# led_sequencer

led_sequencer/layer_met1.png
The bar under the picture is 20 um long.
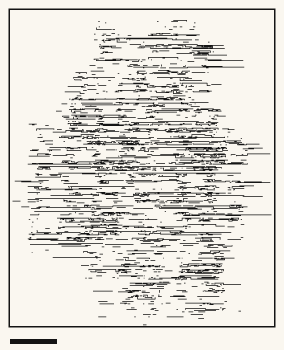

**src/rtl/led_seq_pkg.sv**
```systemverilog
// Shared mode encodings and next-pattern computation for the LED sequencer.
package led_seq_pkg;

  localparam logic [1:0] MODE_ROT_L  = 2'd0;
  localparam logic [1:0] MODE_ROT_R  = 2'd1;
  localparam logic [1:0] MODE_BOUNCE = 2'd2;
  localparam logic [1:0] MODE_COUNT  = 2'd3;

  localparam logic DIR_UP   = 1'b0;
  localparam logic DIR_DOWN = 1'b1;

  // Widest supported pattern; narrower patterns live in the low bits.
  localparam int unsigned PAT_MAX_W = 32;

  typedef struct packed {
    logic                 dir;
    logic [PAT_MAX_W-1:0] pat;
  } pat_step_t;

  // Next pattern and direction for an n-bit pattern, 2 <= n <= PAT_MAX_W.
  function automatic pat_step_t next_pattern(
    input logic [1:0]           mode,
    input logic [PAT_MAX_W-1:0] pat,
    input logic                 dir,
    input int unsigned          n
  );
    logic [PAT_MAX_W-1:0] mask;
    logic [PAT_MAX_W-1:0] msb;
    pat_step_t            res;
    mask    = (n >= PAT_MAX_W) ? '1 : ((PAT_MAX_W'(1) << n) - PAT_MAX_W'(1));
    msb     = PAT_MAX_W'(1) << (n - 1);
    res.dir = dir;
    res.pat = pat;
    case (mode)
      MODE_ROT_L: res.pat = ((pat << 1) | (pat >> (n - 1))) & mask;
      MODE_ROT_R: res.pat = ((pat >> 1) | ((pat & PAT_MAX_W'(1)) << (n - 1))) & mask;
      MODE_BOUNCE: begin
        if (dir == DIR_UP) begin
          res.pat = (pat << 1) & mask;
          if (res.pat == msb) res.dir = DIR_DOWN;
        end else begin
          res.pat = pat >> 1;
          if (res.pat == PAT_MAX_W'(1)) res.dir = DIR_UP;
        end
      end
      default: res.pat = (pat + PAT_MAX_W'(1)) & mask;
    endcase
    return res;
  endfunction

endpackage

```
**src/rtl/led_sequencer_pwm.sv**
```systemverilog
// Free-running PWM counter and duty comparator producing the LED brightness gate.
module led_pwm
  import led_seq_pkg::*;
#(
  parameter int unsigned PWM_W = 8
) (
  input  logic             clk,
  input  logic             resetn,
  input  logic             enable,
  input  logic [PWM_W-1:0] duty,
  output logic             gate
);

  logic [PWM_W-1:0] pwm_cnt;

  // Counter advances only while enabled; all-ones duty keeps the gate fully on.
  always_ff @(posedge clk) begin
    if (!resetn) begin
      pwm_cnt <= '0;
      gate    <= 1'b0;
    end else begin
      if (enable) pwm_cnt <= pwm_cnt + PWM_W'(1);
      gate <= (pwm_cnt < duty) || (&duty);
    end
  end

endmodule

```
**src/rtl/led_sequencer.sv**
```systemverilog
// LED pattern sequencer: period-timed pattern steps in four modes, PWM-dimmed output.
module led_sequencer
  import led_seq_pkg::*;
#(
  parameter int unsigned N_LED          = 3,
  parameter int unsigned CNT_W          = 32,
  parameter int unsigned DEFAULT_PERIOD = 200_000_000,
  parameter int unsigned PWM_W          = 8
) (
  input  logic             clk,
  input  logic             resetn,
  input  logic             enable,
  input  logic [1:0]       mode,
  input  logic [CNT_W-1:0] period,
  input  logic             period_load,
  input  logic [PWM_W-1:0] duty,
  output logic [N_LED-1:0] led,
  output logic [N_LED-1:0] pattern,
  output logic             step_pulse
);

  localparam logic [CNT_W-1:0] RST_PERIOD =
    (DEFAULT_PERIOD == 0) ? CNT_W'(1) : CNT_W'(DEFAULT_PERIOD);
  localparam logic [N_LED-1:0] PAT_ONE = N_LED'(1);

  logic [1:0]       mode_reg;
  logic [CNT_W-1:0] period_reg;
  logic [CNT_W-1:0] cnt;
  logic             dir;
  logic             gate;

  logic             mode_chg_c;
  logic             step_c;
  pat_step_t        step_res_c;
  logic [CNT_W-1:0] cnt_nxt_c;
  logic [N_LED-1:0] pat_nxt_c;
  logic             dir_nxt_c;
  logic             unused_pat_hi_c;

  led_pwm #(.PWM_W(PWM_W)) u_pwm (
    .clk    (clk),
    .resetn (resetn),
    .enable (enable),
    .duty   (duty),
    .gate   (gate)
  );

  // Step timing, mode-change restart and next pattern/direction selection.
  always_comb begin
    mode_chg_c = (mode != mode_reg);
    step_c     = enable && (cnt == period_reg - CNT_W'(1)) && !mode_chg_c;
    step_res_c = next_pattern(mode_reg, PAT_MAX_W'(pattern), dir, N_LED);
    // Bits above N_LED are always zero after masking inside next_pattern.
    unused_pat_hi_c = ^step_res_c.pat;

    cnt_nxt_c = cnt;
    if (mode_chg_c || period_load) cnt_nxt_c = '0;
    else if (enable)               cnt_nxt_c = (cnt == period_reg - CNT_W'(1)) ? '0 : cnt + CNT_W'(1);

    pat_nxt_c = pattern;
    dir_nxt_c = dir;
    if (mode_chg_c) begin
      pat_nxt_c = PAT_ONE;
      dir_nxt_c = DIR_UP;
    end else if (step_c) begin
      pat_nxt_c = step_res_c.pat[N_LED-1:0];
      dir_nxt_c = step_res_c.dir;
    end
  end

  // State and output registers; led tracks the pattern being loaded this cycle.
  always_ff @(posedge clk) begin
    if (!resetn) begin
      mode_reg   <= MODE_ROT_L;
      period_reg <= RST_PERIOD;
      cnt        <= '0;
      dir        <= DIR_UP;
      pattern    <= PAT_ONE;
      led        <= '0;
      step_pulse <= 1'b0;
    end else begin
      mode_reg <= mode;
      if (period_load) period_reg <= (period == '0) ? CNT_W'(1) : period;
      cnt        <= cnt_nxt_c;
      dir        <= dir_nxt_c;
      pattern    <= pat_nxt_c;
      led        <= pat_nxt_c & {N_LED{gate}};
      step_pulse <= step_c;
    end
  end

endmodule

```
**config.mk**
```make
export PLATFORM = sky130hd
export DESIGN_NAME = led_sequencer
export DESIGN_NICKNAME = d
export VERILOG_FILES = /design/src/rtl/led_seq_pkg.sv /design/src/rtl/led_sequencer_pwm.sv /design/src/rtl/led_sequencer.sv
export SDC_FILE = /design/constraint.sdc
export NUM_CORES = 1
export LEC_CHECK = 0
export CAP_MARGIN = 20
export CORE_ASPECT_RATIO = 1.2
export CORE_UTILIZATION = 35
export DETAILED_ROUTE_END_ITERATION = 8
export PLACE_DENSITY = 0.64
export SYNTH_ARGS = -nofsm -noshare
export SYNTH_HDL_FRONTEND = slang
export SYNTH_SLANG_ARGS = --single-unit
```
**constraint.sdc**
```tcl
create_clock -name clk -period 8.7 [get_ports clk]
set_input_delay 2.175 -clock clk [delete_from_list [all_inputs] [get_ports clk]]
set_output_delay 2.175 -clock clk [all_outputs]
set_load 0.02 [all_outputs]
```
# eth_domain_ctrl

`src/rtl/eth_domain_ctrl.sv`:
```
`default_nettype none
// ============================================================================
// Module   : eth_domain_ctrl
// Purpose  : Power/isolation sequencer for the Ethernet island. Power-up runs
//            clock enable -> reset release -> AXI de-isolation; power-down runs
//            AXI isolation -> reset assertion -> clock gating. A sticky error
//            flags an island that never acknowledges an isolation change.
// Ports    : clk_i          host clock
//            rst_ni         asynchronous active-low reset
//            en_i           level request, 1 = island on
//            err_clr_i      single-cycle pulse clearing err_o
//            axi_isolated_i isolation acknowledge (asynchronous, synchronized)
//            clk_en_o       island clock-gate enable
//            domain_rst_no  island reset, active-low
//            axi_isolate_o  AXI isolate request
//            busy_o         high while sequencing (not OFF, not ON)
//            on_o           high only in ON
//            err_o          sticky acknowledge-timeout error
//            state_o        FSM state encoding
// Options  : ETH_DOMAIN_CTRL_TIMEOUT_EN compiles in the acknowledge timeout;
//            without it DEISO/ISO wait forever and err_o is tied low.
// Revision : 1.0 - initial release
// ============================================================================
module eth_domain_ctrl #(
    parameter int ClkSettleCycles = 8,
    parameter int RstHoldCycles   = 16,
    parameter int TimeoutCycles   = 1024,
    parameter int SyncStages      = 3
) (
    input  logic       clk_i,
    input  logic       rst_ni,
    input  logic       en_i,
    input  logic       err_clr_i,
    input  logic       axi_isolated_i,
    output logic       clk_en_o,
    output logic       domain_rst_no,
    output logic       axi_isolate_o,
    output logic       busy_o,
    output logic       on_o,
    output logic       err_o,
    output logic [2:0] state_o
);

    if (ClkSettleCycles < 1 || RstHoldCycles < 1 || TimeoutCycles < 1 || SyncStages < 2) begin : g_param_check
        $error("eth_domain_ctrl: parameter out of range");
    end

    localparam int c_max_ab = (ClkSettleCycles > RstHoldCycles) ? ClkSettleCycles : RstHoldCycles;
`ifdef ETH_DOMAIN_CTRL_TIMEOUT_EN
    localparam int c_cnt_max = (TimeoutCycles > c_max_ab) ? TimeoutCycles : c_max_ab;
`else
    localparam int c_cnt_max = c_max_ab;
`endif
    localparam int c_cnt_w = $clog2(c_cnt_max + 1);

    localparam logic [c_cnt_w-1:0] c_ld_settle  = c_cnt_w'(ClkSettleCycles);
    localparam logic [c_cnt_w-1:0] c_ld_hold    = c_cnt_w'(RstHoldCycles);
`ifdef ETH_DOMAIN_CTRL_TIMEOUT_EN
    localparam logic [c_cnt_w-1:0] c_ld_timeout = c_cnt_w'(TimeoutCycles);
`else
    localparam logic [c_cnt_w-1:0] c_ld_timeout = '0;
`endif

    typedef enum logic [2:0] {
        ST_OFF        = 3'd0,
        ST_CLK_ON     = 3'd1,
        ST_RST_REL    = 3'd2,
        ST_DEISO      = 3'd3,
        ST_ON         = 3'd4,
        ST_ISO        = 3'd5,
        ST_RST_ASSERT = 3'd6,
        ST_CLK_OFF    = 3'd7
    } state_t;

    // Output vector order: {clk_en, rst_n, isolate, busy, on}
    function automatic logic [4:0] f_out(input state_t s);
        logic [4:0] v;
        v = 5'b00100;
        case (s)
            ST_OFF:        v = 5'b00100;
            ST_CLK_ON:     v = 5'b10110;
            ST_RST_REL:    v = 5'b11110;
            ST_DEISO:      v = 5'b11010;
            ST_ON:         v = 5'b11001;
            ST_ISO:        v = 5'b11110;
            ST_RST_ASSERT: v = 5'b10110;
            ST_CLK_OFF:    v = 5'b00110;
            default:       v = 5'b00100;
        endcase
        return v;
    endfunction

    state_t               r_state;
    logic [4:0]           r_out;
    logic [c_cnt_w-1:0]   r_cnt;
    logic [SyncStages-1:0] r_sync;
    logic                 w_ack;
    logic                 w_cnt_last;
    logic                 w_timeout;

    // Acknowledge synchronizer; resets to "isolated" so OFF looks consistent.
    always_ff @(posedge clk_i or negedge rst_ni) begin
        if (!rst_ni) begin
            r_sync <= '1;
        end else begin
            r_sync <= {r_sync[SyncStages-2:0], axi_isolated_i};
        end
    end
    assign w_ack = r_sync[SyncStages-1];

    // A timed state loaded with N exits on the edge where the count would
    // hit zero, so it occupies exactly N cycles.
    assign w_cnt_last = (r_cnt <= c_cnt_w'(1));

`ifdef ETH_DOMAIN_CTRL_TIMEOUT_EN
    assign w_timeout = w_cnt_last;
`else
    assign w_timeout = 1'b0;
`endif

    always_ff @(posedge clk_i or negedge rst_ni) begin
        if (!rst_ni) begin
            r_state <= ST_OFF;
            r_out   <= f_out(ST_OFF);
            r_cnt   <= '0;
        end else begin
            if (r_cnt != '0) begin
                r_cnt <= r_cnt - c_cnt_w'(1);
            end
            unique case (r_state)
                ST_OFF: begin
                    if (en_i) begin
                        r_state <= ST_CLK_ON;
                        r_out   <= f_out(ST_CLK_ON);
                        r_cnt   <= c_ld_settle;
                    end
                end
                ST_CLK_ON: begin
                    if (w_cnt_last) begin
                        r_state <= ST_RST_REL;
                        r_out   <= f_out(ST_RST_REL);
                        r_cnt   <= c_ld_hold;
                    end
                end
                ST_RST_REL: begin
                    if (w_cnt_last) begin
                        r_state <= ST_DEISO;
                        r_out   <= f_out(ST_DEISO);
                        r_cnt   <= c_ld_timeout;
                    end
                end
                ST_DEISO: begin
                    if (!w_ack) begin
                        r_state <= ST_ON;
                        r_out   <= f_out(ST_ON);
                        r_cnt   <= '0;
                    end else if (w_timeout) begin
                        // Island never de-isolated: force a full shutdown.
                        r_state <= ST_ISO;
                        r_out   <= f_out(ST_ISO);
                        r_cnt   <= c_ld_timeout;
                    end
                end
                ST_ON: begin
                    if (!en_i) begin
                        r_state <= ST_ISO;
                        r_out   <= f_out(ST_ISO);
                        r_cnt   <= c_ld_timeout;
                    end
                end
                ST_ISO: begin
                    // Acknowledge or timeout both lead to reset; a hung
                    // island is reset regardless.
                    if (w_ack || w_timeout) begin
                        r_state <= ST_RST_ASSERT;
                        r_out   <= f_out(ST_RST_ASSERT);
                        r_cnt   <= c_ld_hold;
                    end
                end
                ST_RST_ASSERT: begin
                    // Runs the count fully down to zero: the entry cycle plus
                    // RstHoldCycles clocked cycles keep reset asserted with
                    // the clock running before the gate closes.
                    if (r_cnt == '0) begin
                        r_state <= ST_CLK_OFF;
                        r_out   <= f_out(ST_CLK_OFF);
                        r_cnt   <= '0;
                    end
                end
                ST_CLK_OFF: begin
                    r_state <= ST_OFF;
                    r_out   <= f_out(ST_OFF);
                    r_cnt   <= '0;
                end
                default: begin
                    r_state <= ST_OFF;
                    r_out   <= f_out(ST_OFF);
                    r_cnt   <= '0;
                end
            endcase
        end
    end

`ifdef ETH_DOMAIN_CTRL_TIMEOUT_EN
    logic r_err;
    logic w_err_set;

    assign w_err_set = w_timeout &&
                       (((r_state == ST_DEISO) && w_ack) ||
                        ((r_state == ST_ISO) && !w_ack));

    // Set has priority over a coincident clear so no timeout is lost.
    always_ff @(posedge clk_i or negedge rst_ni) begin
        if (!rst_ni) begin
            r_err <= 1'b0;
        end else if (w_err_set) begin
            r_err <= 1'b1;
        end else if (err_clr_i) begin
            r_err <= 1'b0;
        end
    end
    assign err_o = r_err;
`else
    logic w_unused_err_clr;
    assign w_unused_err_clr = err_clr_i;
    assign err_o = 1'b0;
`endif

    assign {clk_en_o, domain_rst_no, axi_isolate_o, busy_o, on_o} = r_out;
    assign state_o = r_state;

endmodule
`default_nettype wire

```
`config.mk`:
```
export PLATFORM = sky130hd
export DESIGN_NAME = eth_domain_ctrl
export DESIGN_NICKNAME = d
export VERILOG_FILES = /design/src/rtl/eth_domain_ctrl.sv
export SDC_FILE = /design/constraint.sdc
export NUM_CORES = 1
export LEC_CHECK = 0
export ABC_AREA = 1
export CAP_MARGIN = 20
export CELL_PAD_IN_SITES_DETAIL_PLACEMENT = 0
export CELL_PAD_IN_SITES_GLOBAL_PLACEMENT = 1
export CORE_MARGIN = 2
export CORE_UTILIZATION = 44
export CTS_BUF_LIST = sky130_fd_sc_hd__clkbuf_2
export DETAILED_ROUTE_END_ITERATION = 10
export GPL_TIMING_DRIVEN = 0
export PLACE_DENSITY = 0.95
export SKIP_CTS_REPAIR_TIMING = 1
export SLEW_MARGIN = 15
export SYNTH_ARGS = -nofsm -noshare
export SYNTH_HDL_FRONTEND = slang
export SYNTH_SLANG_ARGS = --single-unit
export TNS_END_PERCENT = 100
```
`constraint.sdc`:
```
create_clock -name clk_i -period 5 [get_ports clk_i]
set_clock_uncertainty 0.2 [all_clocks]
set_input_delay 0.75 -clock clk_i [delete_from_list [all_inputs] [get_ports clk_i]]
set_output_delay 0.75 -clock clk_i [all_outputs]
set_load 0.01 [all_outputs]
```
# pcpu_intr_ctrl

**config.mk**
```make
export PLATFORM = sky130hd
export DESIGN_NAME = pcpu_intr_ctrl
export DESIGN_NICKNAME = d
export VERILOG_FILES = /design/src/rtl/pcpu_intr_ctrl.sv
export SDC_FILE = /design/constraint.sdc
export NUM_CORES = 1
export LEC_CHECK = 0
export CORE_ASPECT_RATIO = 0.75
export CORE_MARGIN = 3
export CORE_UTILIZATION = 40
export DETAILED_ROUTE_END_ITERATION = 16
export PLACE_DENSITY = 0.79
export SYNTH_ARGS = -nofsm -noshare
export SYNTH_HDL_FRONTEND = slang
export SYNTH_SLANG_ARGS = --single-unit
```
**constraint.sdc**
```tcl
create_clock -name clk -period 2.2 [get_ports clk]
set_input_delay 0.55 -clock clk [delete_from_list [all_inputs] [get_ports clk]]
set_output_delay 0.55 -clock clk [all_outputs]
set_load 0.01 [all_outputs]
```
**src/rtl/pcpu_intr_ctrl.sv**
```systemverilog
// Multi-channel interrupt controller for the pipelined CPU: synchronised request
// lines, per-channel mask and edge/level mode, fixed priority with nesting, INT/Inta handshake.
module pcpu_intr_ctrl #(
  parameter int          N_IRQ      = 8,
  parameter int          ID_W       = 3,
  parameter logic [31:0] VEC_BASE   = 32'h0000_0008,
  parameter logic [31:0] VEC_STRIDE = 32'h0000_0004
) (
  input  logic             clk,
  input  logic             clrn,
  input  logic [N_IRQ-1:0] irq,
  output logic             intr,
  input  logic             inta,
  output logic [31:0]      vector,
  output logic [ID_W-1:0]  irq_id,
  input  logic [2:0]       addr,
  input  logic             we,
  input  logic [31:0]      wdata,
  output logic [31:0]      rdata
);

  localparam logic [2:0] ADDR_MASK   = 3'd0;
  localparam logic [2:0] ADDR_PEND   = 3'd1;
  localparam logic [2:0] ADDR_MODE   = 3'd2;
  localparam logic [2:0] ADDR_EOI    = 3'd3;
  localparam logic [2:0] ADDR_STATUS = 3'd4;
  localparam logic [N_IRQ-1:0] ONE_HOT0 = N_IRQ'(1);

  // Lowest set index wins; returns 0 for an empty vector (callers test emptiness).
  function automatic logic [ID_W-1:0] prio_idx(input logic [N_IRQ-1:0] v);
    logic [ID_W-1:0] idx;
    idx = '0;
    for (int i = N_IRQ - 1; i >= 0; i--) begin
      idx = v[i] ? ID_W'(i) : idx;
    end
    return idx;
  endfunction

  logic [N_IRQ-1:0] s1_q, s2_q, s3_q;
  logic [N_IRQ-1:0] mask_q, mask_d;
  logic [N_IRQ-1:0] mode_q, mode_d;
  logic [N_IRQ-1:0] pending_q, pending_d;
  logic [N_IRQ-1:0] isr_q, isr_d;
  logic             intr_q, intr_d;
  logic             spur_q, spur_d;
  logic [ID_W-1:0]  irq_id_q, irq_id_d;
  logic [31:0]      vector_q, vector_d;

  logic [N_IRQ-1:0] elig_s, rise_s, w1c_s, eoi_clr_s, ack_set_s, to_edge_s, edge_pend_s;
  logic [ID_W-1:0]  cand_s, top_s;
  logic             ack_s, spur_set_s, spur_clr_s;
  logic             unused_s;

  assign unused_s = ^wdata;

  // Next-state logic for channel state, acknowledge and register writes.
  always_comb begin
    elig_s     = pending_q & ~mask_q;
    cand_s     = prio_idx(elig_s);
    top_s      = prio_idx(isr_q);
    rise_s     = s2_q & ~s3_q;
    ack_s      = inta & intr_q & (|elig_s);
    spur_set_s = inta & ~ack_s;
    spur_clr_s = we && (addr == ADDR_STATUS) && wdata[31];

    mask_d = (we && (addr == ADDR_MASK)) ? wdata[N_IRQ-1:0] : mask_q;
    mode_d = (we && (addr == ADDR_MODE)) ? wdata[N_IRQ-1:0] : mode_q;
    w1c_s  = (we && (addr == ADDR_PEND)) ? wdata[N_IRQ-1:0] : '0;

    // EOI retires the old top before the acknowledged channel is added.
    eoi_clr_s = (we && (addr == ADDR_EOI) && (|isr_q)) ? (ONE_HOT0 << top_s) : '0;
    ack_set_s = ack_s ? (ONE_HOT0 << cand_s) : '0;
    isr_d     = (isr_q & ~eoi_clr_s) | ack_set_s;

    // A fresh edge beats a same-cycle clear; level channels just mirror the line.
    to_edge_s   = mode_d & ~mode_q;
    edge_pend_s = (pending_q & ~w1c_s & ~ack_set_s) | rise_s;
    pending_d   = ((mode_q & edge_pend_s) | (~mode_q & s2_q)) & ~to_edge_s;

    if (ack_s) begin
      intr_d   = 1'b0;
      irq_id_d = cand_s;
      vector_d = VEC_BASE + (32'(cand_s) * VEC_STRIDE);
    end else begin
      intr_d   = (|elig_s) && ((isr_q == '0) || (cand_s < top_s));
      irq_id_d = irq_id_q;
      vector_d = vector_q;
    end

    spur_d = spur_set_s | (spur_q & ~spur_clr_s);
  end

  // State registers with immediate reset.
  always_ff @(posedge clk or negedge clrn) begin
    if (!clrn) begin
      s1_q      <= '0;
      s2_q      <= '0;
      s3_q      <= '0;
      mask_q    <= '1;
      mode_q    <= '0;
      pending_q <= '0;
      isr_q     <= '0;
      intr_q    <= 1'b0;
      spur_q    <= 1'b0;
      irq_id_q  <= '0;
      vector_q  <= VEC_BASE;
    end else begin
      s1_q      <= irq;
      s2_q      <= s1_q;
      s3_q      <= s2_q;
      mask_q    <= mask_d;
      mode_q    <= mode_d;
      pending_q <= pending_d;
      isr_q     <= isr_d;
      intr_q    <= intr_d;
      spur_q    <= spur_d;
      irq_id_q  <= irq_id_d;
      vector_q  <= vector_d;
    end
  end

  // Register read mux; unused high bits and spare addresses read zero.
  always_comb begin
    rdata = 32'h0000_0000;
    case (addr)
      ADDR_MASK:   rdata = 32'(mask_q);
      ADDR_PEND:   rdata = 32'(pending_q);
      ADDR_MODE:   rdata = 32'(mode_q);
      ADDR_EOI:    rdata = 32'(isr_q);
      ADDR_STATUS: begin
        rdata     = 32'(irq_id_q);
        rdata[31] = spur_q;
      end
      default:     rdata = 32'h0000_0000;
    endcase
  end

  assign intr   = intr_q;
  assign irq_id = irq_id_q;
  assign vector = vector_q;

endmodule
```
# key_conditioner

File: src/rtl/key_conditioner.sv
// rtl/key_conditioner.sv - synchronises, debounces and edge-detects active-low push keys
// Produces a clean level plus one-cycle press, release and long-hold pulses per key.
module key_conditioner #(
  parameter int N_KEYS          = 4,
  parameter int DEBOUNCE_CYCLES = 500000,
  parameter int HOLD_CYCLES     = 50000000
) (
  input  logic              clk_i,
  input  logic              reset_i,
  input  logic [N_KEYS-1:0] key_n_i,
  output logic [N_KEYS-1:0] level_o,
  output logic [N_KEYS-1:0] press_o,
  output logic [N_KEYS-1:0] release_o,
  output logic [N_KEYS-1:0] hold_o
);

  localparam int DW = $clog2(DEBOUNCE_CYCLES);
  localparam int HW = $clog2(HOLD_CYCLES + 1);
  localparam logic [DW-1:0] DLAST = DW'(DEBOUNCE_CYCLES - 1);
  localparam logic [HW-1:0] HLAST = HW'(HOLD_CYCLES - 1);
  localparam logic [HW-1:0] HMAX  = HW'(HOLD_CYCLES);

  logic [N_KEYS-1:0] s1_q, s2_q;
  logic [N_KEYS-1:0] level_q, level_d;
  logic [N_KEYS-1:0] press_q, press_d;
  logic [N_KEYS-1:0] release_q, release_d;
  logic [N_KEYS-1:0] hold_q, hold_d;
  logic [DW-1:0]     dcnt_q [N_KEYS];
  logic [DW-1:0]     dcnt_d [N_KEYS];
  logic [HW-1:0]     hcnt_q [N_KEYS];
  logic [HW-1:0]     hcnt_d [N_KEYS];

  always_comb begin
    level_d   = level_q;
    press_d   = '0;
    release_d = '0;
    hold_d    = '0;
    for (int i = 0; i < N_KEYS; i++) begin
      dcnt_d[i] = dcnt_q[i];
      hcnt_d[i] = hcnt_q[i];

      // A single sample agreeing with the accepted level throws away the run.
      if (s2_q[i] == level_q[i]) begin
        dcnt_d[i] = '0;
      end else if (dcnt_q[i] == DLAST) begin
        level_d[i]   = s2_q[i];
        dcnt_d[i]    = '0;
        press_d[i]   = s2_q[i];
        release_d[i] = ~s2_q[i];
      end else begin
        dcnt_d[i] = dcnt_q[i] + 1'b1;
      end

      // Saturating at HMAX is what keeps hold to one pulse per press.
      if (!level_q[i]) begin
        hcnt_d[i] = '0;
      end else if (hcnt_q[i] < HMAX) begin
        hcnt_d[i] = hcnt_q[i] + 1'b1;
        hold_d[i] = (hcnt_q[i] == HLAST);
      end
    end
  end

  always_ff @(posedge clk_i or posedge reset_i) begin
    if (reset_i) begin
      s1_q      <= '0;
      s2_q      <= '0;
      level_q   <= '0;
      press_q   <= '0;
      release_q <= '0;
      hold_q    <= '0;
      dcnt_q    <= '{default: '0};
      hcnt_q    <= '{default: '0};
    end else begin
      s1_q      <= ~key_n_i;
      s2_q      <= s1_q;
      level_q   <= level_d;
      press_q   <= press_d;
      release_q <= release_d;
      hold_q    <= hold_d;
      dcnt_q    <= dcnt_d;
      hcnt_q    <= hcnt_d;
    end
  end

  assign level_o   = level_q;
  assign press_o   = press_q;
  assign release_o = release_q;
  assign hold_o    = hold_q;

endmodule

File: config.mk
export PLATFORM = sky130hd
export DESIGN_NAME = key_conditioner
export DESIGN_NICKNAME = d
export VERILOG_FILES = /design/src/rtl/key_conditioner.sv
export SDC_FILE = /design/constraint.sdc
export NUM_CORES = 1
export LEC_CHECK = 0
export CORE_MARGIN = 2
export CORE_UTILIZATION = 35
export CTS_BUF_LIST = sky130_fd_sc_hd__clkbuf_8
export CTS_CLUSTER_DIAMETER = 100
export DETAILED_ROUTE_END_ITERATION = 8
export MAX_ROUTING_LAYER = met4
export SLEW_MARGIN = 20
export SYNTH_ARGS = -nofsm -noshare
export SYNTH_HDL_FRONTEND = slang
export SYNTH_SLANG_ARGS = --single-unit
export TNS_END_PERCENT = 100
File: constraint.sdc
create_clock -name clk_i -period 13.1 [get_ports clk_i]
set_input_delay 3.93 -clock clk_i [delete_from_list [all_inputs] [get_ports clk_i]]
set_output_delay 3.93 -clock clk_i [all_outputs]
set_load 0.05 [all_outputs]
pcpu_intr_ctrl/congestion.png
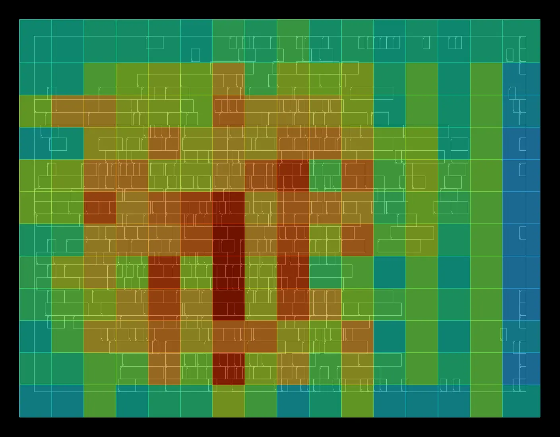
met2 Usage GRT: 25.8%
met1 track demand over resource: 22.9%
GR Util met3: 5.20%
detail-routed net length per standard cell: 15.3 um

==> notes.md, pcpu_intr_ctrl <==
Figures from the implementation reports.

- The flow ran to the end, and the final reports show no timing, DRC or antenna violations.
- The mean area per synthesized cell is between 10 and 15 um2.
- The data arrival time reported for the critical path is 2.49 ns.
- The floorplan report lists the tap cell count as approximately 110.
- The layout report gives the register share of total cell area as between 30% and 40%.
- The finished cells cover between 4000 and 5000 um2.
- The number of placement rows reads 28.
- The hold-critical path depth reads 0.
- The number of setup buffers added after CTS is 3.
- The highest-utilization routing layer at the global route stage is met2.
- The first TritonRoute pass finished after 5 iterations.
- The endpoint of the most critical setup path reads intr$_DFF_PN0_.
- The largest net degree at the start of global routing reads 31.
- The final number of max-transition violations reads 0.
- The top-level port count reads approximately 120.
- The end of the worst register-to-register path reads intr$_DFF_PN0_.
- The worst register-to-register path begins at mask_q[2]$_DFFE_PN1P_.
- The beginning of the critical path is mask_q[2]$_DFFE_PN1P_.
- The cell depth of the worst setup path is 8.
- The initial core utilization reads a little over two fifths.
- The relative area change from synthesis to final layout reads 25.1%.
- The sequential group share of total power is between 30% and 40%.
- The clock network contribution to total cell area reads approximately 4.7%.
- The sequential logic power is 0.00164 W.
- Setup violations remaining at the end of the flow were counted as 0.
- The worst hold margin reads 0.346 ns.
- The biggest area consumer among synthesized cells reads dfrtp_1.
- The area of the chip reads between 9000 and 10000 um2.
- The overall routing resource usage reads 16.8%.
- The final cell count without fillers is 516.
- The area fraction in full adders, half adders and majority gates is 1.12%.
- The total of warnings raised by yosys is 0.
- Before CTS, the worst setup slack after placement is -0.746 ns.
- The clock skew after layout reads around 0.0053 ns.
- The via count is roughly 2.6k.
- Of the total synthesized cell area, the portion taken by XOR and XNOR cells is 0%.
- The transition time of the tightest slew-check pin is around 0.66 ns.
- The DRC violation count after routing reads 0.
- Summed over all nets, wire length on met2 after detailed routing comes to around 3700 um.
- After synthesis the netlist holds a flip-flop and latch count of approximately 64.
- The post-detailed-route count of antenna-violating nets is 0.
- Per the placement log, port buffering inserted around 40 buffers.
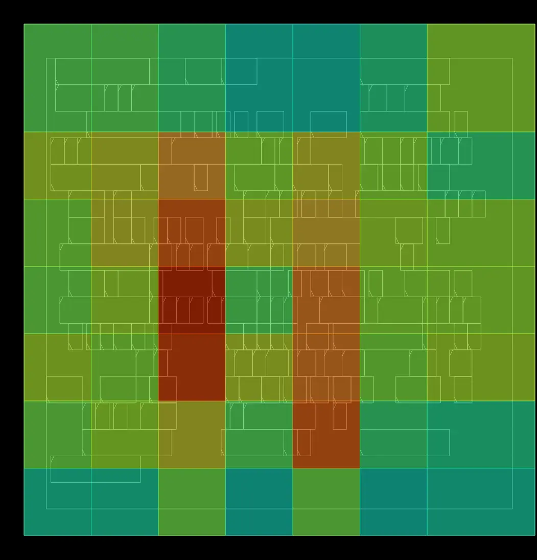
eth_domain_ctrl/congestion.png
Finished Core Util: 54.1%
GR Util met3: 1.71%
met1 track demand over resource: 20.9%
Total GRT Usage: 17.6%
layer with the highest usage: met2

==> notes.md, eth_domain_ctrl <==
Figures from the implementation reports.

- Per the layout report, the design carries roughly 230 filler cells.
- The biggest fanout along the worst timing path is 8.
- The main logic family after synthesis is simple AND/OR/NAND/NOR gates.
- The sequential cell count is 16.
- The area share of the leading cell type in the synthesized netlist is between 20 and 30%.
- The number of well taps is 28.
- The critical path capture point type reads an output pin.
- By area the synthesized netlist is led by dfrtp_1 (29%), nand2_1 (13%), dfstp_2 (10%).
- In this run the critical path is formed by clkdlybuf4s50_1.
- Measured on the final layout, buffering overhead outside the clock network stands at a little over a tenth.
- STA shows the worst min-delay path finishing at r_sync[2]$_DFF_PN1_.
- The clock transition at the registers of the reported paths is around 0.18 ns.
- The fraction of power consumed by combinational cells reads around 67%.
- The post-synthesis instance total is about 140.
- The initial core utilization is 46.7%.
- The cell count after placement reads between 150 and 200.
- The root buffer cell is clkbuf_2.
- The total length of routed met2 wires reads 1080 um.
- The portion of netlist area occupied by mux cells is 0%.
- The top achievable clock speed is ~420 MHz.
- The flow ran to the end, and the final reports show no timing, DRC or antenna violations.
- The worst hold margin reads around 0.17 ns.
- For the worst reg-to-reg path, the startpoint reported by OpenROAD is r_cnt[0]$_DFF_PN0_.
- Per the layout area report, the combinational gate area comes to ~540 um2.
- For reference, compound AND-OR and OR-AND cells occupy under 10% of the area reported after synthesis.
- The number of clock sinks reads 16.
- Leaving out fill and tap cells, the most frequent cells in the layout are nand2_1 (36), inv_1 (16), nand3_1 (14), nor2_1 (13), dfrtp_1 (12).
- The detailed placer's ending HPWL is approximately 1600 um.
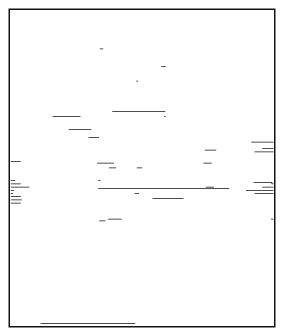
led_sequencer/layer_met3.png
The layer carries 277 um of wire. The layer holds 2.3% of the routed length. 32 nets have wire on it. The longest straight run is 55.2 um.
DR vias: 4295
DRT Wirelength: 12200 um

## Picture notes: led_sequencer/layer_met1.png
643 nets have wire on it. The longest straight run is 33.6 um.
met1 track demand over resource: 20.5%

==> notes.md, led_sequencer <==
Figures from the implementation reports.

- In this run, post-CTS hold repair placed 0 buffers.
- The CTS buffer count reads 9.
- The sequential share of cell area is roughly 28%.
- The clock latency of the later-clocked register in the worst-skew pair is approximately 0.34 ns.
- The checks that failed: DRC.
- The met3 track utilization from global routing reads between 2 and 3%.
- The cell depth of the worst flop-to-flop path is 11.
- The clock network power share reads 42.6%.
- The flow ran to the end, but the final reports show violations.
- The hold-critical path depth reads 2.
- The number of combinational gates with multiple inputs reads roughly 460.
- The most frequent cell after synthesis is dfxtp_1.
- The horizontal extent of the die is roughly 110 um.
- The DRC violation count after routing is 1.
- The number of filler instances in the final layout reads between 1k and 1.5k.
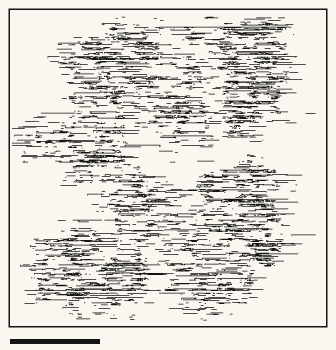
key_conditioner/layer_met1.png
The bar under the picture is 50 um long.
The layer carries 10400 um of wire. The longest straight run is 72.9 um. 1042 nets have wire on it. The wires run mostly horizontal. The layer holds 50% of the routed length.
met1 track demand over resource: 19.4%
DRT Wirelength: 21000 um

==> notes.md, key_conditioner <==
Figures from the implementation reports.

- The fraction of power spent switching nets is 22.6%.
- The count of final setup violators reads 0.
- The sequential share of cell area reads a little over two fifths.
- Setup repair after global routing left no endpoint under its margin.
- The hold-critical path depth is 0.
- The proportion of synthesized flip-flops having asynchronous set or reset reads 100%.
- The post-synthesis instance area reads 10200 um2.
- Global routing put the most usage on met2.
- The sum of overflow across all layers after global routing is 0.
- The beginning of the critical path reads level_o[3]$_DFFE_PP0P_.
- The chip area line in the Yosys stat output reads approximately 10000 um2.
- The number of register bits inferred by synthesis reads approximately 200.
- The sequential cell area fraction in the yosys report is between 40% and 50%.
- The highest-delay cell along the critical path reads clkdlybuf4s50_1.
- The clock network consumes a total of ~0.00065 W.
- Timing would allow up to 166 MHz.
- The number of cells in the yosys synthesis report is 1075.
- The flow ran to the end, and the final reports show no timing, DRC or antenna violations.
- Per the OpenROAD power report, leakage power amounts to 4.44 nW.
- The most common cell after layout, fill and taps aside reads dfrtp_1.
- The area fraction in full adders, half adders and majority gates is 0.980%.
- The multi-input gate share of the layout cell area reads a little over two fifths.
- The non-clock buffering overhead in the final layout is under 10%.
- The post-placement cell area is 10800 um2.
- Counting flops per register, the top entry is hcnt_q.
- The critical path capture point type is an output pin.
- Hold repair after CTS inserted 0 buffers.
- The worst register-to-register path begins at hcnt_q[7]$_DFFE_PP0P_.
- The TritonCTS clock tree is built.
- The data required time reported for the critical path is a little over 9 ns.
- The number of well taps reads around 380.
- Final hold analysis gives a worst-case slack of about 0.34 ns.
- Once iteration 0 of detailed routing completed, the report listed roughly 570 DRC markers.
- The number of buffers inserted by port buffering reads 21.
- The initial antenna violation count is 0.
- The hold path startpoint reads s1_q[3]$_DFF_PP0_.
- The area share of the leading cell type in the synthesized netlist reads between 40% and 50%.
- The detailed router placed 8115 vias in this run.
- The initial core utilization reads 35.6%.
- The final-layout clock buffer total reads 52.
- The complex-gate fraction of the synthesized area reads about an eighth.
- The sequential logic power is 0.000639 W.
- Summing internal, switching and leakage power gives between 0.001 and 0.0015 W.
- Looking at the area split, the leading class of cells is flip-flops and latches.
- The net count of the mapped netlist reads roughly 1.1k.
- The number of buffers and inverters on the critical path is 1.
- The number of global-route vias before repair was between 7k and 8k.

==> gallery <==
Metal 2.
panel A
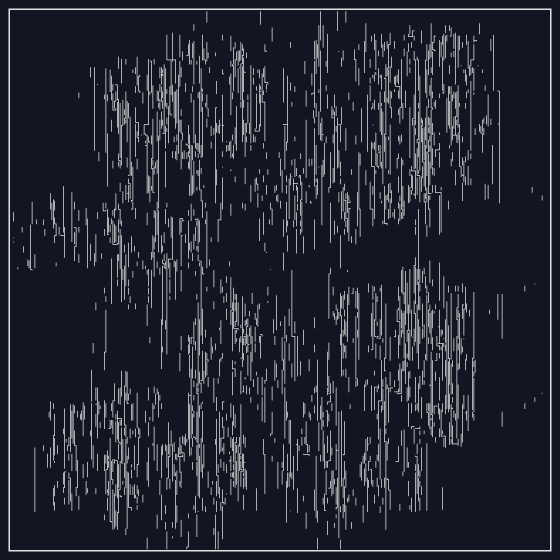
panel B
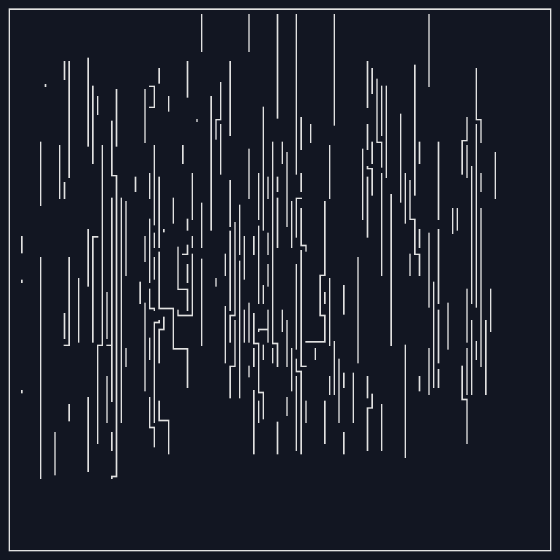
panel C
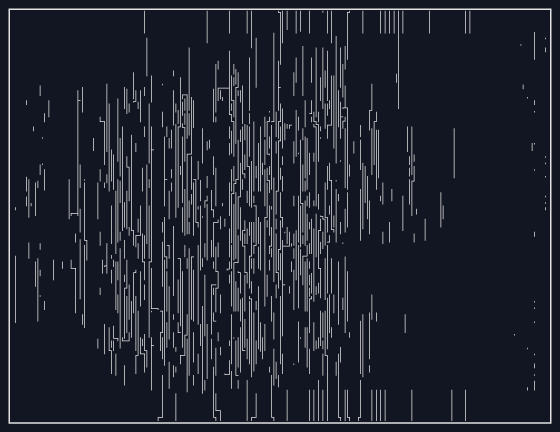
panel D
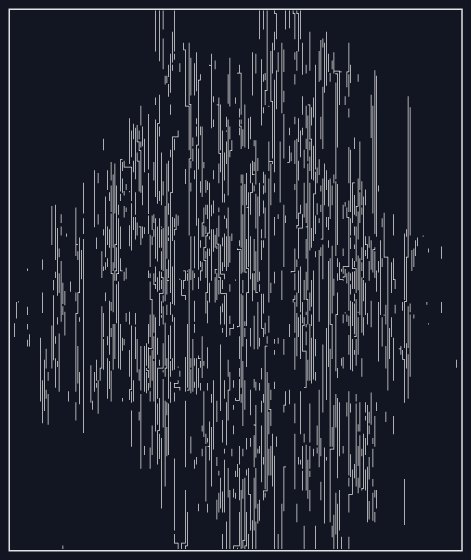
| picture | from |
|---|---|
| panel D | led_sequencer |
| panel B | eth_domain_ctrl |
| panel A | key_conditioner |
| panel C | pcpu_intr_ctrl |


# csr_exu

File: src/rtl/csr_exu.sv
// CSR execution unit: read-modify-write of one CSR per instruction, with
// illegal-access and ecall traps. Optional macro CSR_EXU_SKIP_WRITE_EN.
module csr_exu #(
    parameter int XLEN = 32
) (
    input  logic            clk,
    input  logic            rst_n,
    // Handshakes (in_* and out_*): a transfer occurs on a rising edge where
    // valid and ready are both high; the producer holds valid and payload
    // stable until that edge, and ready never depends on valid.
    input  logic            in_valid,
    output logic            in_ready,
    input  logic [2:0]      in_funct3,
    input  logic [11:0]     in_csr_addr,
    input  logic [4:0]      in_rs1_idx,
    input  logic [XLEN-1:0] in_rs1_data,
    input  logic [XLEN-1:0] in_pc,
    input  logic            in_ecall,
    output logic            out_valid,
    input  logic            out_ready,
    output logic [XLEN-1:0] out_rd_data,
    output logic            out_trap,
    output logic [XLEN-1:0] out_redirect_pc,
    output logic [11:0]     csr_raddr,
    input  logic [XLEN-1:0] csr_rdata,
    input  logic [XLEN-1:0] csr_mtvec,
    input  logic            csr_ro,
    input  logic            csr_exception,
    output logic [11:0]     csr_waddr,
    output logic [XLEN-1:0] csr_wdata,
    output logic [XLEN-1:0] csr_wpc,
    output logic [XLEN-1:0] csr_wcause,
    output logic            csr_wtrap,
    output logic            csr_wvalid,
    output logic [1:0]      o_dbg_state
);

    typedef enum logic [1:0] {
        IDLE  = 2'd0,
        READ  = 2'd1,
        WRITE = 2'd2,
        RESP  = 2'd3
    } state_t;

    state_t            r_state;
    logic              r_in_ready;
    logic [2:0]        r_funct3;
    logic [11:0]       r_addr;
    logic [4:0]        r_rs1_idx;
    logic [XLEN-1:0]   r_rs1_data;
    logic [XLEN-1:0]   r_pc;
    logic              r_ecall;
    logic [11:0]       r_csr_raddr;
    logic              r_csr_wvalid;
    logic              r_csr_wtrap;
    logic [11:0]       r_csr_waddr;
    logic [XLEN-1:0]   r_csr_wdata;
    logic [XLEN-1:0]   r_csr_wpc;
    logic [XLEN-1:0]   r_csr_wcause;
    logic              r_out_valid;
    logic              r_out_trap;
    logic [XLEN-1:0]   r_out_rd_data;
    logic [XLEN-1:0]   r_out_redirect_pc;

    logic [XLEN-1:0]   w_operand;
    logic [XLEN-1:0]   w_new_val;
    logic              w_write_int;
    logic              w_illegal;
    logic              w_trap;
    logic [XLEN-1:0]   w_cause;

    // The CSR side is sampled live at the end of READ; the decision made
    // there is captured straight into the registered write/response outputs.
    assign w_operand = r_funct3[2] ? {{(XLEN-5){1'b0}}, r_rs1_idx} : r_rs1_data;

    always_comb begin
        w_new_val = '0;
        case (r_funct3[1:0])
            2'b01:   w_new_val = w_operand;
            2'b10:   w_new_val = csr_rdata | w_operand;
            2'b11:   w_new_val = csr_rdata & ~w_operand;
            default: w_new_val = '0;
        endcase
    end

`ifdef CSR_EXU_SKIP_WRITE_EN
    assign w_write_int = !(r_funct3[1] && (r_rs1_idx == 5'd0));
`else
    assign w_write_int = 1'b1;
`endif

    assign w_illegal = !r_ecall && ((r_funct3[1:0] == 2'b00) || csr_exception
                                    || (csr_ro && w_write_int));
    assign w_trap    = r_ecall || w_illegal;
    assign w_cause   = r_ecall ? XLEN'(11) : XLEN'(2);

    always_ff @(posedge clk or negedge rst_n) begin
        if (!rst_n) begin
            r_state           <= IDLE;
            r_in_ready        <= 1'b1;
            r_funct3          <= '0;
            r_addr            <= '0;
            r_rs1_idx         <= '0;
            r_rs1_data        <= '0;
            r_pc              <= '0;
            r_ecall           <= 1'b0;
            r_csr_raddr       <= '0;
            r_csr_wvalid      <= 1'b0;
            r_csr_wtrap       <= 1'b0;
            r_csr_waddr       <= '0;
            r_csr_wdata       <= '0;
            r_csr_wpc         <= '0;
            r_csr_wcause      <= '0;
            r_out_valid       <= 1'b0;
            r_out_trap        <= 1'b0;
            r_out_rd_data     <= '0;
            r_out_redirect_pc <= '0;
        end else begin
            case (r_state)
                IDLE: begin
                    if (in_valid && r_in_ready) begin
                        r_funct3    <= in_funct3;
                        r_addr      <= in_csr_addr;
                        r_rs1_idx   <= in_rs1_idx;
                        r_rs1_data  <= in_rs1_data;
                        r_pc        <= in_pc;
                        r_ecall     <= in_ecall;
                        r_csr_raddr <= in_csr_addr;
                        r_in_ready  <= 1'b0;
                        r_state     <= READ;
                    end
                end
                READ: begin
                    r_csr_raddr       <= '0;
                    r_csr_wvalid      <= w_trap || w_write_int;
                    r_csr_wtrap       <= w_trap;
                    r_csr_waddr       <= w_trap ? 12'd0 : r_addr;
                    r_csr_wdata       <= w_trap ? '0 : w_new_val;
                    r_csr_wpc         <= w_trap ? r_pc : '0;
                    r_csr_wcause      <= w_trap ? w_cause : '0;
                    r_out_trap        <= w_trap;
                    r_out_rd_data     <= w_trap ? '0 : csr_rdata;
                    r_out_redirect_pc <= w_trap ? csr_mtvec : '0;
                    r_state           <= WRITE;
                end
                WRITE: begin
                    r_csr_wvalid <= 1'b0;
                    r_csr_wtrap  <= 1'b0;
                    r_csr_waddr  <= '0;
                    r_csr_wdata  <= '0;
                    r_csr_wpc    <= '0;
                    r_csr_wcause <= '0;
                    r_out_valid  <= 1'b1;
                    r_state      <= RESP;
                end
                RESP: begin
                    if (out_ready) begin
                        r_out_valid       <= 1'b0;
                        r_out_trap        <= 1'b0;
                        r_out_rd_data     <= '0;
                        r_out_redirect_pc <= '0;
                        r_in_ready        <= 1'b1;
                        r_state           <= IDLE;
                    end
                end
                default: r_state <= IDLE;
            endcase
        end
    end

    assign in_ready        = r_in_ready;
    assign out_valid       = r_out_valid;
    assign out_trap        = r_out_trap;
    assign out_rd_data     = r_out_rd_data;
    assign out_redirect_pc = r_out_redirect_pc;
    assign csr_raddr       = r_csr_raddr;
    assign csr_wvalid      = r_csr_wvalid;
    assign csr_wtrap       = r_csr_wtrap;
    assign csr_waddr       = r_csr_waddr;
    assign csr_wdata       = r_csr_wdata;
    assign csr_wpc         = r_csr_wpc;
    assign csr_wcause      = r_csr_wcause;
    assign o_dbg_state     = r_state;

endmodule
File: config.mk
export PLATFORM = sky130hd
export DESIGN_NAME = csr_exu
export DESIGN_NICKNAME = d
export VERILOG_FILES = /design/src/rtl/csr_exu.sv
export SDC_FILE = /design/constraint.sdc
export NUM_CORES = 1
export LEC_CHECK = 0
export CORE_MARGIN = 2
export CORE_UTILIZATION = 45
export CTS_CLUSTER_SIZE = 40
export DETAILED_ROUTE_END_ITERATION = 16
export PLACE_DENSITY = 0.79
export SETUP_SLACK_MARGIN = 0.1
export SLEW_MARGIN = 10
export SYNTH_ARGS = -nofsm -noshare
export SYNTH_HDL_FRONTEND = slang
export SYNTH_SLANG_ARGS = --single-unit
File: constraint.sdc
create_clock -name clk -period 2.4 [get_ports clk]
set_input_delay 0.24 -clock clk [delete_from_list [all_inputs] [get_ports clk]]
set_output_delay 0.24 -clock clk [all_outputs]
set_load 0.05 [all_outputs]
# guess_game_core

--- src/rtl/guess_game_core.sv ---
// Number-guessing engine: free-running LFSR secret, guess compare, try budget and countdown timer.
// Latency: one cycle; start, guess and tick effects appear on outputs at the sampling edge.
// Backpressure: none; every guess_valid pulse in PLAY is accepted, one per cycle.
module guess_game_core #(
    parameter int               WIDTH      = 8,
    parameter logic [WIDTH-1:0] SEED       = 8'hB7,
    parameter logic [WIDTH-1:0] TAPS       = 8'hB8,
    parameter int               MAX_TRIES  = 7,
    parameter int               TICK_DIV   = 50_000_000,
    parameter int               TIME_LIMIT = 30,
    localparam int              TW         = $clog2(MAX_TRIES + 1),
    localparam int              LW         = $clog2(TIME_LIMIT + 1)
) (
    input  logic             clk,
    input  logic             rst,
    input  logic             start,
    input  logic             guess_valid,
    input  logic [WIDTH-1:0] guess,
    output logic             big,
    output logic             smal,
    output logic             hit,
    output logic             playing,
    output logic             win,
    output logic             lose,
    output logic [TW-1:0]    tries_left,
    output logic [LW-1:0]    time_left,
    output logic [WIDTH-1:0] secret_out
);

    localparam int               CW       = (TICK_DIV > 1) ? $clog2(TICK_DIV) : 1;
    localparam logic [WIDTH-1:0] SEED_EFF = (SEED == '0) ? WIDTH'(1) : SEED;
    localparam logic [CW-1:0]    TICK_TOP = CW'(TICK_DIV - 1);

    typedef enum logic [1:0] {
        IDLE = 2'd0,
        PLAY = 2'd1,
        WIN  = 2'd2,
        LOSE = 2'd3
    } state_t;

    state_t           state;
    logic [WIDTH-1:0] lfsr;
    logic [WIDTH-1:0] secret;
    logic [CW-1:0]    tick_cnt;
    logic             lfsr_phase;

    logic lfsr_fb;
    logic guess_acc;
    logic guess_eq;
    logic guess_gt;
    logic tick_wrap;
    logic timeout;
    logic wrong_last;

    assign lfsr_fb    = ^(lfsr & TAPS);
    assign guess_acc  = (state == PLAY) && guess_valid;
    assign guess_eq   = (guess == secret);
    assign guess_gt   = (guess > secret);
    assign tick_wrap  = (state == PLAY) && (tick_cnt == TICK_TOP);
    assign timeout    = tick_wrap && (time_left == LW'(1));
    assign wrong_last = guess_acc && !guess_eq && (tries_left == TW'(1));

    always_ff @(posedge clk) begin
        if (rst) begin
            state      <= IDLE;
            lfsr       <= SEED_EFF;
            lfsr_phase <= 1'b0;
            secret     <= '0;
            tick_cnt   <= '0;
            big        <= 1'b0;
            smal       <= 1'b0;
            hit        <= 1'b0;
            playing    <= 1'b0;
            win        <= 1'b0;
            lose       <= 1'b0;
            tries_left <= '0;
            time_left  <= '0;
            secret_out <= '0;
        end else begin
            // The LFSR steps on alternate cycles regardless of game state.
            lfsr_phase <= ~lfsr_phase;
            if (lfsr_phase) begin
                lfsr <= {lfsr[WIDTH-2:0], lfsr_fb};
            end

            case (state)
                IDLE, WIN, LOSE: begin
                    if (start) begin
                        state      <= PLAY;
                        secret     <= lfsr;
                        tries_left <= TW'(MAX_TRIES);
                        time_left  <= LW'(TIME_LIMIT);
                        tick_cnt   <= '0;
                        big        <= 1'b0;
                        smal       <= 1'b0;
                        hit        <= 1'b0;
                        playing    <= 1'b1;
                        win        <= 1'b0;
                        lose       <= 1'b0;
                        secret_out <= '0;
                    end
                end

                PLAY: begin
                    tick_cnt <= tick_wrap ? '0 : tick_cnt + CW'(1);

                    if (guess_acc) begin
                        hit  <= guess_eq;
                        big  <= !guess_eq && guess_gt;
                        smal <= !guess_eq && !guess_gt;
                        if (!guess_eq) begin
                            tries_left <= tries_left - TW'(1);
                        end
                    end

                    // A correct guess freezes the clock on the same cycle it would tick.
                    if (tick_wrap && !(guess_acc && guess_eq)) begin
                        time_left <= time_left - LW'(1);
                    end

                    if (guess_acc && guess_eq) begin
                        state      <= WIN;
                        playing    <= 1'b0;
                        win        <= 1'b1;
                        secret_out <= secret;
                    end else if (wrong_last || timeout) begin
                        state      <= LOSE;
                        playing    <= 1'b0;
                        lose       <= 1'b1;
                        secret_out <= secret;
                    end
                end

                default: state <= IDLE;
            endcase
        end
    end

endmodule
--- config.mk ---
export PLATFORM = sky130hd
export DESIGN_NAME = guess_game_core
export DESIGN_NICKNAME = d
export VERILOG_FILES = /design/src/rtl/guess_game_core.sv
export SDC_FILE = /design/constraint.sdc
export NUM_CORES = 1
export LEC_CHECK = 0
export ABC_AREA = 0
export CAP_MARGIN = 40
export CORE_UTILIZATION = 40
export CTS_BUF_LIST = sky130_fd_sc_hd__clkbuf_16
export CTS_CLUSTER_SIZE = 25
export DETAILED_ROUTE_END_ITERATION = 12
export PLACE_DENSITY = 0.63
export SLEW_MARGIN = 20
export SYNTH_ARGS = -nofsm -noshare
export SYNTH_HDL_FRONTEND = slang
export SYNTH_SLANG_ARGS = --single-unit
export TNS_END_PERCENT = 50
--- constraint.sdc ---
create_clock -name clk -period 2.45 [get_ports clk]
set_input_delay 0.49 -clock clk [delete_from_list [all_inputs] [get_ports clk]]
set_output_delay 0.49 -clock clk [all_outputs]
set_load 0.05 [all_outputs]
# dac_update_arbiter

<file path="src/rtl/dac_arb_pkg.sv">
// Shared definitions for the DAC update arbiter: state encoding and the
// default widths that are also used by the DAC serial controller.
package dac_arb_pkg;

  // Default widths shared with the DAC controller
  localparam int DAC_W_DATA = 16;
  localparam int DAC_W_CHS  = 3;
  localparam int DAC_N_CHAN = 8;

  // Arbiter state encoding
  localparam logic [1:0] ST_IDLE  = 2'd0;
  localparam logic [1:0] ST_ISSUE = 2'd1;
  localparam logic [1:0] ST_WAIT  = 2'd2;

  typedef enum logic [1:0] {
    S_IDLE  = ST_IDLE,
    S_ISSUE = ST_ISSUE,
    S_WAIT  = ST_WAIT
  } state_t;

endpackage

</file>
<file path="src/rtl/dac_update_arbiter_rr_select.sv">
// Combinational round-robin priority encoder. Searches the pending vector
// starting one past the last issued channel, wrapping at N_CHAN, and
// reports the first set bit.
module rr_select
  import dac_arb_pkg::*;
#(
  parameter int N_CHAN = DAC_N_CHAN,
  parameter int W_CHS  = DAC_W_CHS
) (
  input  logic [N_CHAN-1:0] pend,
  input  logic [W_CHS-1:0]  last_chan,
  output logic [W_CHS-1:0]  sel,
  output logic              any
);

  logic [W_CHS-1:0] idx;

  // Walk offsets from farthest to nearest so the nearest set bit wins
  always_comb begin
    sel = '0;
    any = 1'b0;
    idx = '0;
    for (int k = N_CHAN; k >= 1; k--) begin
      idx = W_CHS'((int'(last_chan) + k) % N_CHAN);
      if (pend[idx]) begin
        sel = idx;
        any = 1'b1;
      end
    end
  end

endmodule

</file>
<file path="src/rtl/dac_update_arbiter.sv">
// DAC update arbiter: keeps one pending value per channel (newest write
// wins), and hands them to the DAC controller one at a time in round-robin
// order, waiting for the controller's done pulse between issues.
// Optional feature macro: DAC_ARB_TIMEOUT_EN (bounded WAIT with re-queue).
module dac_update_arbiter
  import dac_arb_pkg::*;
#(
  parameter int W_DATA         = DAC_W_DATA,
  parameter int W_CHS          = DAC_W_CHS,
  parameter int N_CHAN         = DAC_N_CHAN,
  parameter int TIMEOUT_CYCLES = 63
) (
  input  logic              clk_in,
  input  logic              nreset_in,
  input  logic [W_DATA-1:0] wr_data_in,
  input  logic [W_CHS-1:0]  wr_chan_in,
  input  logic              wr_valid_in,
  output logic [W_DATA-1:0] dac_data_out,
  output logic [W_CHS-1:0]  dac_chan_out,
  output logic              dac_valid_out,
  input  logic              dac_done_in,
  output logic [N_CHAN-1:0] pending_out,
  output logic              busy_out,
  output logic              coalesce_out,
  output logic              timeout_out
);

  localparam logic [W_CHS:0]   CHAN_LIMIT = (W_CHS+1)'(N_CHAN);
  localparam logic [W_CHS-1:0] LAST_INIT  = W_CHS'(N_CHAN - 1);

  state_t            state, state_nxt;
  logic [W_DATA-1:0] val [N_CHAN];
  logic [N_CHAN-1:0] pend;
  logic [W_CHS-1:0]  last_chan;
  logic [W_CHS-1:0]  sel;
  logic              any;
  logic              do_sel;
  logic              wr_hit;
  logic              tmo_hit;

  // Writes to channels beyond N_CHAN are dropped
  assign wr_hit      = wr_valid_in && ({1'b0, wr_chan_in} < CHAN_LIMIT);
  assign pending_out = pend;
  assign busy_out    = (state != S_IDLE);

  rr_select #(
    .N_CHAN (N_CHAN),
    .W_CHS  (W_CHS)
  ) u_rr_select (
    .pend      (pend),
    .last_chan (last_chan),
    .sel       (sel),
    .any       (any)
  );

  // Next-state and issue strobe; IDLE selects whenever anything is pending
  always_comb begin
    state_nxt     = state;
    do_sel        = 1'b0;
    dac_valid_out = 1'b0;
    unique case (state)
      S_IDLE: begin
        if (any) begin
          do_sel    = 1'b1;
          state_nxt = S_ISSUE;
        end
      end
      S_ISSUE: begin
        dac_valid_out = 1'b1;
        state_nxt     = S_WAIT;
      end
      S_WAIT: begin
        if (dac_done_in || tmo_hit) state_nxt = S_IDLE;
      end
      default: state_nxt = S_IDLE;
    endcase
  end

  // State register
  always_ff @(posedge clk_in or negedge nreset_in) begin
    if (!nreset_in) state <= S_IDLE;
    else            state <= state_nxt;
  end

  // Per-channel value store; the newest write always lands
  always_ff @(posedge clk_in or negedge nreset_in) begin
    if (!nreset_in) begin
      for (int i = 0; i < N_CHAN; i++) val[i] <= '0;
    end else if (wr_hit) begin
      for (int i = 0; i < N_CHAN; i++) begin
        if (wr_chan_in == W_CHS'(i)) val[i] <= wr_data_in;
      end
    end
  end

  // Pending flags: a write beats a same-cycle selection, so a value written
  // while its channel is being issued stays queued for the next round
  always_ff @(posedge clk_in or negedge nreset_in) begin
    if (!nreset_in) begin
      pend <= '0;
    end else begin
      for (int i = 0; i < N_CHAN; i++) begin
        if (wr_hit && (wr_chan_in == W_CHS'(i)))      pend[i] <= 1'b1;
        else if (do_sel && (sel == W_CHS'(i)))        pend[i] <= 1'b0;
        else if (tmo_hit && (dac_chan_out == W_CHS'(i))) pend[i] <= 1'b1;
      end
    end
  end

  // Latch the selected channel and its pre-write value; held until next selection
  always_ff @(posedge clk_in or negedge nreset_in) begin
    if (!nreset_in) begin
      dac_data_out <= '0;
      dac_chan_out <= '0;
      last_chan    <= LAST_INIT;
    end else if (do_sel) begin
      dac_data_out <= val[sel];
      dac_chan_out <= sel;
      last_chan    <= sel;
    end
  end

  // Flag a write that lands on a channel already holding an unsent value
  always_ff @(posedge clk_in or negedge nreset_in) begin
    if (!nreset_in) coalesce_out <= 1'b0;
    else            coalesce_out <= wr_hit && pend[wr_chan_in];
  end

`ifdef DAC_ARB_TIMEOUT_EN
  localparam int               W_CNT    = $clog2(TIMEOUT_CYCLES + 1);
  localparam logic [W_CNT-1:0] CNT_TERM = W_CNT'(TIMEOUT_CYCLES);

  logic [W_CNT-1:0] wait_cnt;

  // Counts WAIT cycles including the current one; loaded on the way in
  always_ff @(posedge clk_in or negedge nreset_in) begin
    if (!nreset_in)             wait_cnt <= '0;
    else if (state == S_ISSUE)  wait_cnt <= W_CNT'(1);
    else if (state == S_WAIT)   wait_cnt <= wait_cnt + 1'b1;
  end

  // A done on the terminal cycle is a success, not an abort
  assign tmo_hit = (state == S_WAIT) && !dac_done_in && (wait_cnt == CNT_TERM);

  // One-cycle abort indication, coincident with the return to IDLE
  always_ff @(posedge clk_in or negedge nreset_in) begin
    if (!nreset_in) timeout_out <= 1'b0;
    else            timeout_out <= tmo_hit;
  end
`else
  // Keeps the parameter referenced in builds without the WAIT counter
  localparam int tmo_unused = TIMEOUT_CYCLES;

  assign tmo_hit     = 1'b0;
  assign timeout_out = 1'b0;
`endif

endmodule

</file>
<file path="config.mk">
export PLATFORM = sky130hd
export DESIGN_NAME = dac_update_arbiter
export DESIGN_NICKNAME = d
export VERILOG_FILES = /design/src/rtl/dac_arb_pkg.sv /design/src/rtl/dac_update_arbiter_rr_select.sv /design/src/rtl/dac_update_arbiter.sv
export SDC_FILE = /design/constraint.sdc
export NUM_CORES = 1
export LEC_CHECK = 0
export ABC_AREA = 1
export CORE_UTILIZATION = 30
export CTS_BUF_LIST = sky130_fd_sc_hd__clkbuf_4
export DETAILED_ROUTE_END_ITERATION = 6
export GPL_TIMING_DRIVEN = 0
export PLACE_DENSITY = 0.51
export REMOVE_ABC_BUFFERS = 1
export SLEW_MARGIN = 5
export SYNTH_ARGS = -nofsm -noshare
export SYNTH_HDL_FRONTEND = slang
export SYNTH_SLANG_ARGS = --single-unit
</file>
<file path="constraint.sdc">
create_clock -name clk_in -period 3.62 [get_ports clk_in]
set_input_delay 0.362 -clock clk_in [delete_from_list [all_inputs] [get_ports clk_in]]
set_output_delay 0.362 -clock clk_in [all_outputs]
set_load 0.01 [all_outputs]
</file>

==> gallery <==
Track usage over the die.
Plate I
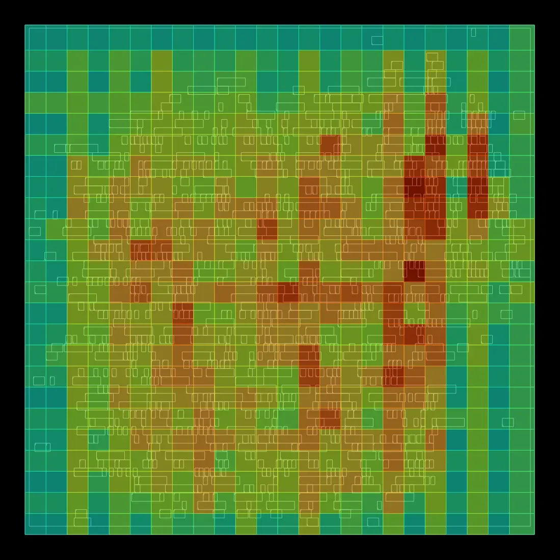
Plate II
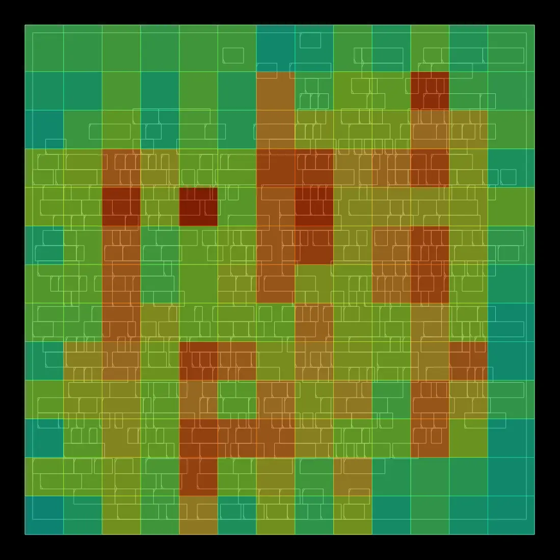
Plate III
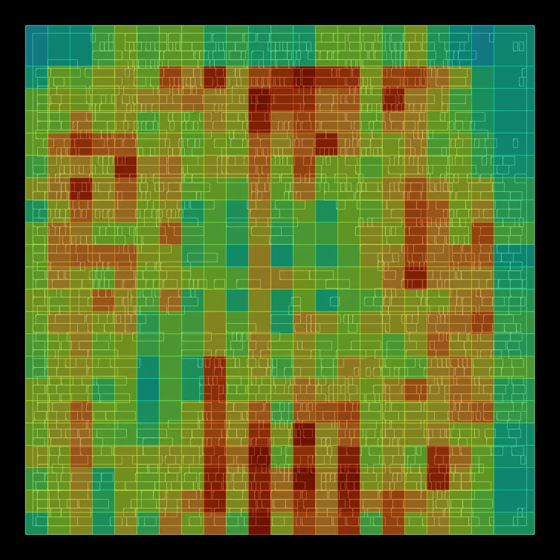
Plate I: dac_update_arbiter
Plate II: guess_game_core
Plate III: csr_exu
The one with the lowest utilization is Plate I.
The one with the highest utilization is Plate III.

dac_update_arbiter/layer_met2.png
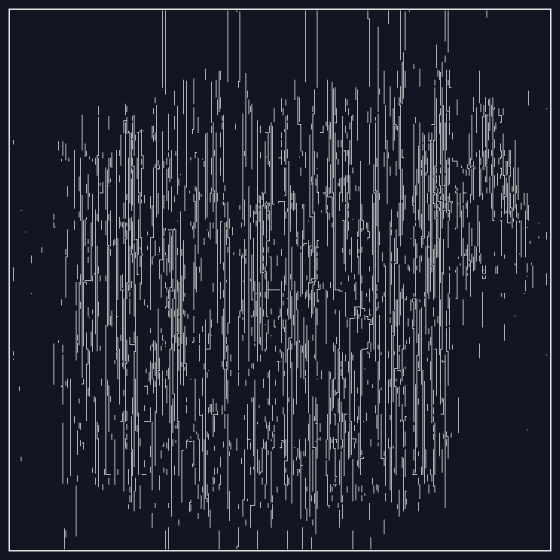
The longest straight run is 74.5 um. The layer carries 10700 um of wire. The layer holds 45% of the routed length.
met2 Usage GRT: 26.8%
DRT Wirelength: 23700 um

==> notes.md, dac_update_arbiter <==
Figures from the implementation reports.

- The violation count after the first detailed-route iteration is 530.
- During I/O placement, the number of pins put on the boundary was approximately 54.
- For the worst flop-to-flop path, the logic depth is 22.
- The number of cells in the yosys synthesis report is 1047.
- The area of all sequential standard cells reads 4030 um2.
- In this run, the synthesized area fraction spent on adder and majority cells is recorded as less than 1%.
- The relative area change from synthesis to final layout is 13.4%.
- The initial antenna violation count reads 1.
- The number of well taps is 341.
- The area share of xor/xnor cells in the synthesized design is less than 1%.
- From left edge to right edge, the die measures about 170 um.
- The total length of routed met2 wires reads 10700 um.
- The clock tree has to reach about 160 sinks.
- The sum of overflow across all layers after global routing is 0.
- The post-route cell area reads between 9000 and 10000 um2.
- The beginning of the critical path is last_chan[1]$_DFFE_PN1P_.
- Timing analysis after detailed placement gives a worst setup slack of -0.526 ns.
- The critical path capture point type is a flop.
- The report lists the number of standard-cell rows as 60.
- Per the timing report, the most critical flop-to-flop path finishes at dac_data_out[1]$_DFFE_PN0P_.
- The layout report gives the register share of total cell area as around 44%.
- The worst hold margin is around 0.32 ns.
- The total of hold buffers inserted after clock tree synthesis is 1.
- The TritonCTS clock tree reads built.
- The worst register-to-register path has a setup slack of about 0.27 ns.
- For reference, the top cells by area after synthesis are dfrtp_1 (48%), nand2_1 (22%), o21ai_0 (8.0%).
- The final-layout clock buffer total is 20.
- The combined area of the multi-input logic cells is between 3000 and 4000 um2.
- The count of instances resized after the clock tree is built is 12.
- The flow ran to the end, and the final reports show no timing, DRC or antenna violations.
- The utilization of the core after routing reads between 30% and 40%.
- The final cycle utilization of the critical path is 92.6%.
- The timing report attributes the biggest portion of critical-path delay to simple AND/OR/NAND/NOR gates.
- The number of enable-type register cells in the synthesized netlist reads 0.
- On the final layout, the worst clock skew is approximately 0.022 ns.
- The cell count after placement reads around 1.4k.
- The count of final hold-check violations reads 0.
- Per the detail_route report, the via count comes to slightly below 7k.
- The global routing stage identified its most utilized layer as met2.
- The highest metal layer with signal wires reads met4.
- By count the netlist is led by nand2_1 (477), dfrtp_1 (158), o21ai_0 (131), nand3_1 (90).
- In this run, the synthesized area fraction spent on and/or/nand/nor cells is recorded as 33.1%.
- The post-synth register bit count is 161.
- The non-clock buffer instance count of the final layout is slightly above 60.
- The root buffer cell chosen for the clock tree is clkbuf_4.
- The sequential cell area fraction in the yosys report reads ~49%.
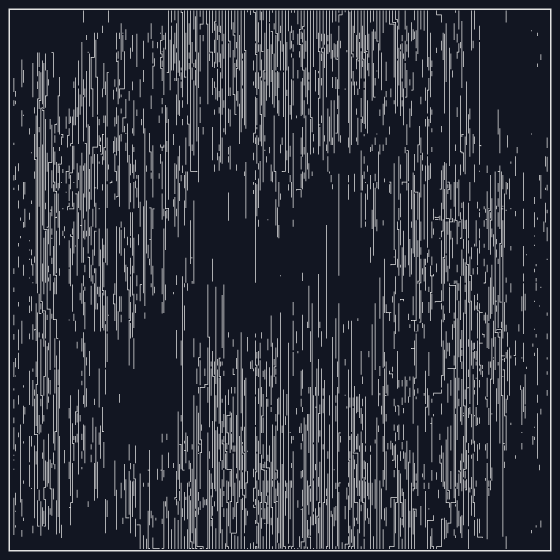
csr_exu/layer_met2.png
1287 nets have wire on it. The layer holds 49% of the routed length.
met2 Usage GRT: 39.1%
DR vias: 8726
DRT Wirelength: 29900 um

==> notes.md, csr_exu <==
Figures from the implementation reports.

- Of the combinational cells, the family taking the most area is AND-OR/OR-AND gates.
- The top-level port count is approximately 350.
- After filler insertion, the fill cell instance count of the layout stands at ~1.9k.
- The area fraction in full adders, half adders and majority gates reads less than 1%.
- The clock network contribution to total cell area is under 10%.
- After clock tree synthesis, the flow added hold-fix buffers numbering 1.
- The highest-utilization routing layer at the global route stage is met2.
- The post-synthesis instance total is ~1.1k.
- The transition time of the tightest slew-check pin reads around 0.59 ns.
- The final worst-path setup slack is approximately 0.15 ns.
- The end of the worst register-to-register path is csr_wdata[2]$_DFFE_PN0P_.
- In this run the register-to-register setup slack is between 0.2 and 0.3 ns.
- The beginning of the critical path is in_ready$_DFFE_PN1P_.
- The met1 wire length reads 12200 um.
- The overall routing resource usage is between 20% and 30%.
- Summing the areas of all xor and xnor instances in the mapped netlist gives 0% of the synthesized area.
- The non-clock buffering overhead in the final layout reads 23.1%.
- The area of all sequential standard cells reads between 6000 and 7000 um2.
- The sum of negative setup slack reads 0 ns.
- According to the tapcell log, the count of inserted taps is around 320.
- In this run, the synthesized area fraction spent on and/or/nand/nor cells is recorded as 16.3%.
- The flow ran to the end, and the final reports show no timing, DRC or antenna violations.
- According to the floorplan log, the row count is about 56.
- The sum of overflow across all layers after global routing is 0.
- The TritonCTS clock tree reads built.
- Looking at the setup timing report, the critical path kind is reg -> out.
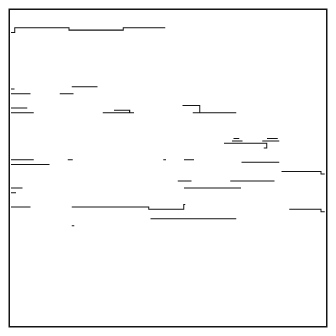
guess_game_core/layer_met3.png
The wires run mostly horizontal. The layer carries 289 um of wire. The layer holds 3.7% of the routed length.
DR vias: 2875
GR Util met3: 4.36%
DRT Wirelength: 7750 um

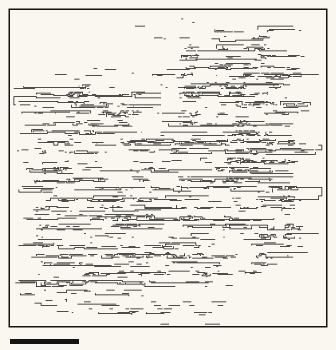
guess_game_core/layer_met1.png
The bar under the picture is 20 um long.
The layer carries 3440 um of wire. 432 nets have wire on it. The wires run mostly horizontal. The layer holds 44% of the routed length.
met1 track demand over resource: 23.3%

==> notes.md, guess_game_core <==
Figures from the implementation reports.

- The number of enable-type register cells in the synthesized netlist reads 0.
- Once placement finished, the instance area stood at ~3800 um2.
- The share of post-route cells with drive strength above 1 reads 14.0%.
- STA classifies the critical path endpoint as a flop.
- The kind of cell with the highest combined delay along the critical path is simple AND/OR/NAND/NOR gates.
- The sequential cell area fraction in the yosys report reads 42.2%.
- The core area is a little under 8000 um2.
- The final worst-path setup slack is between 0.2 and 0.25 ns.
- For the worst-skew pair, the clock arrives at the later sink with an insertion delay of between 0.3 and 0.4 ns.
- The area share of xor/xnor cells in the synthesized design reads 2.75%.
- In the synthesized netlist, the number of instances is roughly 370.
- The post-route cell area is between 4000 and 5000 um2.
- The worst hold margin reads about 0.47 ns.
- The CTS buffer count is 9.
- The register with the most flip-flops in the layout has 26 of them.
- Looking at the global route congestion table, the highest-usage layer is met2.
- Across all stage logs, warnings added up to 28.
- The fraction of final cell area spent on clock buffers and inverters in this run is roughly 7%.
- After layout, the setup clock skew is reported as ~0.0080 ns.
- Post-route period utilization is reported as approximately nine tenths.
- The synthesized design contains 67 register bits.
- The number of well taps is roughly 100.
- Setup repair after global routing left no endpoint under its margin.
- Of the total synthesized cell area, the portion taken by AND-OR and OR-AND cells is between 10% and 20%.
- The cell depth of the worst setup path is 5.
- In the final timing run, aggregate negative setup slack is 0 ns.
- In the final layout, the multi-input gates occupy between 1500 and 2000 um2.
- The violation count after the first detailed-route iteration is 105.
- Summed over all nets, wire length on met3 after detailed routing comes to around 290 um.
- The H-tree was split into 3 levels.
- The flow ran to the end, and the final reports show no timing, DRC or antenna violations.
- The number of placement rows reads 32.
- Overall routing resource usage recorded by global route was around a fifth.
- The net count of the mapped netlist reads roughly 400.
- Per the detail_route report, routed wire per instance is roughly 14 um.
- The post-synthesis chip area from yosys reads 3180 um2.
- The number of buffer and inverter stages on the critical path is 0.
- The largest net degree at the start of global routing reads 25.
- Per the timing report, the achievable frequency comes out to between 400 and 500 MHz.
- Yosys reported that registers with async set or reset make up 0%.
- The most critical setup path has its startpoint at tick_cnt[3]$_SDFFE_PP0N_.
- The end of the worst register-to-register path is tick_cnt[25]$_SDFFE_PP0N_.
- The most critical min-delay path falls under reg -> reg.
- The layout contains a multi-input combinational cell count of 274.
- The inverter count of the layout excluding clock inverters is 17.
- The highest-delay cell along the critical path reads or4_1.
- Counting pins that exceed their max-slew limit in the final report gives 0.

# num_cdc_tx

$ cat config.mk
export PLATFORM = sky130hd
export DESIGN_NAME = num_cdc_tx
export DESIGN_NICKNAME = d
export VERILOG_FILES = /design/src/rtl/num_cdc_pkg.sv /design/src/rtl/sync_bit.sv /design/src/rtl/num_cdc_tx.sv
export SDC_FILE = /design/constraint.sdc
export NUM_CORES = 1
export LEC_CHECK = 0
export CAP_MARGIN = 20
export CORE_AREA = 2 2 72 74
export CTS_CLUSTER_DIAMETER = 80
export DETAILED_ROUTE_END_ITERATION = 16
export DIE_AREA = 0 0 74 76
export PLACE_DENSITY = 0.71
export SYNTH_ARGS = -nofsm -noshare
export SYNTH_HDL_FRONTEND = slang
export SYNTH_SLANG_ARGS = --single-unit
$ cat constraint.sdc
create_clock -name clk_sync_i -period 1.9 [get_ports clk_sync_i]
set_input_delay 0.285 -clock clk_sync_i [delete_from_list [all_inputs] [get_ports clk_sync_i]]
set_output_delay 0.285 -clock clk_sync_i [all_outputs]
set_load 0.01 [all_outputs]
$ cat src/rtl/num_cdc_pkg.sv
// Shared types and defaults for the six-number display bundle crossing.
package num_cdc_pkg;

    typedef enum logic [1:0] {
        IDLE     = 2'd0,
        LAUNCH   = 2'd1,
        WAIT_ACK = 2'd2
    } state_t;

    localparam int NUM_CNT     = 32'sd6;
    localparam int SYNC_D_DEF  = 32'sd3;
    localparam int TIMEOUT_DEF = 32'sd1024;

    // Wait counter width: enough to hold TIMEOUT, never narrower than one bit.
    function automatic int cnt_width(input int timeout);
        int w;
        w = $clog2(timeout + 32'sd1);
        return (w < 32'sd1) ? 32'sd1 : w;
    endfunction

endpackage

$ cat src/rtl/sync_bit.sv
// Multi-flop single-bit synchroniser with asynchronous active-high reset to 0.
module sync_bit #(
    parameter int SYNC_D = 3
) (
    input  logic clk,
    input  logic rst,
    input  logic d,
    output logic q
);

    logic [SYNC_D-1:0] stage_r;

    // Shift the asynchronous input through the synchroniser chain.
    always_ff @(posedge clk or posedge rst) begin
        if (rst) begin
            stage_r <= '0;
        end else begin
            stage_r <= {stage_r[SYNC_D-2:0], d};
        end
    end

    assign q = stage_r[SYNC_D-1];

endmodule

$ cat src/rtl/num_cdc_tx.sv
// Launching side of the six-number bundle crossing: capture, hold stable,
// announce with a toggle request and wait for the synchronised toggle ack.
module num_cdc_tx
    import num_cdc_pkg::*;
#(
    parameter int NUM_W       = 3,
    parameter int SYNC_D      = SYNC_D_DEF,
    parameter bit CHANGE_ONLY = 1'b0,
    parameter int TIMEOUT     = TIMEOUT_DEF
) (
    input  logic             clk_sync_i,
    input  logic             rst_i,
    input  logic             valid_i,
    output logic             ready_o,
    input  logic [NUM_W-1:0] num_1_i,
    input  logic [NUM_W-1:0] num_2_i,
    input  logic [NUM_W-1:0] num_3_i,
    input  logic [NUM_W-1:0] num_4_i,
    input  logic [NUM_W-1:0] num_5_i,
    input  logic [NUM_W-1:0] num_6_i,
    output logic [NUM_W-1:0] hold_num_1_o,
    output logic [NUM_W-1:0] hold_num_2_o,
    output logic [NUM_W-1:0] hold_num_3_o,
    output logic [NUM_W-1:0] hold_num_4_o,
    output logic [NUM_W-1:0] hold_num_5_o,
    output logic [NUM_W-1:0] hold_num_6_o,
    output logic             req_o,
    input  logic             ack_i,
    output logic             busy_o,
    output logic             timeout_o
);

    localparam int               CNT_W   = cnt_width(TIMEOUT);
    localparam logic [CNT_W-1:0] CNT_MAX = {CNT_W{1'b1}};
    localparam logic [CNT_W-1:0] TO_LIM  = (TIMEOUT == 0) ? '0 : CNT_W'(TIMEOUT - 1);

    state_t                          state_r;
    state_t                          state_nxt;
    logic [NUM_CNT-1:0][NUM_W-1:0]   num_s;
    logic [NUM_CNT-1:0][NUM_W-1:0]   hold_r;
    logic [CNT_W-1:0]                wait_cnt_r;
    logic                            req_r;
    logic                            ready_r;
    logic                            busy_r;
    logic                            timeout_r;
    logic                            ack_s;
    logic                            accept_s;
    logic                            same_s;
    logic                            load_s;
    logic                            toggle_s;
    logic                            cnt_clr_s;
    logic                            cnt_inc_s;

    sync_bit #(
        .SYNC_D (SYNC_D)
    ) u_ack_sync (
        .clk (clk_sync_i),
        .rst (rst_i),
        .d   (ack_i),
        .q   (ack_s)
    );

    assign num_s    = {num_6_i, num_5_i, num_4_i, num_3_i, num_2_i, num_1_i};
    assign same_s   = (num_s == hold_r);
    assign accept_s = valid_i && ready_r;

    // FSM state register.
    always_ff @(posedge clk_sync_i or posedge rst_i) begin
        if (rst_i) begin
            state_r <= IDLE;
        end else begin
            state_r <= state_nxt;
        end
    end

    // Next-state logic; an unchanged bundle in change-only mode needs no handshake.
    always_comb begin
        state_nxt = state_r;
        case (state_r)
            IDLE: begin
                if (accept_s && !(CHANGE_ONLY && same_s)) begin
                    state_nxt = LAUNCH;
                end else begin
                    state_nxt = IDLE;
                end
            end
            LAUNCH:   state_nxt = WAIT_ACK;
            WAIT_ACK: begin
                if (ack_s == req_r) begin
                    state_nxt = IDLE;
                end else begin
                    state_nxt = WAIT_ACK;
                end
            end
            default:  state_nxt = IDLE;
        endcase
    end

    // Per-state datapath strobes.
    always_comb begin
        load_s    = 1'b0;
        toggle_s  = 1'b0;
        cnt_clr_s = 1'b0;
        cnt_inc_s = 1'b0;
        case (state_r)
            IDLE:     load_s = accept_s;
            LAUNCH: begin
                toggle_s  = 1'b1;
                cnt_clr_s = 1'b1;
            end
            WAIT_ACK: begin
                if (ack_s != req_r) begin
                    cnt_inc_s = 1'b1;
                end else begin
                    cnt_inc_s = 1'b0;
                end
            end
            default:  load_s = 1'b0;
        endcase
    end

    // Hold registers, toggle request, wait counter and registered status flags.
    always_ff @(posedge clk_sync_i or posedge rst_i) begin
        if (rst_i) begin
            hold_r     <= '0;
            req_r      <= 1'b0;
            wait_cnt_r <= '0;
            timeout_r  <= 1'b0;
            ready_r    <= 1'b0;
            busy_r     <= 1'b0;
        end else begin
            if (load_s) begin
                hold_r <= num_s;
            end
            if (toggle_s) begin
                req_r <= ~req_r;
            end
            if (cnt_clr_s) begin
                wait_cnt_r <= '0;
            end else if (cnt_inc_s && (wait_cnt_r != CNT_MAX)) begin
                wait_cnt_r <= wait_cnt_r + CNT_W'(1);
            end
            // Sticky: the block keeps waiting, only reset clears the flag.
            if ((TIMEOUT != 0) && cnt_inc_s && (wait_cnt_r >= TO_LIM)) begin
                timeout_r <= 1'b1;
            end
            ready_r <= (state_nxt == IDLE);
            busy_r  <= (state_nxt != IDLE);
        end
    end

    assign hold_num_1_o = hold_r[0];
    assign hold_num_2_o = hold_r[1];
    assign hold_num_3_o = hold_r[2];
    assign hold_num_4_o = hold_r[3];
    assign hold_num_5_o = hold_r[4];
    assign hold_num_6_o = hold_r[5];
    assign req_o        = req_r;
    assign ready_o      = ready_r;
    assign busy_o       = busy_r;
    assign timeout_o    = timeout_r;

endmodule

# univ_shift_counter

### src/rtl/usc_pkg.sv
// Shared definitions for the universal shift/count register: mode encodings
// and the 3-bit mode type used at the mode port.
package usc_pkg;

  typedef enum logic [2:0] {
    HOLD = 3'b000,
    SHR  = 3'b001,
    SHL  = 3'b010,
    LOAD = 3'b011,
    ROR  = 3'b100,
    ROL  = 3'b101,
    CUP  = 3'b110,
    CDN  = 3'b111
  } usc_mode_e;

  localparam int unsigned USC_MODE_W = 3;

endpackage : usc_pkg

### src/rtl/univ_shift_counter.sv
// Universal register: hold, serial shift, parallel load, rotate and up/down
// count selected by mode, gated by en, with a combinational terminal-count flag.
module univ_shift_counter
  import usc_pkg::*;
#(
  parameter int unsigned      WIDTH   = 8,
  parameter logic [WIDTH-1:0] RST_VAL = '0
) (
  input  logic                  CLK,
  input  logic                  clr,
  input  logic                  en,
  input  logic [USC_MODE_W-1:0] mode,
  input  logic                  MSB_in,
  input  logic                  LSB_in,
  input  logic [WIDTH-1:0]      reg_in,
  output logic [WIDTH-1:0]      reg_out,
  output logic                  tc
);

  logic [WIDTH-1:0] r_state;
  logic [WIDTH-1:0] w_next;
  usc_mode_e        w_mode;

  assign w_mode = usc_mode_e'(mode);

  always_comb begin
    w_next = r_state;
    if (en) begin
      unique case (w_mode)
        HOLD: w_next = r_state;
        SHR:  w_next = {MSB_in, r_state[WIDTH-1:1]};
        SHL:  w_next = {r_state[WIDTH-2:0], LSB_in};
        LOAD: w_next = reg_in;
        ROR:  w_next = {r_state[0], r_state[WIDTH-1:1]};
        ROL:  w_next = {r_state[WIDTH-2:0], r_state[WIDTH-1]};
        CUP:  w_next = r_state + 1'b1;
        CDN:  w_next = r_state - 1'b1;
        default: w_next = r_state;
      endcase
    end
  end

  always_ff @(posedge CLK or negedge clr) begin
    if (!clr) r_state <= RST_VAL;
    else      r_state <= w_next;
  end

  assign reg_out = r_state;

  // Flags the cycle whose edge will wrap the count in the selected direction.
  assign tc = en && (((w_mode == CUP) && (r_state == '1)) ||
                     ((w_mode == CDN) && (r_state == '0)));

endmodule : univ_shift_counter

### config.mk
export PLATFORM = sky130hd
export DESIGN_NAME = univ_shift_counter
export DESIGN_NICKNAME = d
export VERILOG_FILES = /design/src/rtl/usc_pkg.sv /design/src/rtl/univ_shift_counter.sv
export SDC_FILE = /design/constraint.sdc
export NUM_CORES = 1
export LEC_CHECK = 0
export ABC_CLOCK_PERIOD_IN_PS = 1800
export CAP_MARGIN = 20
export CORE_MARGIN = 1
export CORE_UTILIZATION = 45
export CTS_CLUSTER_DIAMETER = 40
export DETAILED_ROUTE_END_ITERATION = 10
export PLACE_DENSITY_LB_ADDON = 0.08
export SYNTH_ARGS = -nofsm -noshare
export SYNTH_HDL_FRONTEND = slang
export SYNTH_SLANG_ARGS = --single-unit
### constraint.sdc
create_clock -name CLK -period 1.8 [get_ports CLK]
set_input_delay 0.18 -clock CLK [delete_from_list [all_inputs] [get_ports CLK]]
set_output_delay 0.18 -clock CLK [all_outputs]
set_load 0.02 [all_outputs]
# fpu_core_flat

<file path="src/rtl/fpu_pkg.sv">
`default_nettype none
// +------------------------------------------------------------------+
// | Module  : fpu_pkg                                                |
// | Desc    : Shared types and constants for the binary32 FPU.       |
// | Rev     : 1.0                                                    |
// +------------------------------------------------------------------+
package fpu_pkg;

  typedef enum logic [2:0] {
    OP_ADD = 3'b000,
    OP_SUB = 3'b001,
    OP_MUL = 3'b010
  } fpu_op_t;

  typedef enum logic [1:0] {
    RM_NEAREST = 2'b00,
    RM_ZERO    = 2'b01,
    RM_UP      = 2'b10,
    RM_DOWN    = 2'b11
  } rmode_t;

  localparam logic [31:0] QNAN    = 32'h7FC0_0000;
  localparam logic [30:0] MAX_FIN = 31'h7F7F_FFFF;
  localparam logic [30:0] INF_MAG = 31'h7F80_0000;

  typedef struct packed {
    logic inf;
    logic snan;
    logic qnan;
    logic ine;
    logic overflow;
    logic underflow;
    logic zero;
    logic div_by_zero;
  } fpu_flags_t;

endpackage
`default_nettype wire

</file>
<file path="src/rtl/fpu_if.sv">
`default_nettype none
// +------------------------------------------------------------------+
// | Module  : fpu_if                                                 |
// | Desc    : Operand/result bundle between transactor and FPU.      |
// | Rev     : 1.0                                                    |
// +------------------------------------------------------------------+
interface fpu_if #(
  parameter int DATA_WIDTH = 32
);
  logic [DATA_WIDTH-1:0] opa;
  logic [DATA_WIDTH-1:0] opb;
  logic [2:0]            fpu_op;
  logic [1:0]            rmode;
  logic [DATA_WIDTH-1:0] out;
  logic                  inf;
  logic                  snan;
  logic                  qnan;
  logic                  ine;
  logic                  overflow;
  logic                  underflow;
  logic                  zero;
  logic                  div_by_zero;

  modport master (
    output opa, opb, fpu_op, rmode,
    input  out, inf, snan, qnan, ine, overflow, underflow, zero, div_by_zero
  );

  modport slave (
    input  opa, opb, fpu_op, rmode,
    output out, inf, snan, qnan, ine, overflow, underflow, zero, div_by_zero
  );
endinterface
`default_nettype wire

</file>
<file path="src/rtl/fpu_round.sv">
`default_nettype none
// +------------------------------------------------------------------+
// | Module  : fpu_round                                              |
// | Desc    : Normalise, round, overflow and flush-to-zero handling. |
// | Rev     : 1.0                                                    |
// +------------------------------------------------------------------+
module fpu_round
  import fpu_pkg::*;
(
  input  logic               i_sign,
  input  logic signed [10:0] i_exp,     // biased exponent when i_mant leads at bit 46
  input  logic [47:0]        i_mant,
  input  rmode_t             i_rmode,
  output logic [31:0]        o_result,
  output logic               o_overflow,
  output logic               o_underflow,
  output logic               o_inexact
);

  logic [5:0]         w_lead;
  logic [47:0]        w_norm;
  logic signed [10:0] w_exp_norm;
  logic signed [10:0] w_exp_rnd;
  logic               w_lsb;
  logic               w_guard;
  logic               w_sticky;
  logic               w_inexact;
  logic               w_round_up;
  logic [24:0]        w_mant_rnd;
  logic [22:0]        w_frac;
  logic               w_ovf_inf;

  always_comb begin
    w_lead = 6'd0;
    for (int i = 0; i < 48; i++) begin
      if (i_mant[i]) begin
        w_lead = 6'(i);
      end
    end
  end

  assign w_norm     = i_mant << (6'd47 - w_lead);
  assign w_exp_norm = i_exp + $signed({5'b00000, w_lead}) - 11'sd46;
  assign w_lsb      = w_norm[24];
  assign w_guard    = w_norm[23];
  assign w_sticky   = |w_norm[22:0];
  assign w_inexact  = w_guard | w_sticky;

  always_comb begin
    w_round_up = 1'b0;
    case (i_rmode)
      RM_NEAREST: w_round_up = w_guard & (w_sticky | w_lsb);
      RM_ZERO:    w_round_up = 1'b0;
      RM_UP:      w_round_up = ~i_sign & w_inexact;
      RM_DOWN:    w_round_up = i_sign & w_inexact;
      default:    w_round_up = 1'b0;
    endcase
  end

  // A carry out of rounding leaves an all-zero fraction one binade higher.
  assign w_mant_rnd = {1'b0, w_norm[47:24]} + {24'd0, w_round_up};
  assign w_exp_rnd  = w_exp_norm + $signed({10'd0, w_mant_rnd[24]});
  assign w_frac     = w_mant_rnd[24] ? w_mant_rnd[23:1] : w_mant_rnd[22:0];

  assign w_ovf_inf = (i_rmode == RM_NEAREST) ||
                     ((i_rmode == RM_UP)   && !i_sign) ||
                     ((i_rmode == RM_DOWN) &&  i_sign);

  always_comb begin
    o_result    = {i_sign, w_exp_rnd[7:0], w_frac};
    o_overflow  = 1'b0;
    o_underflow = 1'b0;
    o_inexact   = w_inexact;
    if (i_mant == 48'd0) begin
      o_result  = {i_sign, 31'd0};
      o_inexact = 1'b0;
    end else if (w_exp_rnd >= 11'sd255) begin
      o_result   = {i_sign, (w_ovf_inf ? INF_MAG : MAX_FIN)};
      o_overflow = 1'b1;
      o_inexact  = 1'b1;
    end else if (w_exp_rnd <= 11'sd0) begin
      o_result    = {i_sign, 31'd0};
      o_underflow = 1'b1;
      o_inexact   = 1'b1;
    end
  end

endmodule
`default_nettype wire

</file>
<file path="src/rtl/fpu_core.sv">
`default_nettype none
// +------------------------------------------------------------------+
// | Module  : fpu_core                                               |
// | Desc    : binary32 add/sub/mul with 4 rounding modes, 1-cycle.   |
// | Rev     : 1.0                                                    |
// +------------------------------------------------------------------+
module fpu_core
  import fpu_pkg::*;
#(
  parameter int DATA_WIDTH = 32
) (
  input  logic  clk,
  input  logic  reset,
  fpu_if.slave  bus
);

  logic        w_sa, w_sb, w_sb_eff;
  logic [7:0]  w_ea, w_eb;
  logic [22:0] w_fa, w_fb;
  logic        w_a_nan, w_b_nan, w_a_snan, w_b_snan;
  logic        w_a_inf, w_b_inf, w_a_zero, w_b_zero;
  logic [23:0] w_ma, w_mb;
  logic        w_is_mul, w_is_sub, w_op_valid;
  rmode_t      w_rmode;

  assign {w_sa, w_ea, w_fa} = bus.opa[31:0];
  assign {w_sb, w_eb, w_fb} = bus.opb[31:0];

  assign w_a_nan  = (w_ea == 8'hFF) && (w_fa != 23'd0);
  assign w_b_nan  = (w_eb == 8'hFF) && (w_fb != 23'd0);
  assign w_a_snan = w_a_nan && !w_fa[22];
  assign w_b_snan = w_b_nan && !w_fb[22];
  assign w_a_inf  = (w_ea == 8'hFF) && (w_fa == 23'd0);
  assign w_b_inf  = (w_eb == 8'hFF) && (w_fb == 23'd0);
  // Denormals have exponent 0 and are treated as signed zero.
  assign w_a_zero = (w_ea == 8'd0);
  assign w_b_zero = (w_eb == 8'd0);
  assign w_ma     = w_a_zero ? 24'd0 : {1'b1, w_fa};
  assign w_mb     = w_b_zero ? 24'd0 : {1'b1, w_fb};

  assign w_is_mul   = (bus.fpu_op == OP_MUL);
  assign w_is_sub   = (bus.fpu_op == OP_SUB);
  assign w_op_valid = (bus.fpu_op == OP_ADD) || w_is_sub || w_is_mul;
  assign w_rmode    = rmode_t'(bus.rmode);
  assign w_sb_eff   = w_sb ^ w_is_sub;

  // ---------------- add / subtract datapath ----------------
  logic        w_a_ge;
  logic        w_s_big, w_s_sml;
  logic [7:0]  w_e_big, w_e_sml, w_diff;
  logic [23:0] w_m_big, w_m_sml;
  logic [4:0]  w_shift;
  logic [49:0] w_wide;
  logic [26:0] w_big27, w_aligned;
  logic [27:0] w_sum;
  logic        w_add_sign;

  assign w_a_ge  = (w_a_zero ? 31'd0 : bus.opa[30:0]) >= (w_b_zero ? 31'd0 : bus.opb[30:0]);
  assign w_s_big = w_a_ge ? w_sa     : w_sb_eff;
  assign w_s_sml = w_a_ge ? w_sb_eff : w_sa;
  assign w_e_big = w_a_ge ? w_ea     : w_eb;
  assign w_e_sml = w_a_ge ? w_eb     : w_ea;
  assign w_m_big = w_a_ge ? w_ma     : w_mb;
  assign w_m_sml = w_a_ge ? w_mb     : w_ma;

  // Beyond 27 positions the smaller operand only contributes to sticky.
  assign w_diff    = w_e_big - w_e_sml;
  assign w_shift   = (w_diff > 8'd27) ? 5'd27 : w_diff[4:0];
  assign w_wide    = {w_m_sml, 26'd0} >> w_shift;
  assign w_aligned = {w_wide[49:24], |w_wide[23:0]};
  assign w_big27   = {w_m_big, 3'b000};
  assign w_sum     = (w_s_big != w_s_sml) ? ({1'b0, w_big27} - {1'b0, w_aligned})
                                          : ({1'b0, w_big27} + {1'b0, w_aligned});
  assign w_add_sign = (w_sum == 28'd0) ? (w_rmode == RM_DOWN) : w_s_big;

  // ---------------- multiply datapath ----------------
  logic [47:0]        w_prod;
  logic signed [10:0] w_mul_exp;

  assign w_prod    = w_ma * w_mb;
  assign w_mul_exp = $signed({3'b000, w_ea}) + $signed({3'b000, w_eb}) - 11'sd127;

  // ---------------- shared rounding ----------------
  logic               w_rnd_sign;
  logic signed [10:0] w_rnd_exp;
  logic [47:0]        w_rnd_mant;
  logic [31:0]        w_rnd_result;
  logic               w_rnd_ovf, w_rnd_unf, w_rnd_ine;

  assign w_rnd_sign = w_is_mul ? (w_sa ^ w_sb) : w_add_sign;
  assign w_rnd_exp  = w_is_mul ? w_mul_exp : $signed({3'b000, w_e_big});
  assign w_rnd_mant = w_is_mul ? w_prod : {w_sum, 20'd0};

  fpu_round u_round (
    .i_sign      (w_rnd_sign),
    .i_exp       (w_rnd_exp),
    .i_mant      (w_rnd_mant),
    .i_rmode     (w_rmode),
    .o_result    (w_rnd_result),
    .o_overflow  (w_rnd_ovf),
    .o_underflow (w_rnd_unf),
    .o_inexact   (w_rnd_ine)
  );

  // ---------------- special operands and flags ----------------
  logic [31:0] w_res;
  fpu_flags_t  w_flags;
  logic        w_ovf, w_unf, w_ine, w_snan;

  always_comb begin
    w_res  = w_rnd_result;
    w_ovf  = w_rnd_ovf;
    w_unf  = w_rnd_unf;
    w_ine  = w_rnd_ine;
    w_snan = 1'b0;
    if (!w_op_valid || w_a_nan || w_b_nan) begin
      w_res  = QNAN;
      w_ovf  = 1'b0;
      w_unf  = 1'b0;
      w_ine  = 1'b0;
      w_snan = w_op_valid && (w_a_snan || w_b_snan);
    end else if (w_a_inf || w_b_inf) begin
      w_ovf = 1'b0;
      w_unf = 1'b0;
      w_ine = 1'b0;
      if (w_is_mul) begin
        w_res = ((w_a_inf && w_b_zero) || (w_b_inf && w_a_zero)) ? QNAN
                                                                  : {w_sa ^ w_sb, INF_MAG};
      end else if (w_a_inf && w_b_inf && (w_sa != w_sb_eff)) begin
        w_res = QNAN;
      end else begin
        w_res = w_a_inf ? {w_sa, INF_MAG} : {w_sb_eff, INF_MAG};
      end
    end
  end

  always_comb begin
    w_flags             = '0;
    w_flags.inf         = (w_res[30:0] == INF_MAG);
    w_flags.snan        = w_snan;
    w_flags.qnan        = (w_res[30:23] == 8'hFF) && (w_res[22:0] != 23'd0);
    w_flags.ine         = w_ine;
    w_flags.overflow    = w_ovf;
    w_flags.underflow   = w_unf;
    w_flags.zero        = (w_res[30:0] == 31'd0);
    w_flags.div_by_zero = 1'b0;
  end

  // ---------------- output registers ----------------
  logic [DATA_WIDTH-1:0] r_out;
  fpu_flags_t            r_flags;

  always_ff @(posedge clk or negedge reset) begin
    if (!reset) begin
      r_out   <= '0;
      r_flags <= '0;
    end else begin
      r_out   <= w_res;
      r_flags <= w_flags;
    end
  end

  assign bus.out         = r_out;
  assign bus.inf         = r_flags.inf;
  assign bus.snan        = r_flags.snan;
  assign bus.qnan        = r_flags.qnan;
  assign bus.ine         = r_flags.ine;
  assign bus.overflow    = r_flags.overflow;
  assign bus.underflow   = r_flags.underflow;
  assign bus.zero        = r_flags.zero;
  assign bus.div_by_zero = r_flags.div_by_zero;

endmodule
`default_nettype wire

</file>
<file path="src/flat_wrapper.sv">
// flat-port wrapper written by rule: the top's interface ports become plain ports
module fpu_core_flat import fpu_pkg::*;
#(
  parameter int DATA_WIDTH = 32
)
  (clk, reset, bus_opa, bus_opb, bus_fpu_op, bus_rmode, bus_out, bus_inf, bus_snan, bus_qnan, bus_ine, bus_overflow, bus_underflow, bus_zero, bus_div_by_zero);
  fpu_if #(.DATA_WIDTH(DATA_WIDTH)) bus_i ();
  input  logic clk;
  input  logic reset;
  input wire logic [$bits(bus_i.opa)-1:0] bus_opa;
  input wire logic [$bits(bus_i.opb)-1:0] bus_opb;
  input wire logic [$bits(bus_i.fpu_op)-1:0] bus_fpu_op;
  input wire logic [$bits(bus_i.rmode)-1:0] bus_rmode;
  output wire logic [$bits(bus_i.out)-1:0] bus_out;
  output wire logic [$bits(bus_i.inf)-1:0] bus_inf;
  output wire logic [$bits(bus_i.snan)-1:0] bus_snan;
  output wire logic [$bits(bus_i.qnan)-1:0] bus_qnan;
  output wire logic [$bits(bus_i.ine)-1:0] bus_ine;
  output wire logic [$bits(bus_i.overflow)-1:0] bus_overflow;
  output wire logic [$bits(bus_i.underflow)-1:0] bus_underflow;
  output wire logic [$bits(bus_i.zero)-1:0] bus_zero;
  output wire logic [$bits(bus_i.div_by_zero)-1:0] bus_div_by_zero;
  assign bus_i.opa = bus_opa;
  assign bus_i.opb = bus_opb;
  assign bus_i.fpu_op = bus_fpu_op;
  assign bus_i.rmode = bus_rmode;
  assign bus_out = bus_i.out;
  assign bus_inf = bus_i.inf;
  assign bus_snan = bus_i.snan;
  assign bus_qnan = bus_i.qnan;
  assign bus_ine = bus_i.ine;
  assign bus_overflow = bus_i.overflow;
  assign bus_underflow = bus_i.underflow;
  assign bus_zero = bus_i.zero;
  assign bus_div_by_zero = bus_i.div_by_zero;
  fpu_core #(.DATA_WIDTH(DATA_WIDTH)) u_core (.clk(clk), .reset(reset), .bus(bus_i));
endmodule
</file>
<file path="config.mk">
export PLATFORM = sky130hd
export DESIGN_NAME = fpu_core_flat
export DESIGN_NICKNAME = d
export VERILOG_FILES = /design/src/rtl/fpu_pkg.sv /design/src/rtl/fpu_if.sv /design/src/rtl/fpu_round.sv /design/src/rtl/fpu_core.sv /design/src/flat_wrapper.sv
export SDC_FILE = /design/constraint.sdc
export NUM_CORES = 2
export LEC_CHECK = 0
export CAP_MARGIN = 20
export CORE_UTILIZATION = 31
export CTS_BUF_LIST = sky130_fd_sc_hd__clkbuf_4 sky130_fd_sc_hd__clkbuf_8
export DETAILED_ROUTE_END_ITERATION = 16
export PLACE_DENSITY = 0.49
export SYNTH_ARGS = -nofsm -noshare
export SYNTH_HDL_FRONTEND = slang
export SYNTH_SLANG_ARGS = --single-unit
</file>
<file path="constraint.sdc">
create_clock -name clk -period 0.93 [get_ports clk]
set_input_delay 0.1395 -clock clk [delete_from_list [all_inputs] [get_ports clk]]
set_output_delay 0.1395 -clock clk [all_outputs]
set_load 0.05 [all_outputs]
</file>
# addsub16_issue

==> src/rtl/addsub16_pkg.sv <==
// Shared types for the add/sub issue stage: the queued request record and datapath width.
package addsub16_pkg;

   localparam int DATA_W    = 16;
   // Width of the tag field carried through the request FIFO; wider tags are truncated.
   localparam int TAG_MAX_W = 4;

   typedef struct packed {
      logic [DATA_W-1:0]    a;
      logic [DATA_W-1:0]    b;
      logic                 sub;
      logic                 acc;
      logic [TAG_MAX_W-1:0] tag;
   } addsub_req_t;

endpackage

==> src/rtl/addsub_req_fifo.sv <==
// Synchronous request FIFO; pointers carry one extra wrap bit so full and empty are distinguishable.
module addsub_req_fifo
   import addsub16_pkg::*;
#(
   parameter int DEPTH = 4
) (
   input  logic        clk,
   input  logic        rst,
   input  logic        push,
   input  logic        pop,
   input  addsub_req_t wr_data,
   output logic        full,
   output logic        empty,
   output addsub_req_t head
);

   localparam int AW = $clog2(DEPTH);
   localparam logic [AW:0] PTR_ONE = 1;

   logic [AW:0] wr_ptr;
   logic [AW:0] rd_ptr;
   addsub_req_t mem [DEPTH];

   always_ff @(posedge clk) begin
      if (rst) begin
         wr_ptr <= '0;
         rd_ptr <= '0;
      end else begin
         if (push && !full) wr_ptr <= wr_ptr + PTR_ONE;
         if (pop && !empty) rd_ptr <= rd_ptr + PTR_ONE;
      end
   end

   // Storage needs no reset; only the pointers define which entries are live.
   always_ff @(posedge clk) begin
      if (push && !full) mem[wr_ptr[AW-1:0]] <= wr_data;
   end

   assign empty = (wr_ptr == rd_ptr);
   assign full  = (wr_ptr[AW] != rd_ptr[AW]) && (wr_ptr[AW-1:0] == rd_ptr[AW-1:0]);
   assign head  = mem[rd_ptr[AW-1:0]];

endmodule

==> src/rtl/addsub16_issue.sv <==
// Issue/retire stage around an external 16-bit add/sub datapath: queues requests, drives the
// adder from the FIFO head and registers the sum with its tag and flags.
module addsub16_issue
   import addsub16_pkg::*;
#(
   parameter int DEPTH = 4,
   parameter int TAG_W = TAG_MAX_W
) (
   input  logic              clk,
   input  logic              rst,
   input  logic              req_valid,
   output logic              req_ready,
   input  logic [DATA_W-1:0] req_a,
   input  logic [DATA_W-1:0] req_b,
   input  logic              req_sub,
   input  logic              req_acc,
   input  logic [TAG_W-1:0]  req_tag,
   input  logic              acc_clr,
   output logic [DATA_W-1:0] add_a,
   output logic [DATA_W-1:0] add_b,
   output logic              add_cin,
   input  logic [DATA_W-1:0] add_s,
   output logic              rsp_valid,
   input  logic              rsp_ready,
   output logic [DATA_W-1:0] rsp_s,
   output logic [TAG_W-1:0]  rsp_tag,
   output logic              rsp_zero,
   output logic              rsp_neg
);

   // Handshakes: a transfer happens on a rising edge where valid && ready; valid never waits on ready,
   // and a held response (rsp_valid && !rsp_ready) keeps every rsp_* output stable.

   logic        full;
   logic        empty;
   logic        issue;
   addsub_req_t head;
   addsub_req_t wr_req;
   logic [DATA_W-1:0] acc_q;

   assign wr_req = '{a: req_a, b: req_b, sub: req_sub, acc: req_acc, tag: TAG_MAX_W'(req_tag)};

   assign req_ready = !full;
   assign issue     = !empty && (!rsp_valid || rsp_ready);

   addsub_req_fifo #(.DEPTH(DEPTH)) u_fifo (
      .clk     (clk),
      .rst     (rst),
      .push    (req_valid && req_ready),
      .pop     (issue),
      .wr_data (wr_req),
      .full    (full),
      .empty   (empty),
      .head    (head)
   );

   // Adder pins come only from registered state, so no req_* or rsp_ready path reaches the adder.
   always_comb begin
      add_a   = '0;
      add_b   = '0;
      add_cin = 1'b0;
      if (!empty) begin
         add_a   = head.acc ? acc_q : head.a;
         add_b   = head.b;
         add_cin = head.sub;
      end
   end

   // A clear wins over the issue write; the issuing op has already consumed the old value.
   always_ff @(posedge clk) begin
      if (rst || acc_clr) acc_q <= '0;
      else if (issue)     acc_q <= add_s;
   end

   always_ff @(posedge clk) begin
      if (rst) begin
         rsp_valid <= 1'b0;
         rsp_s     <= '0;
         rsp_tag   <= '0;
         rsp_zero  <= 1'b0;
         rsp_neg   <= 1'b0;
      end else if (issue) begin
         rsp_valid <= 1'b1;
         rsp_s     <= add_s;
         rsp_tag   <= TAG_W'(head.tag);
         rsp_zero  <= (add_s == '0);
         rsp_neg   <= add_s[DATA_W-1];
      end else if (rsp_valid && rsp_ready) begin
         rsp_valid <= 1'b0;
      end
   end

endmodule

==> config.mk <==
export PLATFORM = sky130hd
export DESIGN_NAME = addsub16_issue
export DESIGN_NICKNAME = d
export VERILOG_FILES = /design/src/rtl/addsub16_pkg.sv /design/src/rtl/addsub_req_fifo.sv /design/src/rtl/addsub16_issue.sv
export SDC_FILE = /design/constraint.sdc
export NUM_CORES = 1
export LEC_CHECK = 0
export CORE_MARGIN = 2
export CORE_UTILIZATION = 53
export DETAILED_ROUTE_END_ITERATION = 12
export PLACE_DENSITY_LB_ADDON = 0.3
export SLEW_MARGIN = 40
export SYNTH_ARGS = -nofsm -noshare
export SYNTH_HDL_FRONTEND = slang
export SYNTH_SLANG_ARGS = --single-unit
==> constraint.sdc <==
create_clock -name clk -period 2.6 [get_ports clk]
set_input_delay 0.26 -clock clk [delete_from_list [all_inputs] [get_ports clk]]
set_output_delay 0.26 -clock clk [all_outputs]
set_load 0.01 [all_outputs]

==> notes/layouts.md <==
Pictures saved along the way, in no particular order.

M3 wires.
image #1
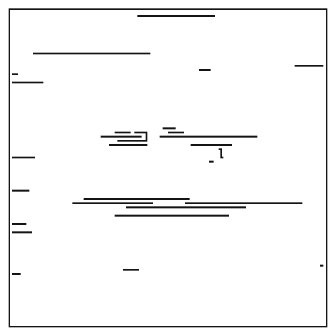
image #2
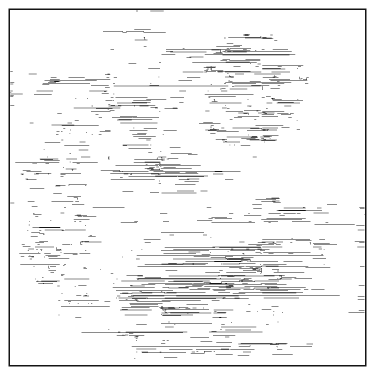
image #3
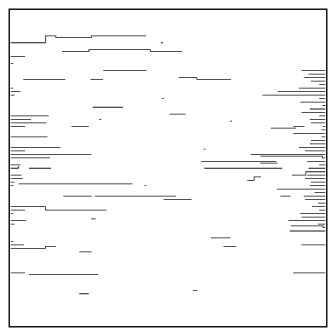
image #4
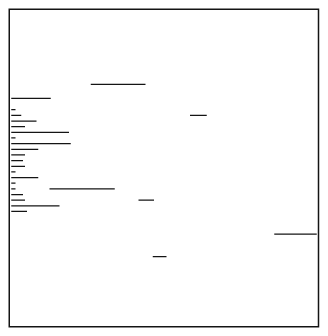
- fpu_core_flat = image #2
- num_cdc_tx = image #4
- univ_shift_counter = image #1
- addsub16_issue = image #3

Key to image #3:
95 nets have wire on it. The layer holds 6.8% of the routed length.

addsub16_issue/congestion.png
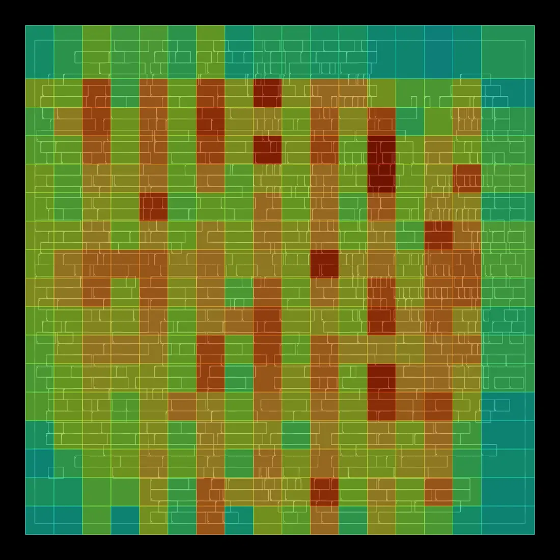
detail-routed net length per standard cell: 20.5 um
GR Util met3: 5.40%
layer with the highest usage: met2
met2 Usage GRT: 36.7%

==> notes.md, addsub16_issue <==
Figures from the implementation reports.

- The flow ran to the end, and the final reports show no timing, DRC or antenna violations.
- Once iteration 0 of detailed routing completed, the report listed 346 DRC markers.
- Looking at the power breakdown, combinational cells take approximately a third of the total.
- The sum of overflow across all layers after global routing is 0.
- The highest-delay cell along the critical path is mux4_2.
- The portion of netlist area occupied by mux cells reads 13.6%.
- The die height reads approximately 120 um.
- Looking at the hold checks, the worst path lands on acc_q[2]$_SDFFE_PP0P_.
- The sequential cell area fraction in the yosys report is between 70 and 80%.
- The worst hold margin reads between 0.4 and 0.5 ns.
- The initial core utilization is a little over half.
- The first global-routing pass estimated 24300 um of wire.
- The number of filler instances in the final layout is between 900 and 1k.
- The count of final setup violators is 0.
- Row generation in the floorplan step produced between 40 and 50 rows.
- The tally of max-capacitance violations reads 0.
- Synthesis produced roughly 450 cells.
- The dominant register cell reads edfxtp_1.
- The final number of max-transition violations reads 0.
- The detailed placer's ending HPWL reads approximately 10000 um.
- The data arrival time of the critical path reads 2.26 ns.
- The sequential cell count reads 198.
- The most common cell after layout, fill and taps aside reads edfxtp_1.
- The mean area per synthesized cell is approximately 17 um2.
- The clock latency of the later-clocked register in the worst-skew pair reads 0.44 ns.
- The sum of negative setup slack is 0 ns.
- The post-detailed-route count of antenna-violating nets reads 0.
- The dominant kind of cell reads flip-flops and latches.
- The post-route cell area reads 9720 um2.
- The largest net degree at the start of global routing is 39.
- The kind of start point of the critical path reads a flop.
- Cell internal power was estimated by the tool at about 0.0067 W.
- The fraction of power spent switching nets reads between 20% and 30%.
- TritonCTS built the clock tree.
- The final-stage net count reads between 600 and 700.
- Leaving out fill and tap cells, the most frequent cells in the layout are edfxtp_1 (152), clkdlybuf4s50_1 (89), nand2_1 (58), a21oi_1 (39), dfxtp_1 (39).
- The via count is between 4k and 5k.
- The DRC violation count after routing reads 0.
- The number of enable-type register cells in the synthesized netlist reads 152.
- The cell depth of the worst flop-to-flop path is 6.
- Sorting the Yosys area breakdown by cell type puts at the top edfxtp_1.
- The initial antenna violation count reads 0.
- The main logic family after synthesis reads multiplexers.
- The critical path runs through a total of 5 cells.
- The final-layout clock buffer total reads 22.
- The number of setup buffers added after CTS is 5.
- The total power divided by cell area reads slightly below 1000 nW/um2.
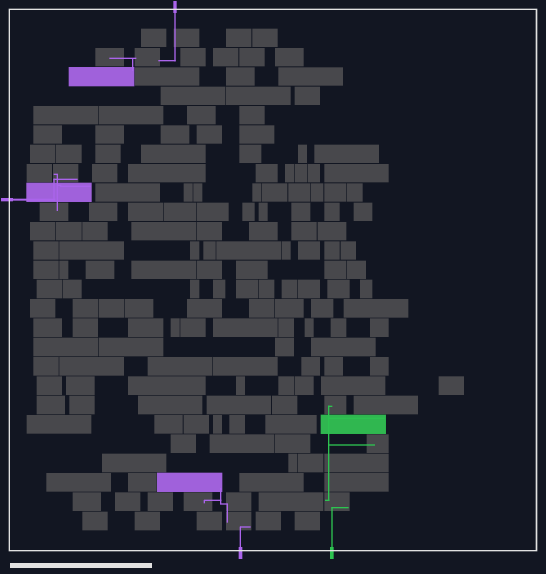
num_cdc_tx/io_fan.png
The bar under the picture is 20 um long.
Key: `req_o` = green [bits 1, direction output, edge south, end cells 1, buffers 1, wire 36.4 um]; `hold_num_2_o` = purple [bits 3, direction output, edge 1 west, 1 north, 1 south, end cells 3, buffers 3, wire 49.4 um]
number of port buffers: 43
count of pins on the block boundary: 44

==> notes.md, num_cdc_tx <==
Figures from the implementation reports.

- After clock tree synthesis, the repair step resized 0 gates.
- The number of global-route vias before repair reads about 1.2k.
- The initial antenna violation count is 0.
- For the completed layout, the total cell area is recorded as roughly 2300 um2.
- The critical path capture point type is a flop.
- The flow ran to the end, and the final reports show no timing, DRC or antenna violations.
- The wire length of the first global-routing pass is ~5300 um.
- The count of final hold-check violations reads 0.
- The power report puts the net switching power at 0.000900 W.
- Along the worst hold path, the cell count comes to 0.
- The post-route minimum period reads 1.67 ns.
- The sequential cell area fraction in the yosys report reads between 50% and 60%.
- The worst hold margin is 0.354 ns.
- The number of unique standard cell types used by synthesis is around 41.
- The kind of start point of the critical path reads a flop.
- The clock transition at the registers of the reported paths reads around 0.080 ns.
- The final timing report counts setup violations totalling 0.
- After synthesis, the chip area reported by Yosys is around 1600 um2.
- The setup path with the least slack is of type reg -> reg.
- Of the total power, registers draw 38.2%.
- The H-tree depth reported by CTS is 2.
- The sequential cell count is 38.
- The required time at the endpoint of the critical path is 2.08 ns.
- The cell depth of the worst flop-to-flop path is 5.
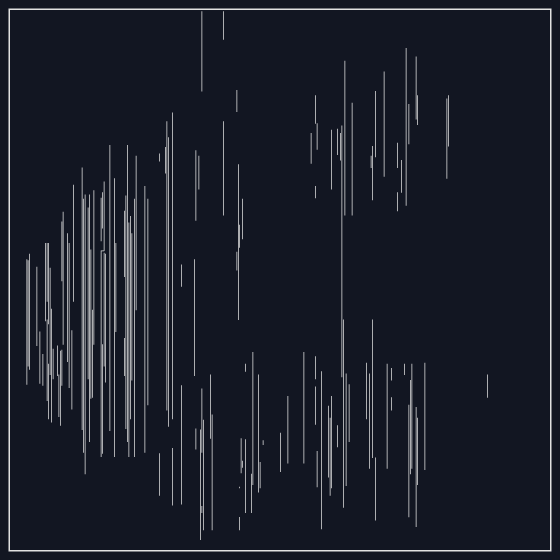
fpu_core_flat/layer_met4.png
The layer carries 8490 um of wire. 130 nets have wire on it. The layer holds 5.0% of the routed length.
DRT Wirelength: 170000 um
DR vias: 40.5k

==> notes.md, fpu_core_flat <==
Figures from the implementation reports.

- The met1 wire length is 73200 um.
- The sequential share of cell area is approximately 1.8%.
- The flow reports power dissipated in the clock network as 0.00105 W.
- The post-placement cell area reads between 40000 and 50000 um2.
- In the final layout, flip-flops and latches occupy about 980 um2.
- The initial antenna violation count was 12.
- The final reports fail on setup timing.
- The net count of the mapped netlist is about 5.6k.
- Looking at the post-CTS report, the setup buffer insertion count equals roughly 51.
- From the final report, the count of setup violators was given as ~78.
- The data arrival time of the critical path reads about 15 ns.
- STA puts the critical path data required time at 1.08 ns.
- In this run, synthesis produced a sequential element count of 39.
- The complex-gate fraction of the synthesized area is approximately a fifth.
- The logs give a warning total of around 76.
- Per report_power, the sequential group accounts for around 1.2% of the total.
- The mean area per synthesized cell is around 7.6 um2.
- The portion of netlist area occupied by mux cells reads under 10%.
- The layout summary lists the proportion of cells stronger than drive strength 1 as between 30% and 40%.
- The transition time of the tightest slew-check pin reads approximately 0.81 ns.
- The wire length of the first global-routing pass is between 200000 and 300000 um.
- The kind of critical path reads in -> reg.
- The met1 track utilization from global routing reads between 30% and 40%.
- Including well taps, the total number of placed cells is approximately 7.5k.
- The final worst-path setup slack reads -14.13 ns.
- The power group with the largest share is combinational logic.
- The highest-utilization routing layer at the global route stage reads met2.
- The number of global-route vias before repair is between 40k and 50k.
- The post-route cell area reads around 53000 um2.
- The flow ran to the end, but the final reports show violations.
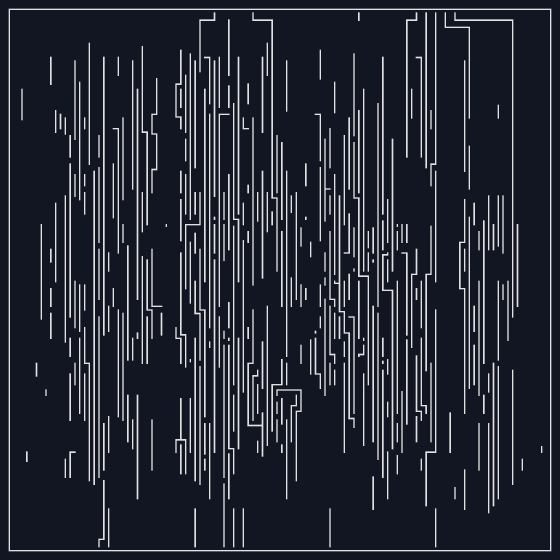
univ_shift_counter/layer_met2.png
The longest straight run is 29.9 um. The layer holds 52% of the routed length. The layer carries 1890 um of wire. The wires run mostly vertical.
DRT Wirelength: 3620 um
DR vias: 1343
met2 Usage GRT: 53.9%

==> notes.md, univ_shift_counter <==
Figures from the implementation reports.

- According to the floorplan report, the die width is approximately 52 um.
- The total length of routed met2 wires reads 1890 um.
- The number of antenna diodes reads 0.
- For this run, the detailed router reports a per-instance via density of 6.08.
- The sequential cell count reads 8.
- The initial antenna violation count is 0.
- The non-clock buffering overhead in the final layout reads between 30% and 40%.
- Setup violations remaining at the end of the flow were counted as 2.
- The met1 track utilization from global routing is a little under two fifths.
- The finished layout reports a core utilization of 68.8%.
- The area of the chip is 2670 um2.
- In the log, the iteration count for the first detailed-route pass is 4.
- The run finished, with violations left.
- The proportion of synthesized flip-flops having asynchronous set or reset reads 100%.
- Yosys shows that the main logic family after synthesis is AND-OR/OR-AND gates.
- The power in the clock group reads 0.000144 W.
- The root buffer cell reads clkbuf_4.
- The top-level port count is 25.
- The simple-gate portion of the synthesized area is a little under a third.
- The total combinational power is between 0.0006 and 0.0007 W.
- The net count of the finished layout is approximately 210.
- The detailed router reports a met3 wire length of a little under 200 um.
- After Yosys synthesis, full adders, half adders and majority gates account for 2.93% of the synthesized area.
- Per the post-route antenna check, the number of violating nets is 0.
- The share of post-route cells with drive strength above 1 reads between 20% and 30%.
- The normalized max-slew margin is approximately three quarters.
- The total power divided by cell area is between 600 and 700 nW/um2.
- The biggest fanout along the worst timing path reads 4.
- The maximum buffer depth of the clock tree reads 2.
- The TritonCTS clock tree reads built.
- The number of well taps is 28.
- The placement stage leaves a total instance area of 1540 um2.
- The filler cells instantiated in the layout total between 200 and 250.
- The dominant register cell is dfrtp_1.
- The area share of xor/xnor cells in the synthesized design reads less than 1%.
- In the final design, more cell area goes to multi-input combinational cells than to any other class.
- The clock skew after layout is 0.00691 ns.
- The H-tree depth reported by CTS is 1.
- A synthesized cell averages about 7.5 um2.
- Listed in order, past its start point the critical path passes xnor2_1, ha_2, or4_4, nor4_2, a31oi_1, o32a_1, o21ai_2.
- The design internal power reads between 0.0006 and 0.0007 W.
- The final reports fail on setup timing.
- According to the floorplan report, the placeable core area is roughly 2300 um2.
- In the post-route analysis, the smallest setup slack over all paths is -0.110 ns.
- The clock network contribution to total cell area reads under 10%.


==> gallery <==
M3 wires.
(a)
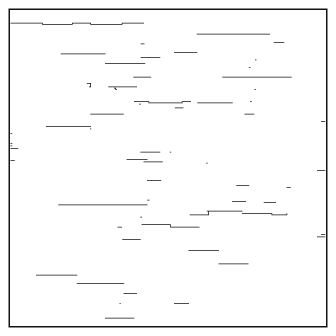
(b)
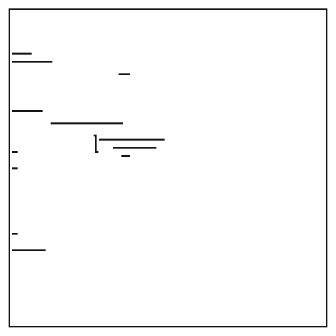
(c)
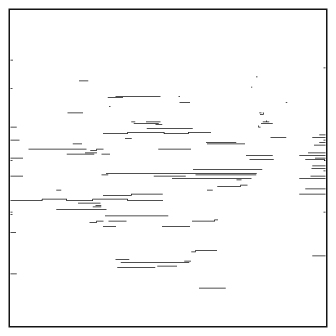
(d)
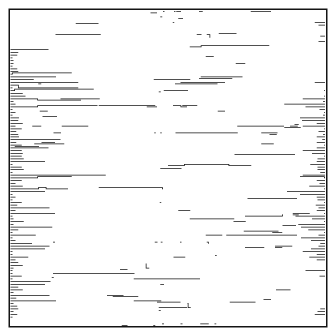
(e)
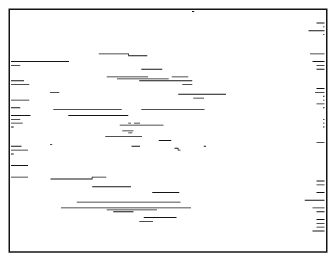
- csr_exu = (d)
- dac_update_arbiter = (c)
- key_conditioner = (a)
- eth_domain_ctrl = (b)
- pcpu_intr_ctrl = (e)

Key to (a):
29 nets have wire on it. The longest straight run is 49.0 um. The wires run mostly horizontal.


## Gallery

Signal wires on met1.
shot_01.png
The bar under the picture is 20 um long.
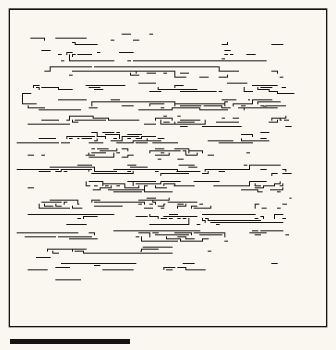
shot_02.png
The bar under the picture is 50 um long.
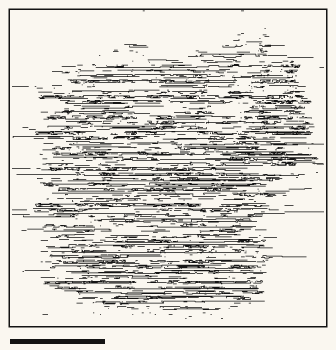
shot_03.png
The bar under the picture is 20 um long.
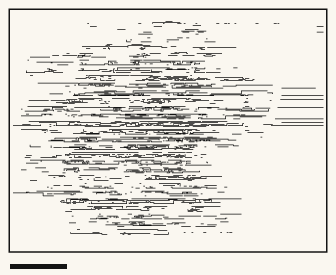
shot_04.png
The bar under the picture is 50 um long.
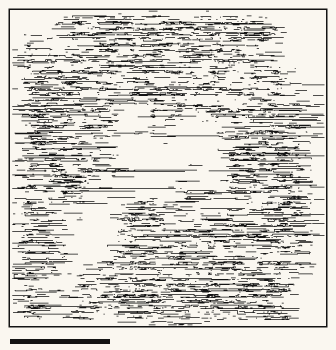
shot_05.png
The bar under the picture is 100 um long.
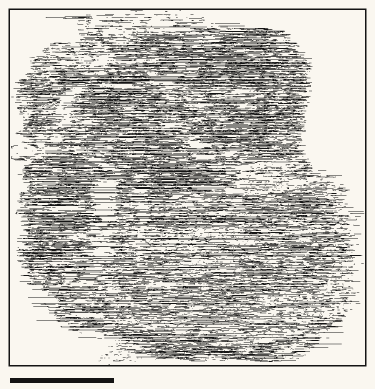
shot_06.png
The bar under the picture is 20 um long.
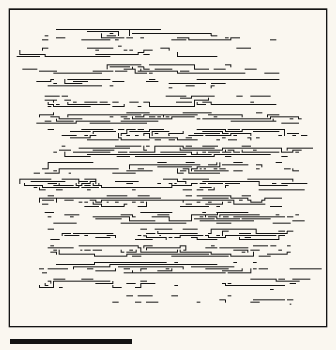
| picture | from |
|---|---|
| shot_06.png | univ_shift_counter |
| shot_02.png | dac_update_arbiter |
| shot_04.png | csr_exu |
| shot_03.png | pcpu_intr_ctrl |
| shot_05.png | fpu_core_flat |
| shot_01.png | eth_domain_ctrl |
The one with the largest die is shot_05.png.

Power and IR drop assume default switching activity.
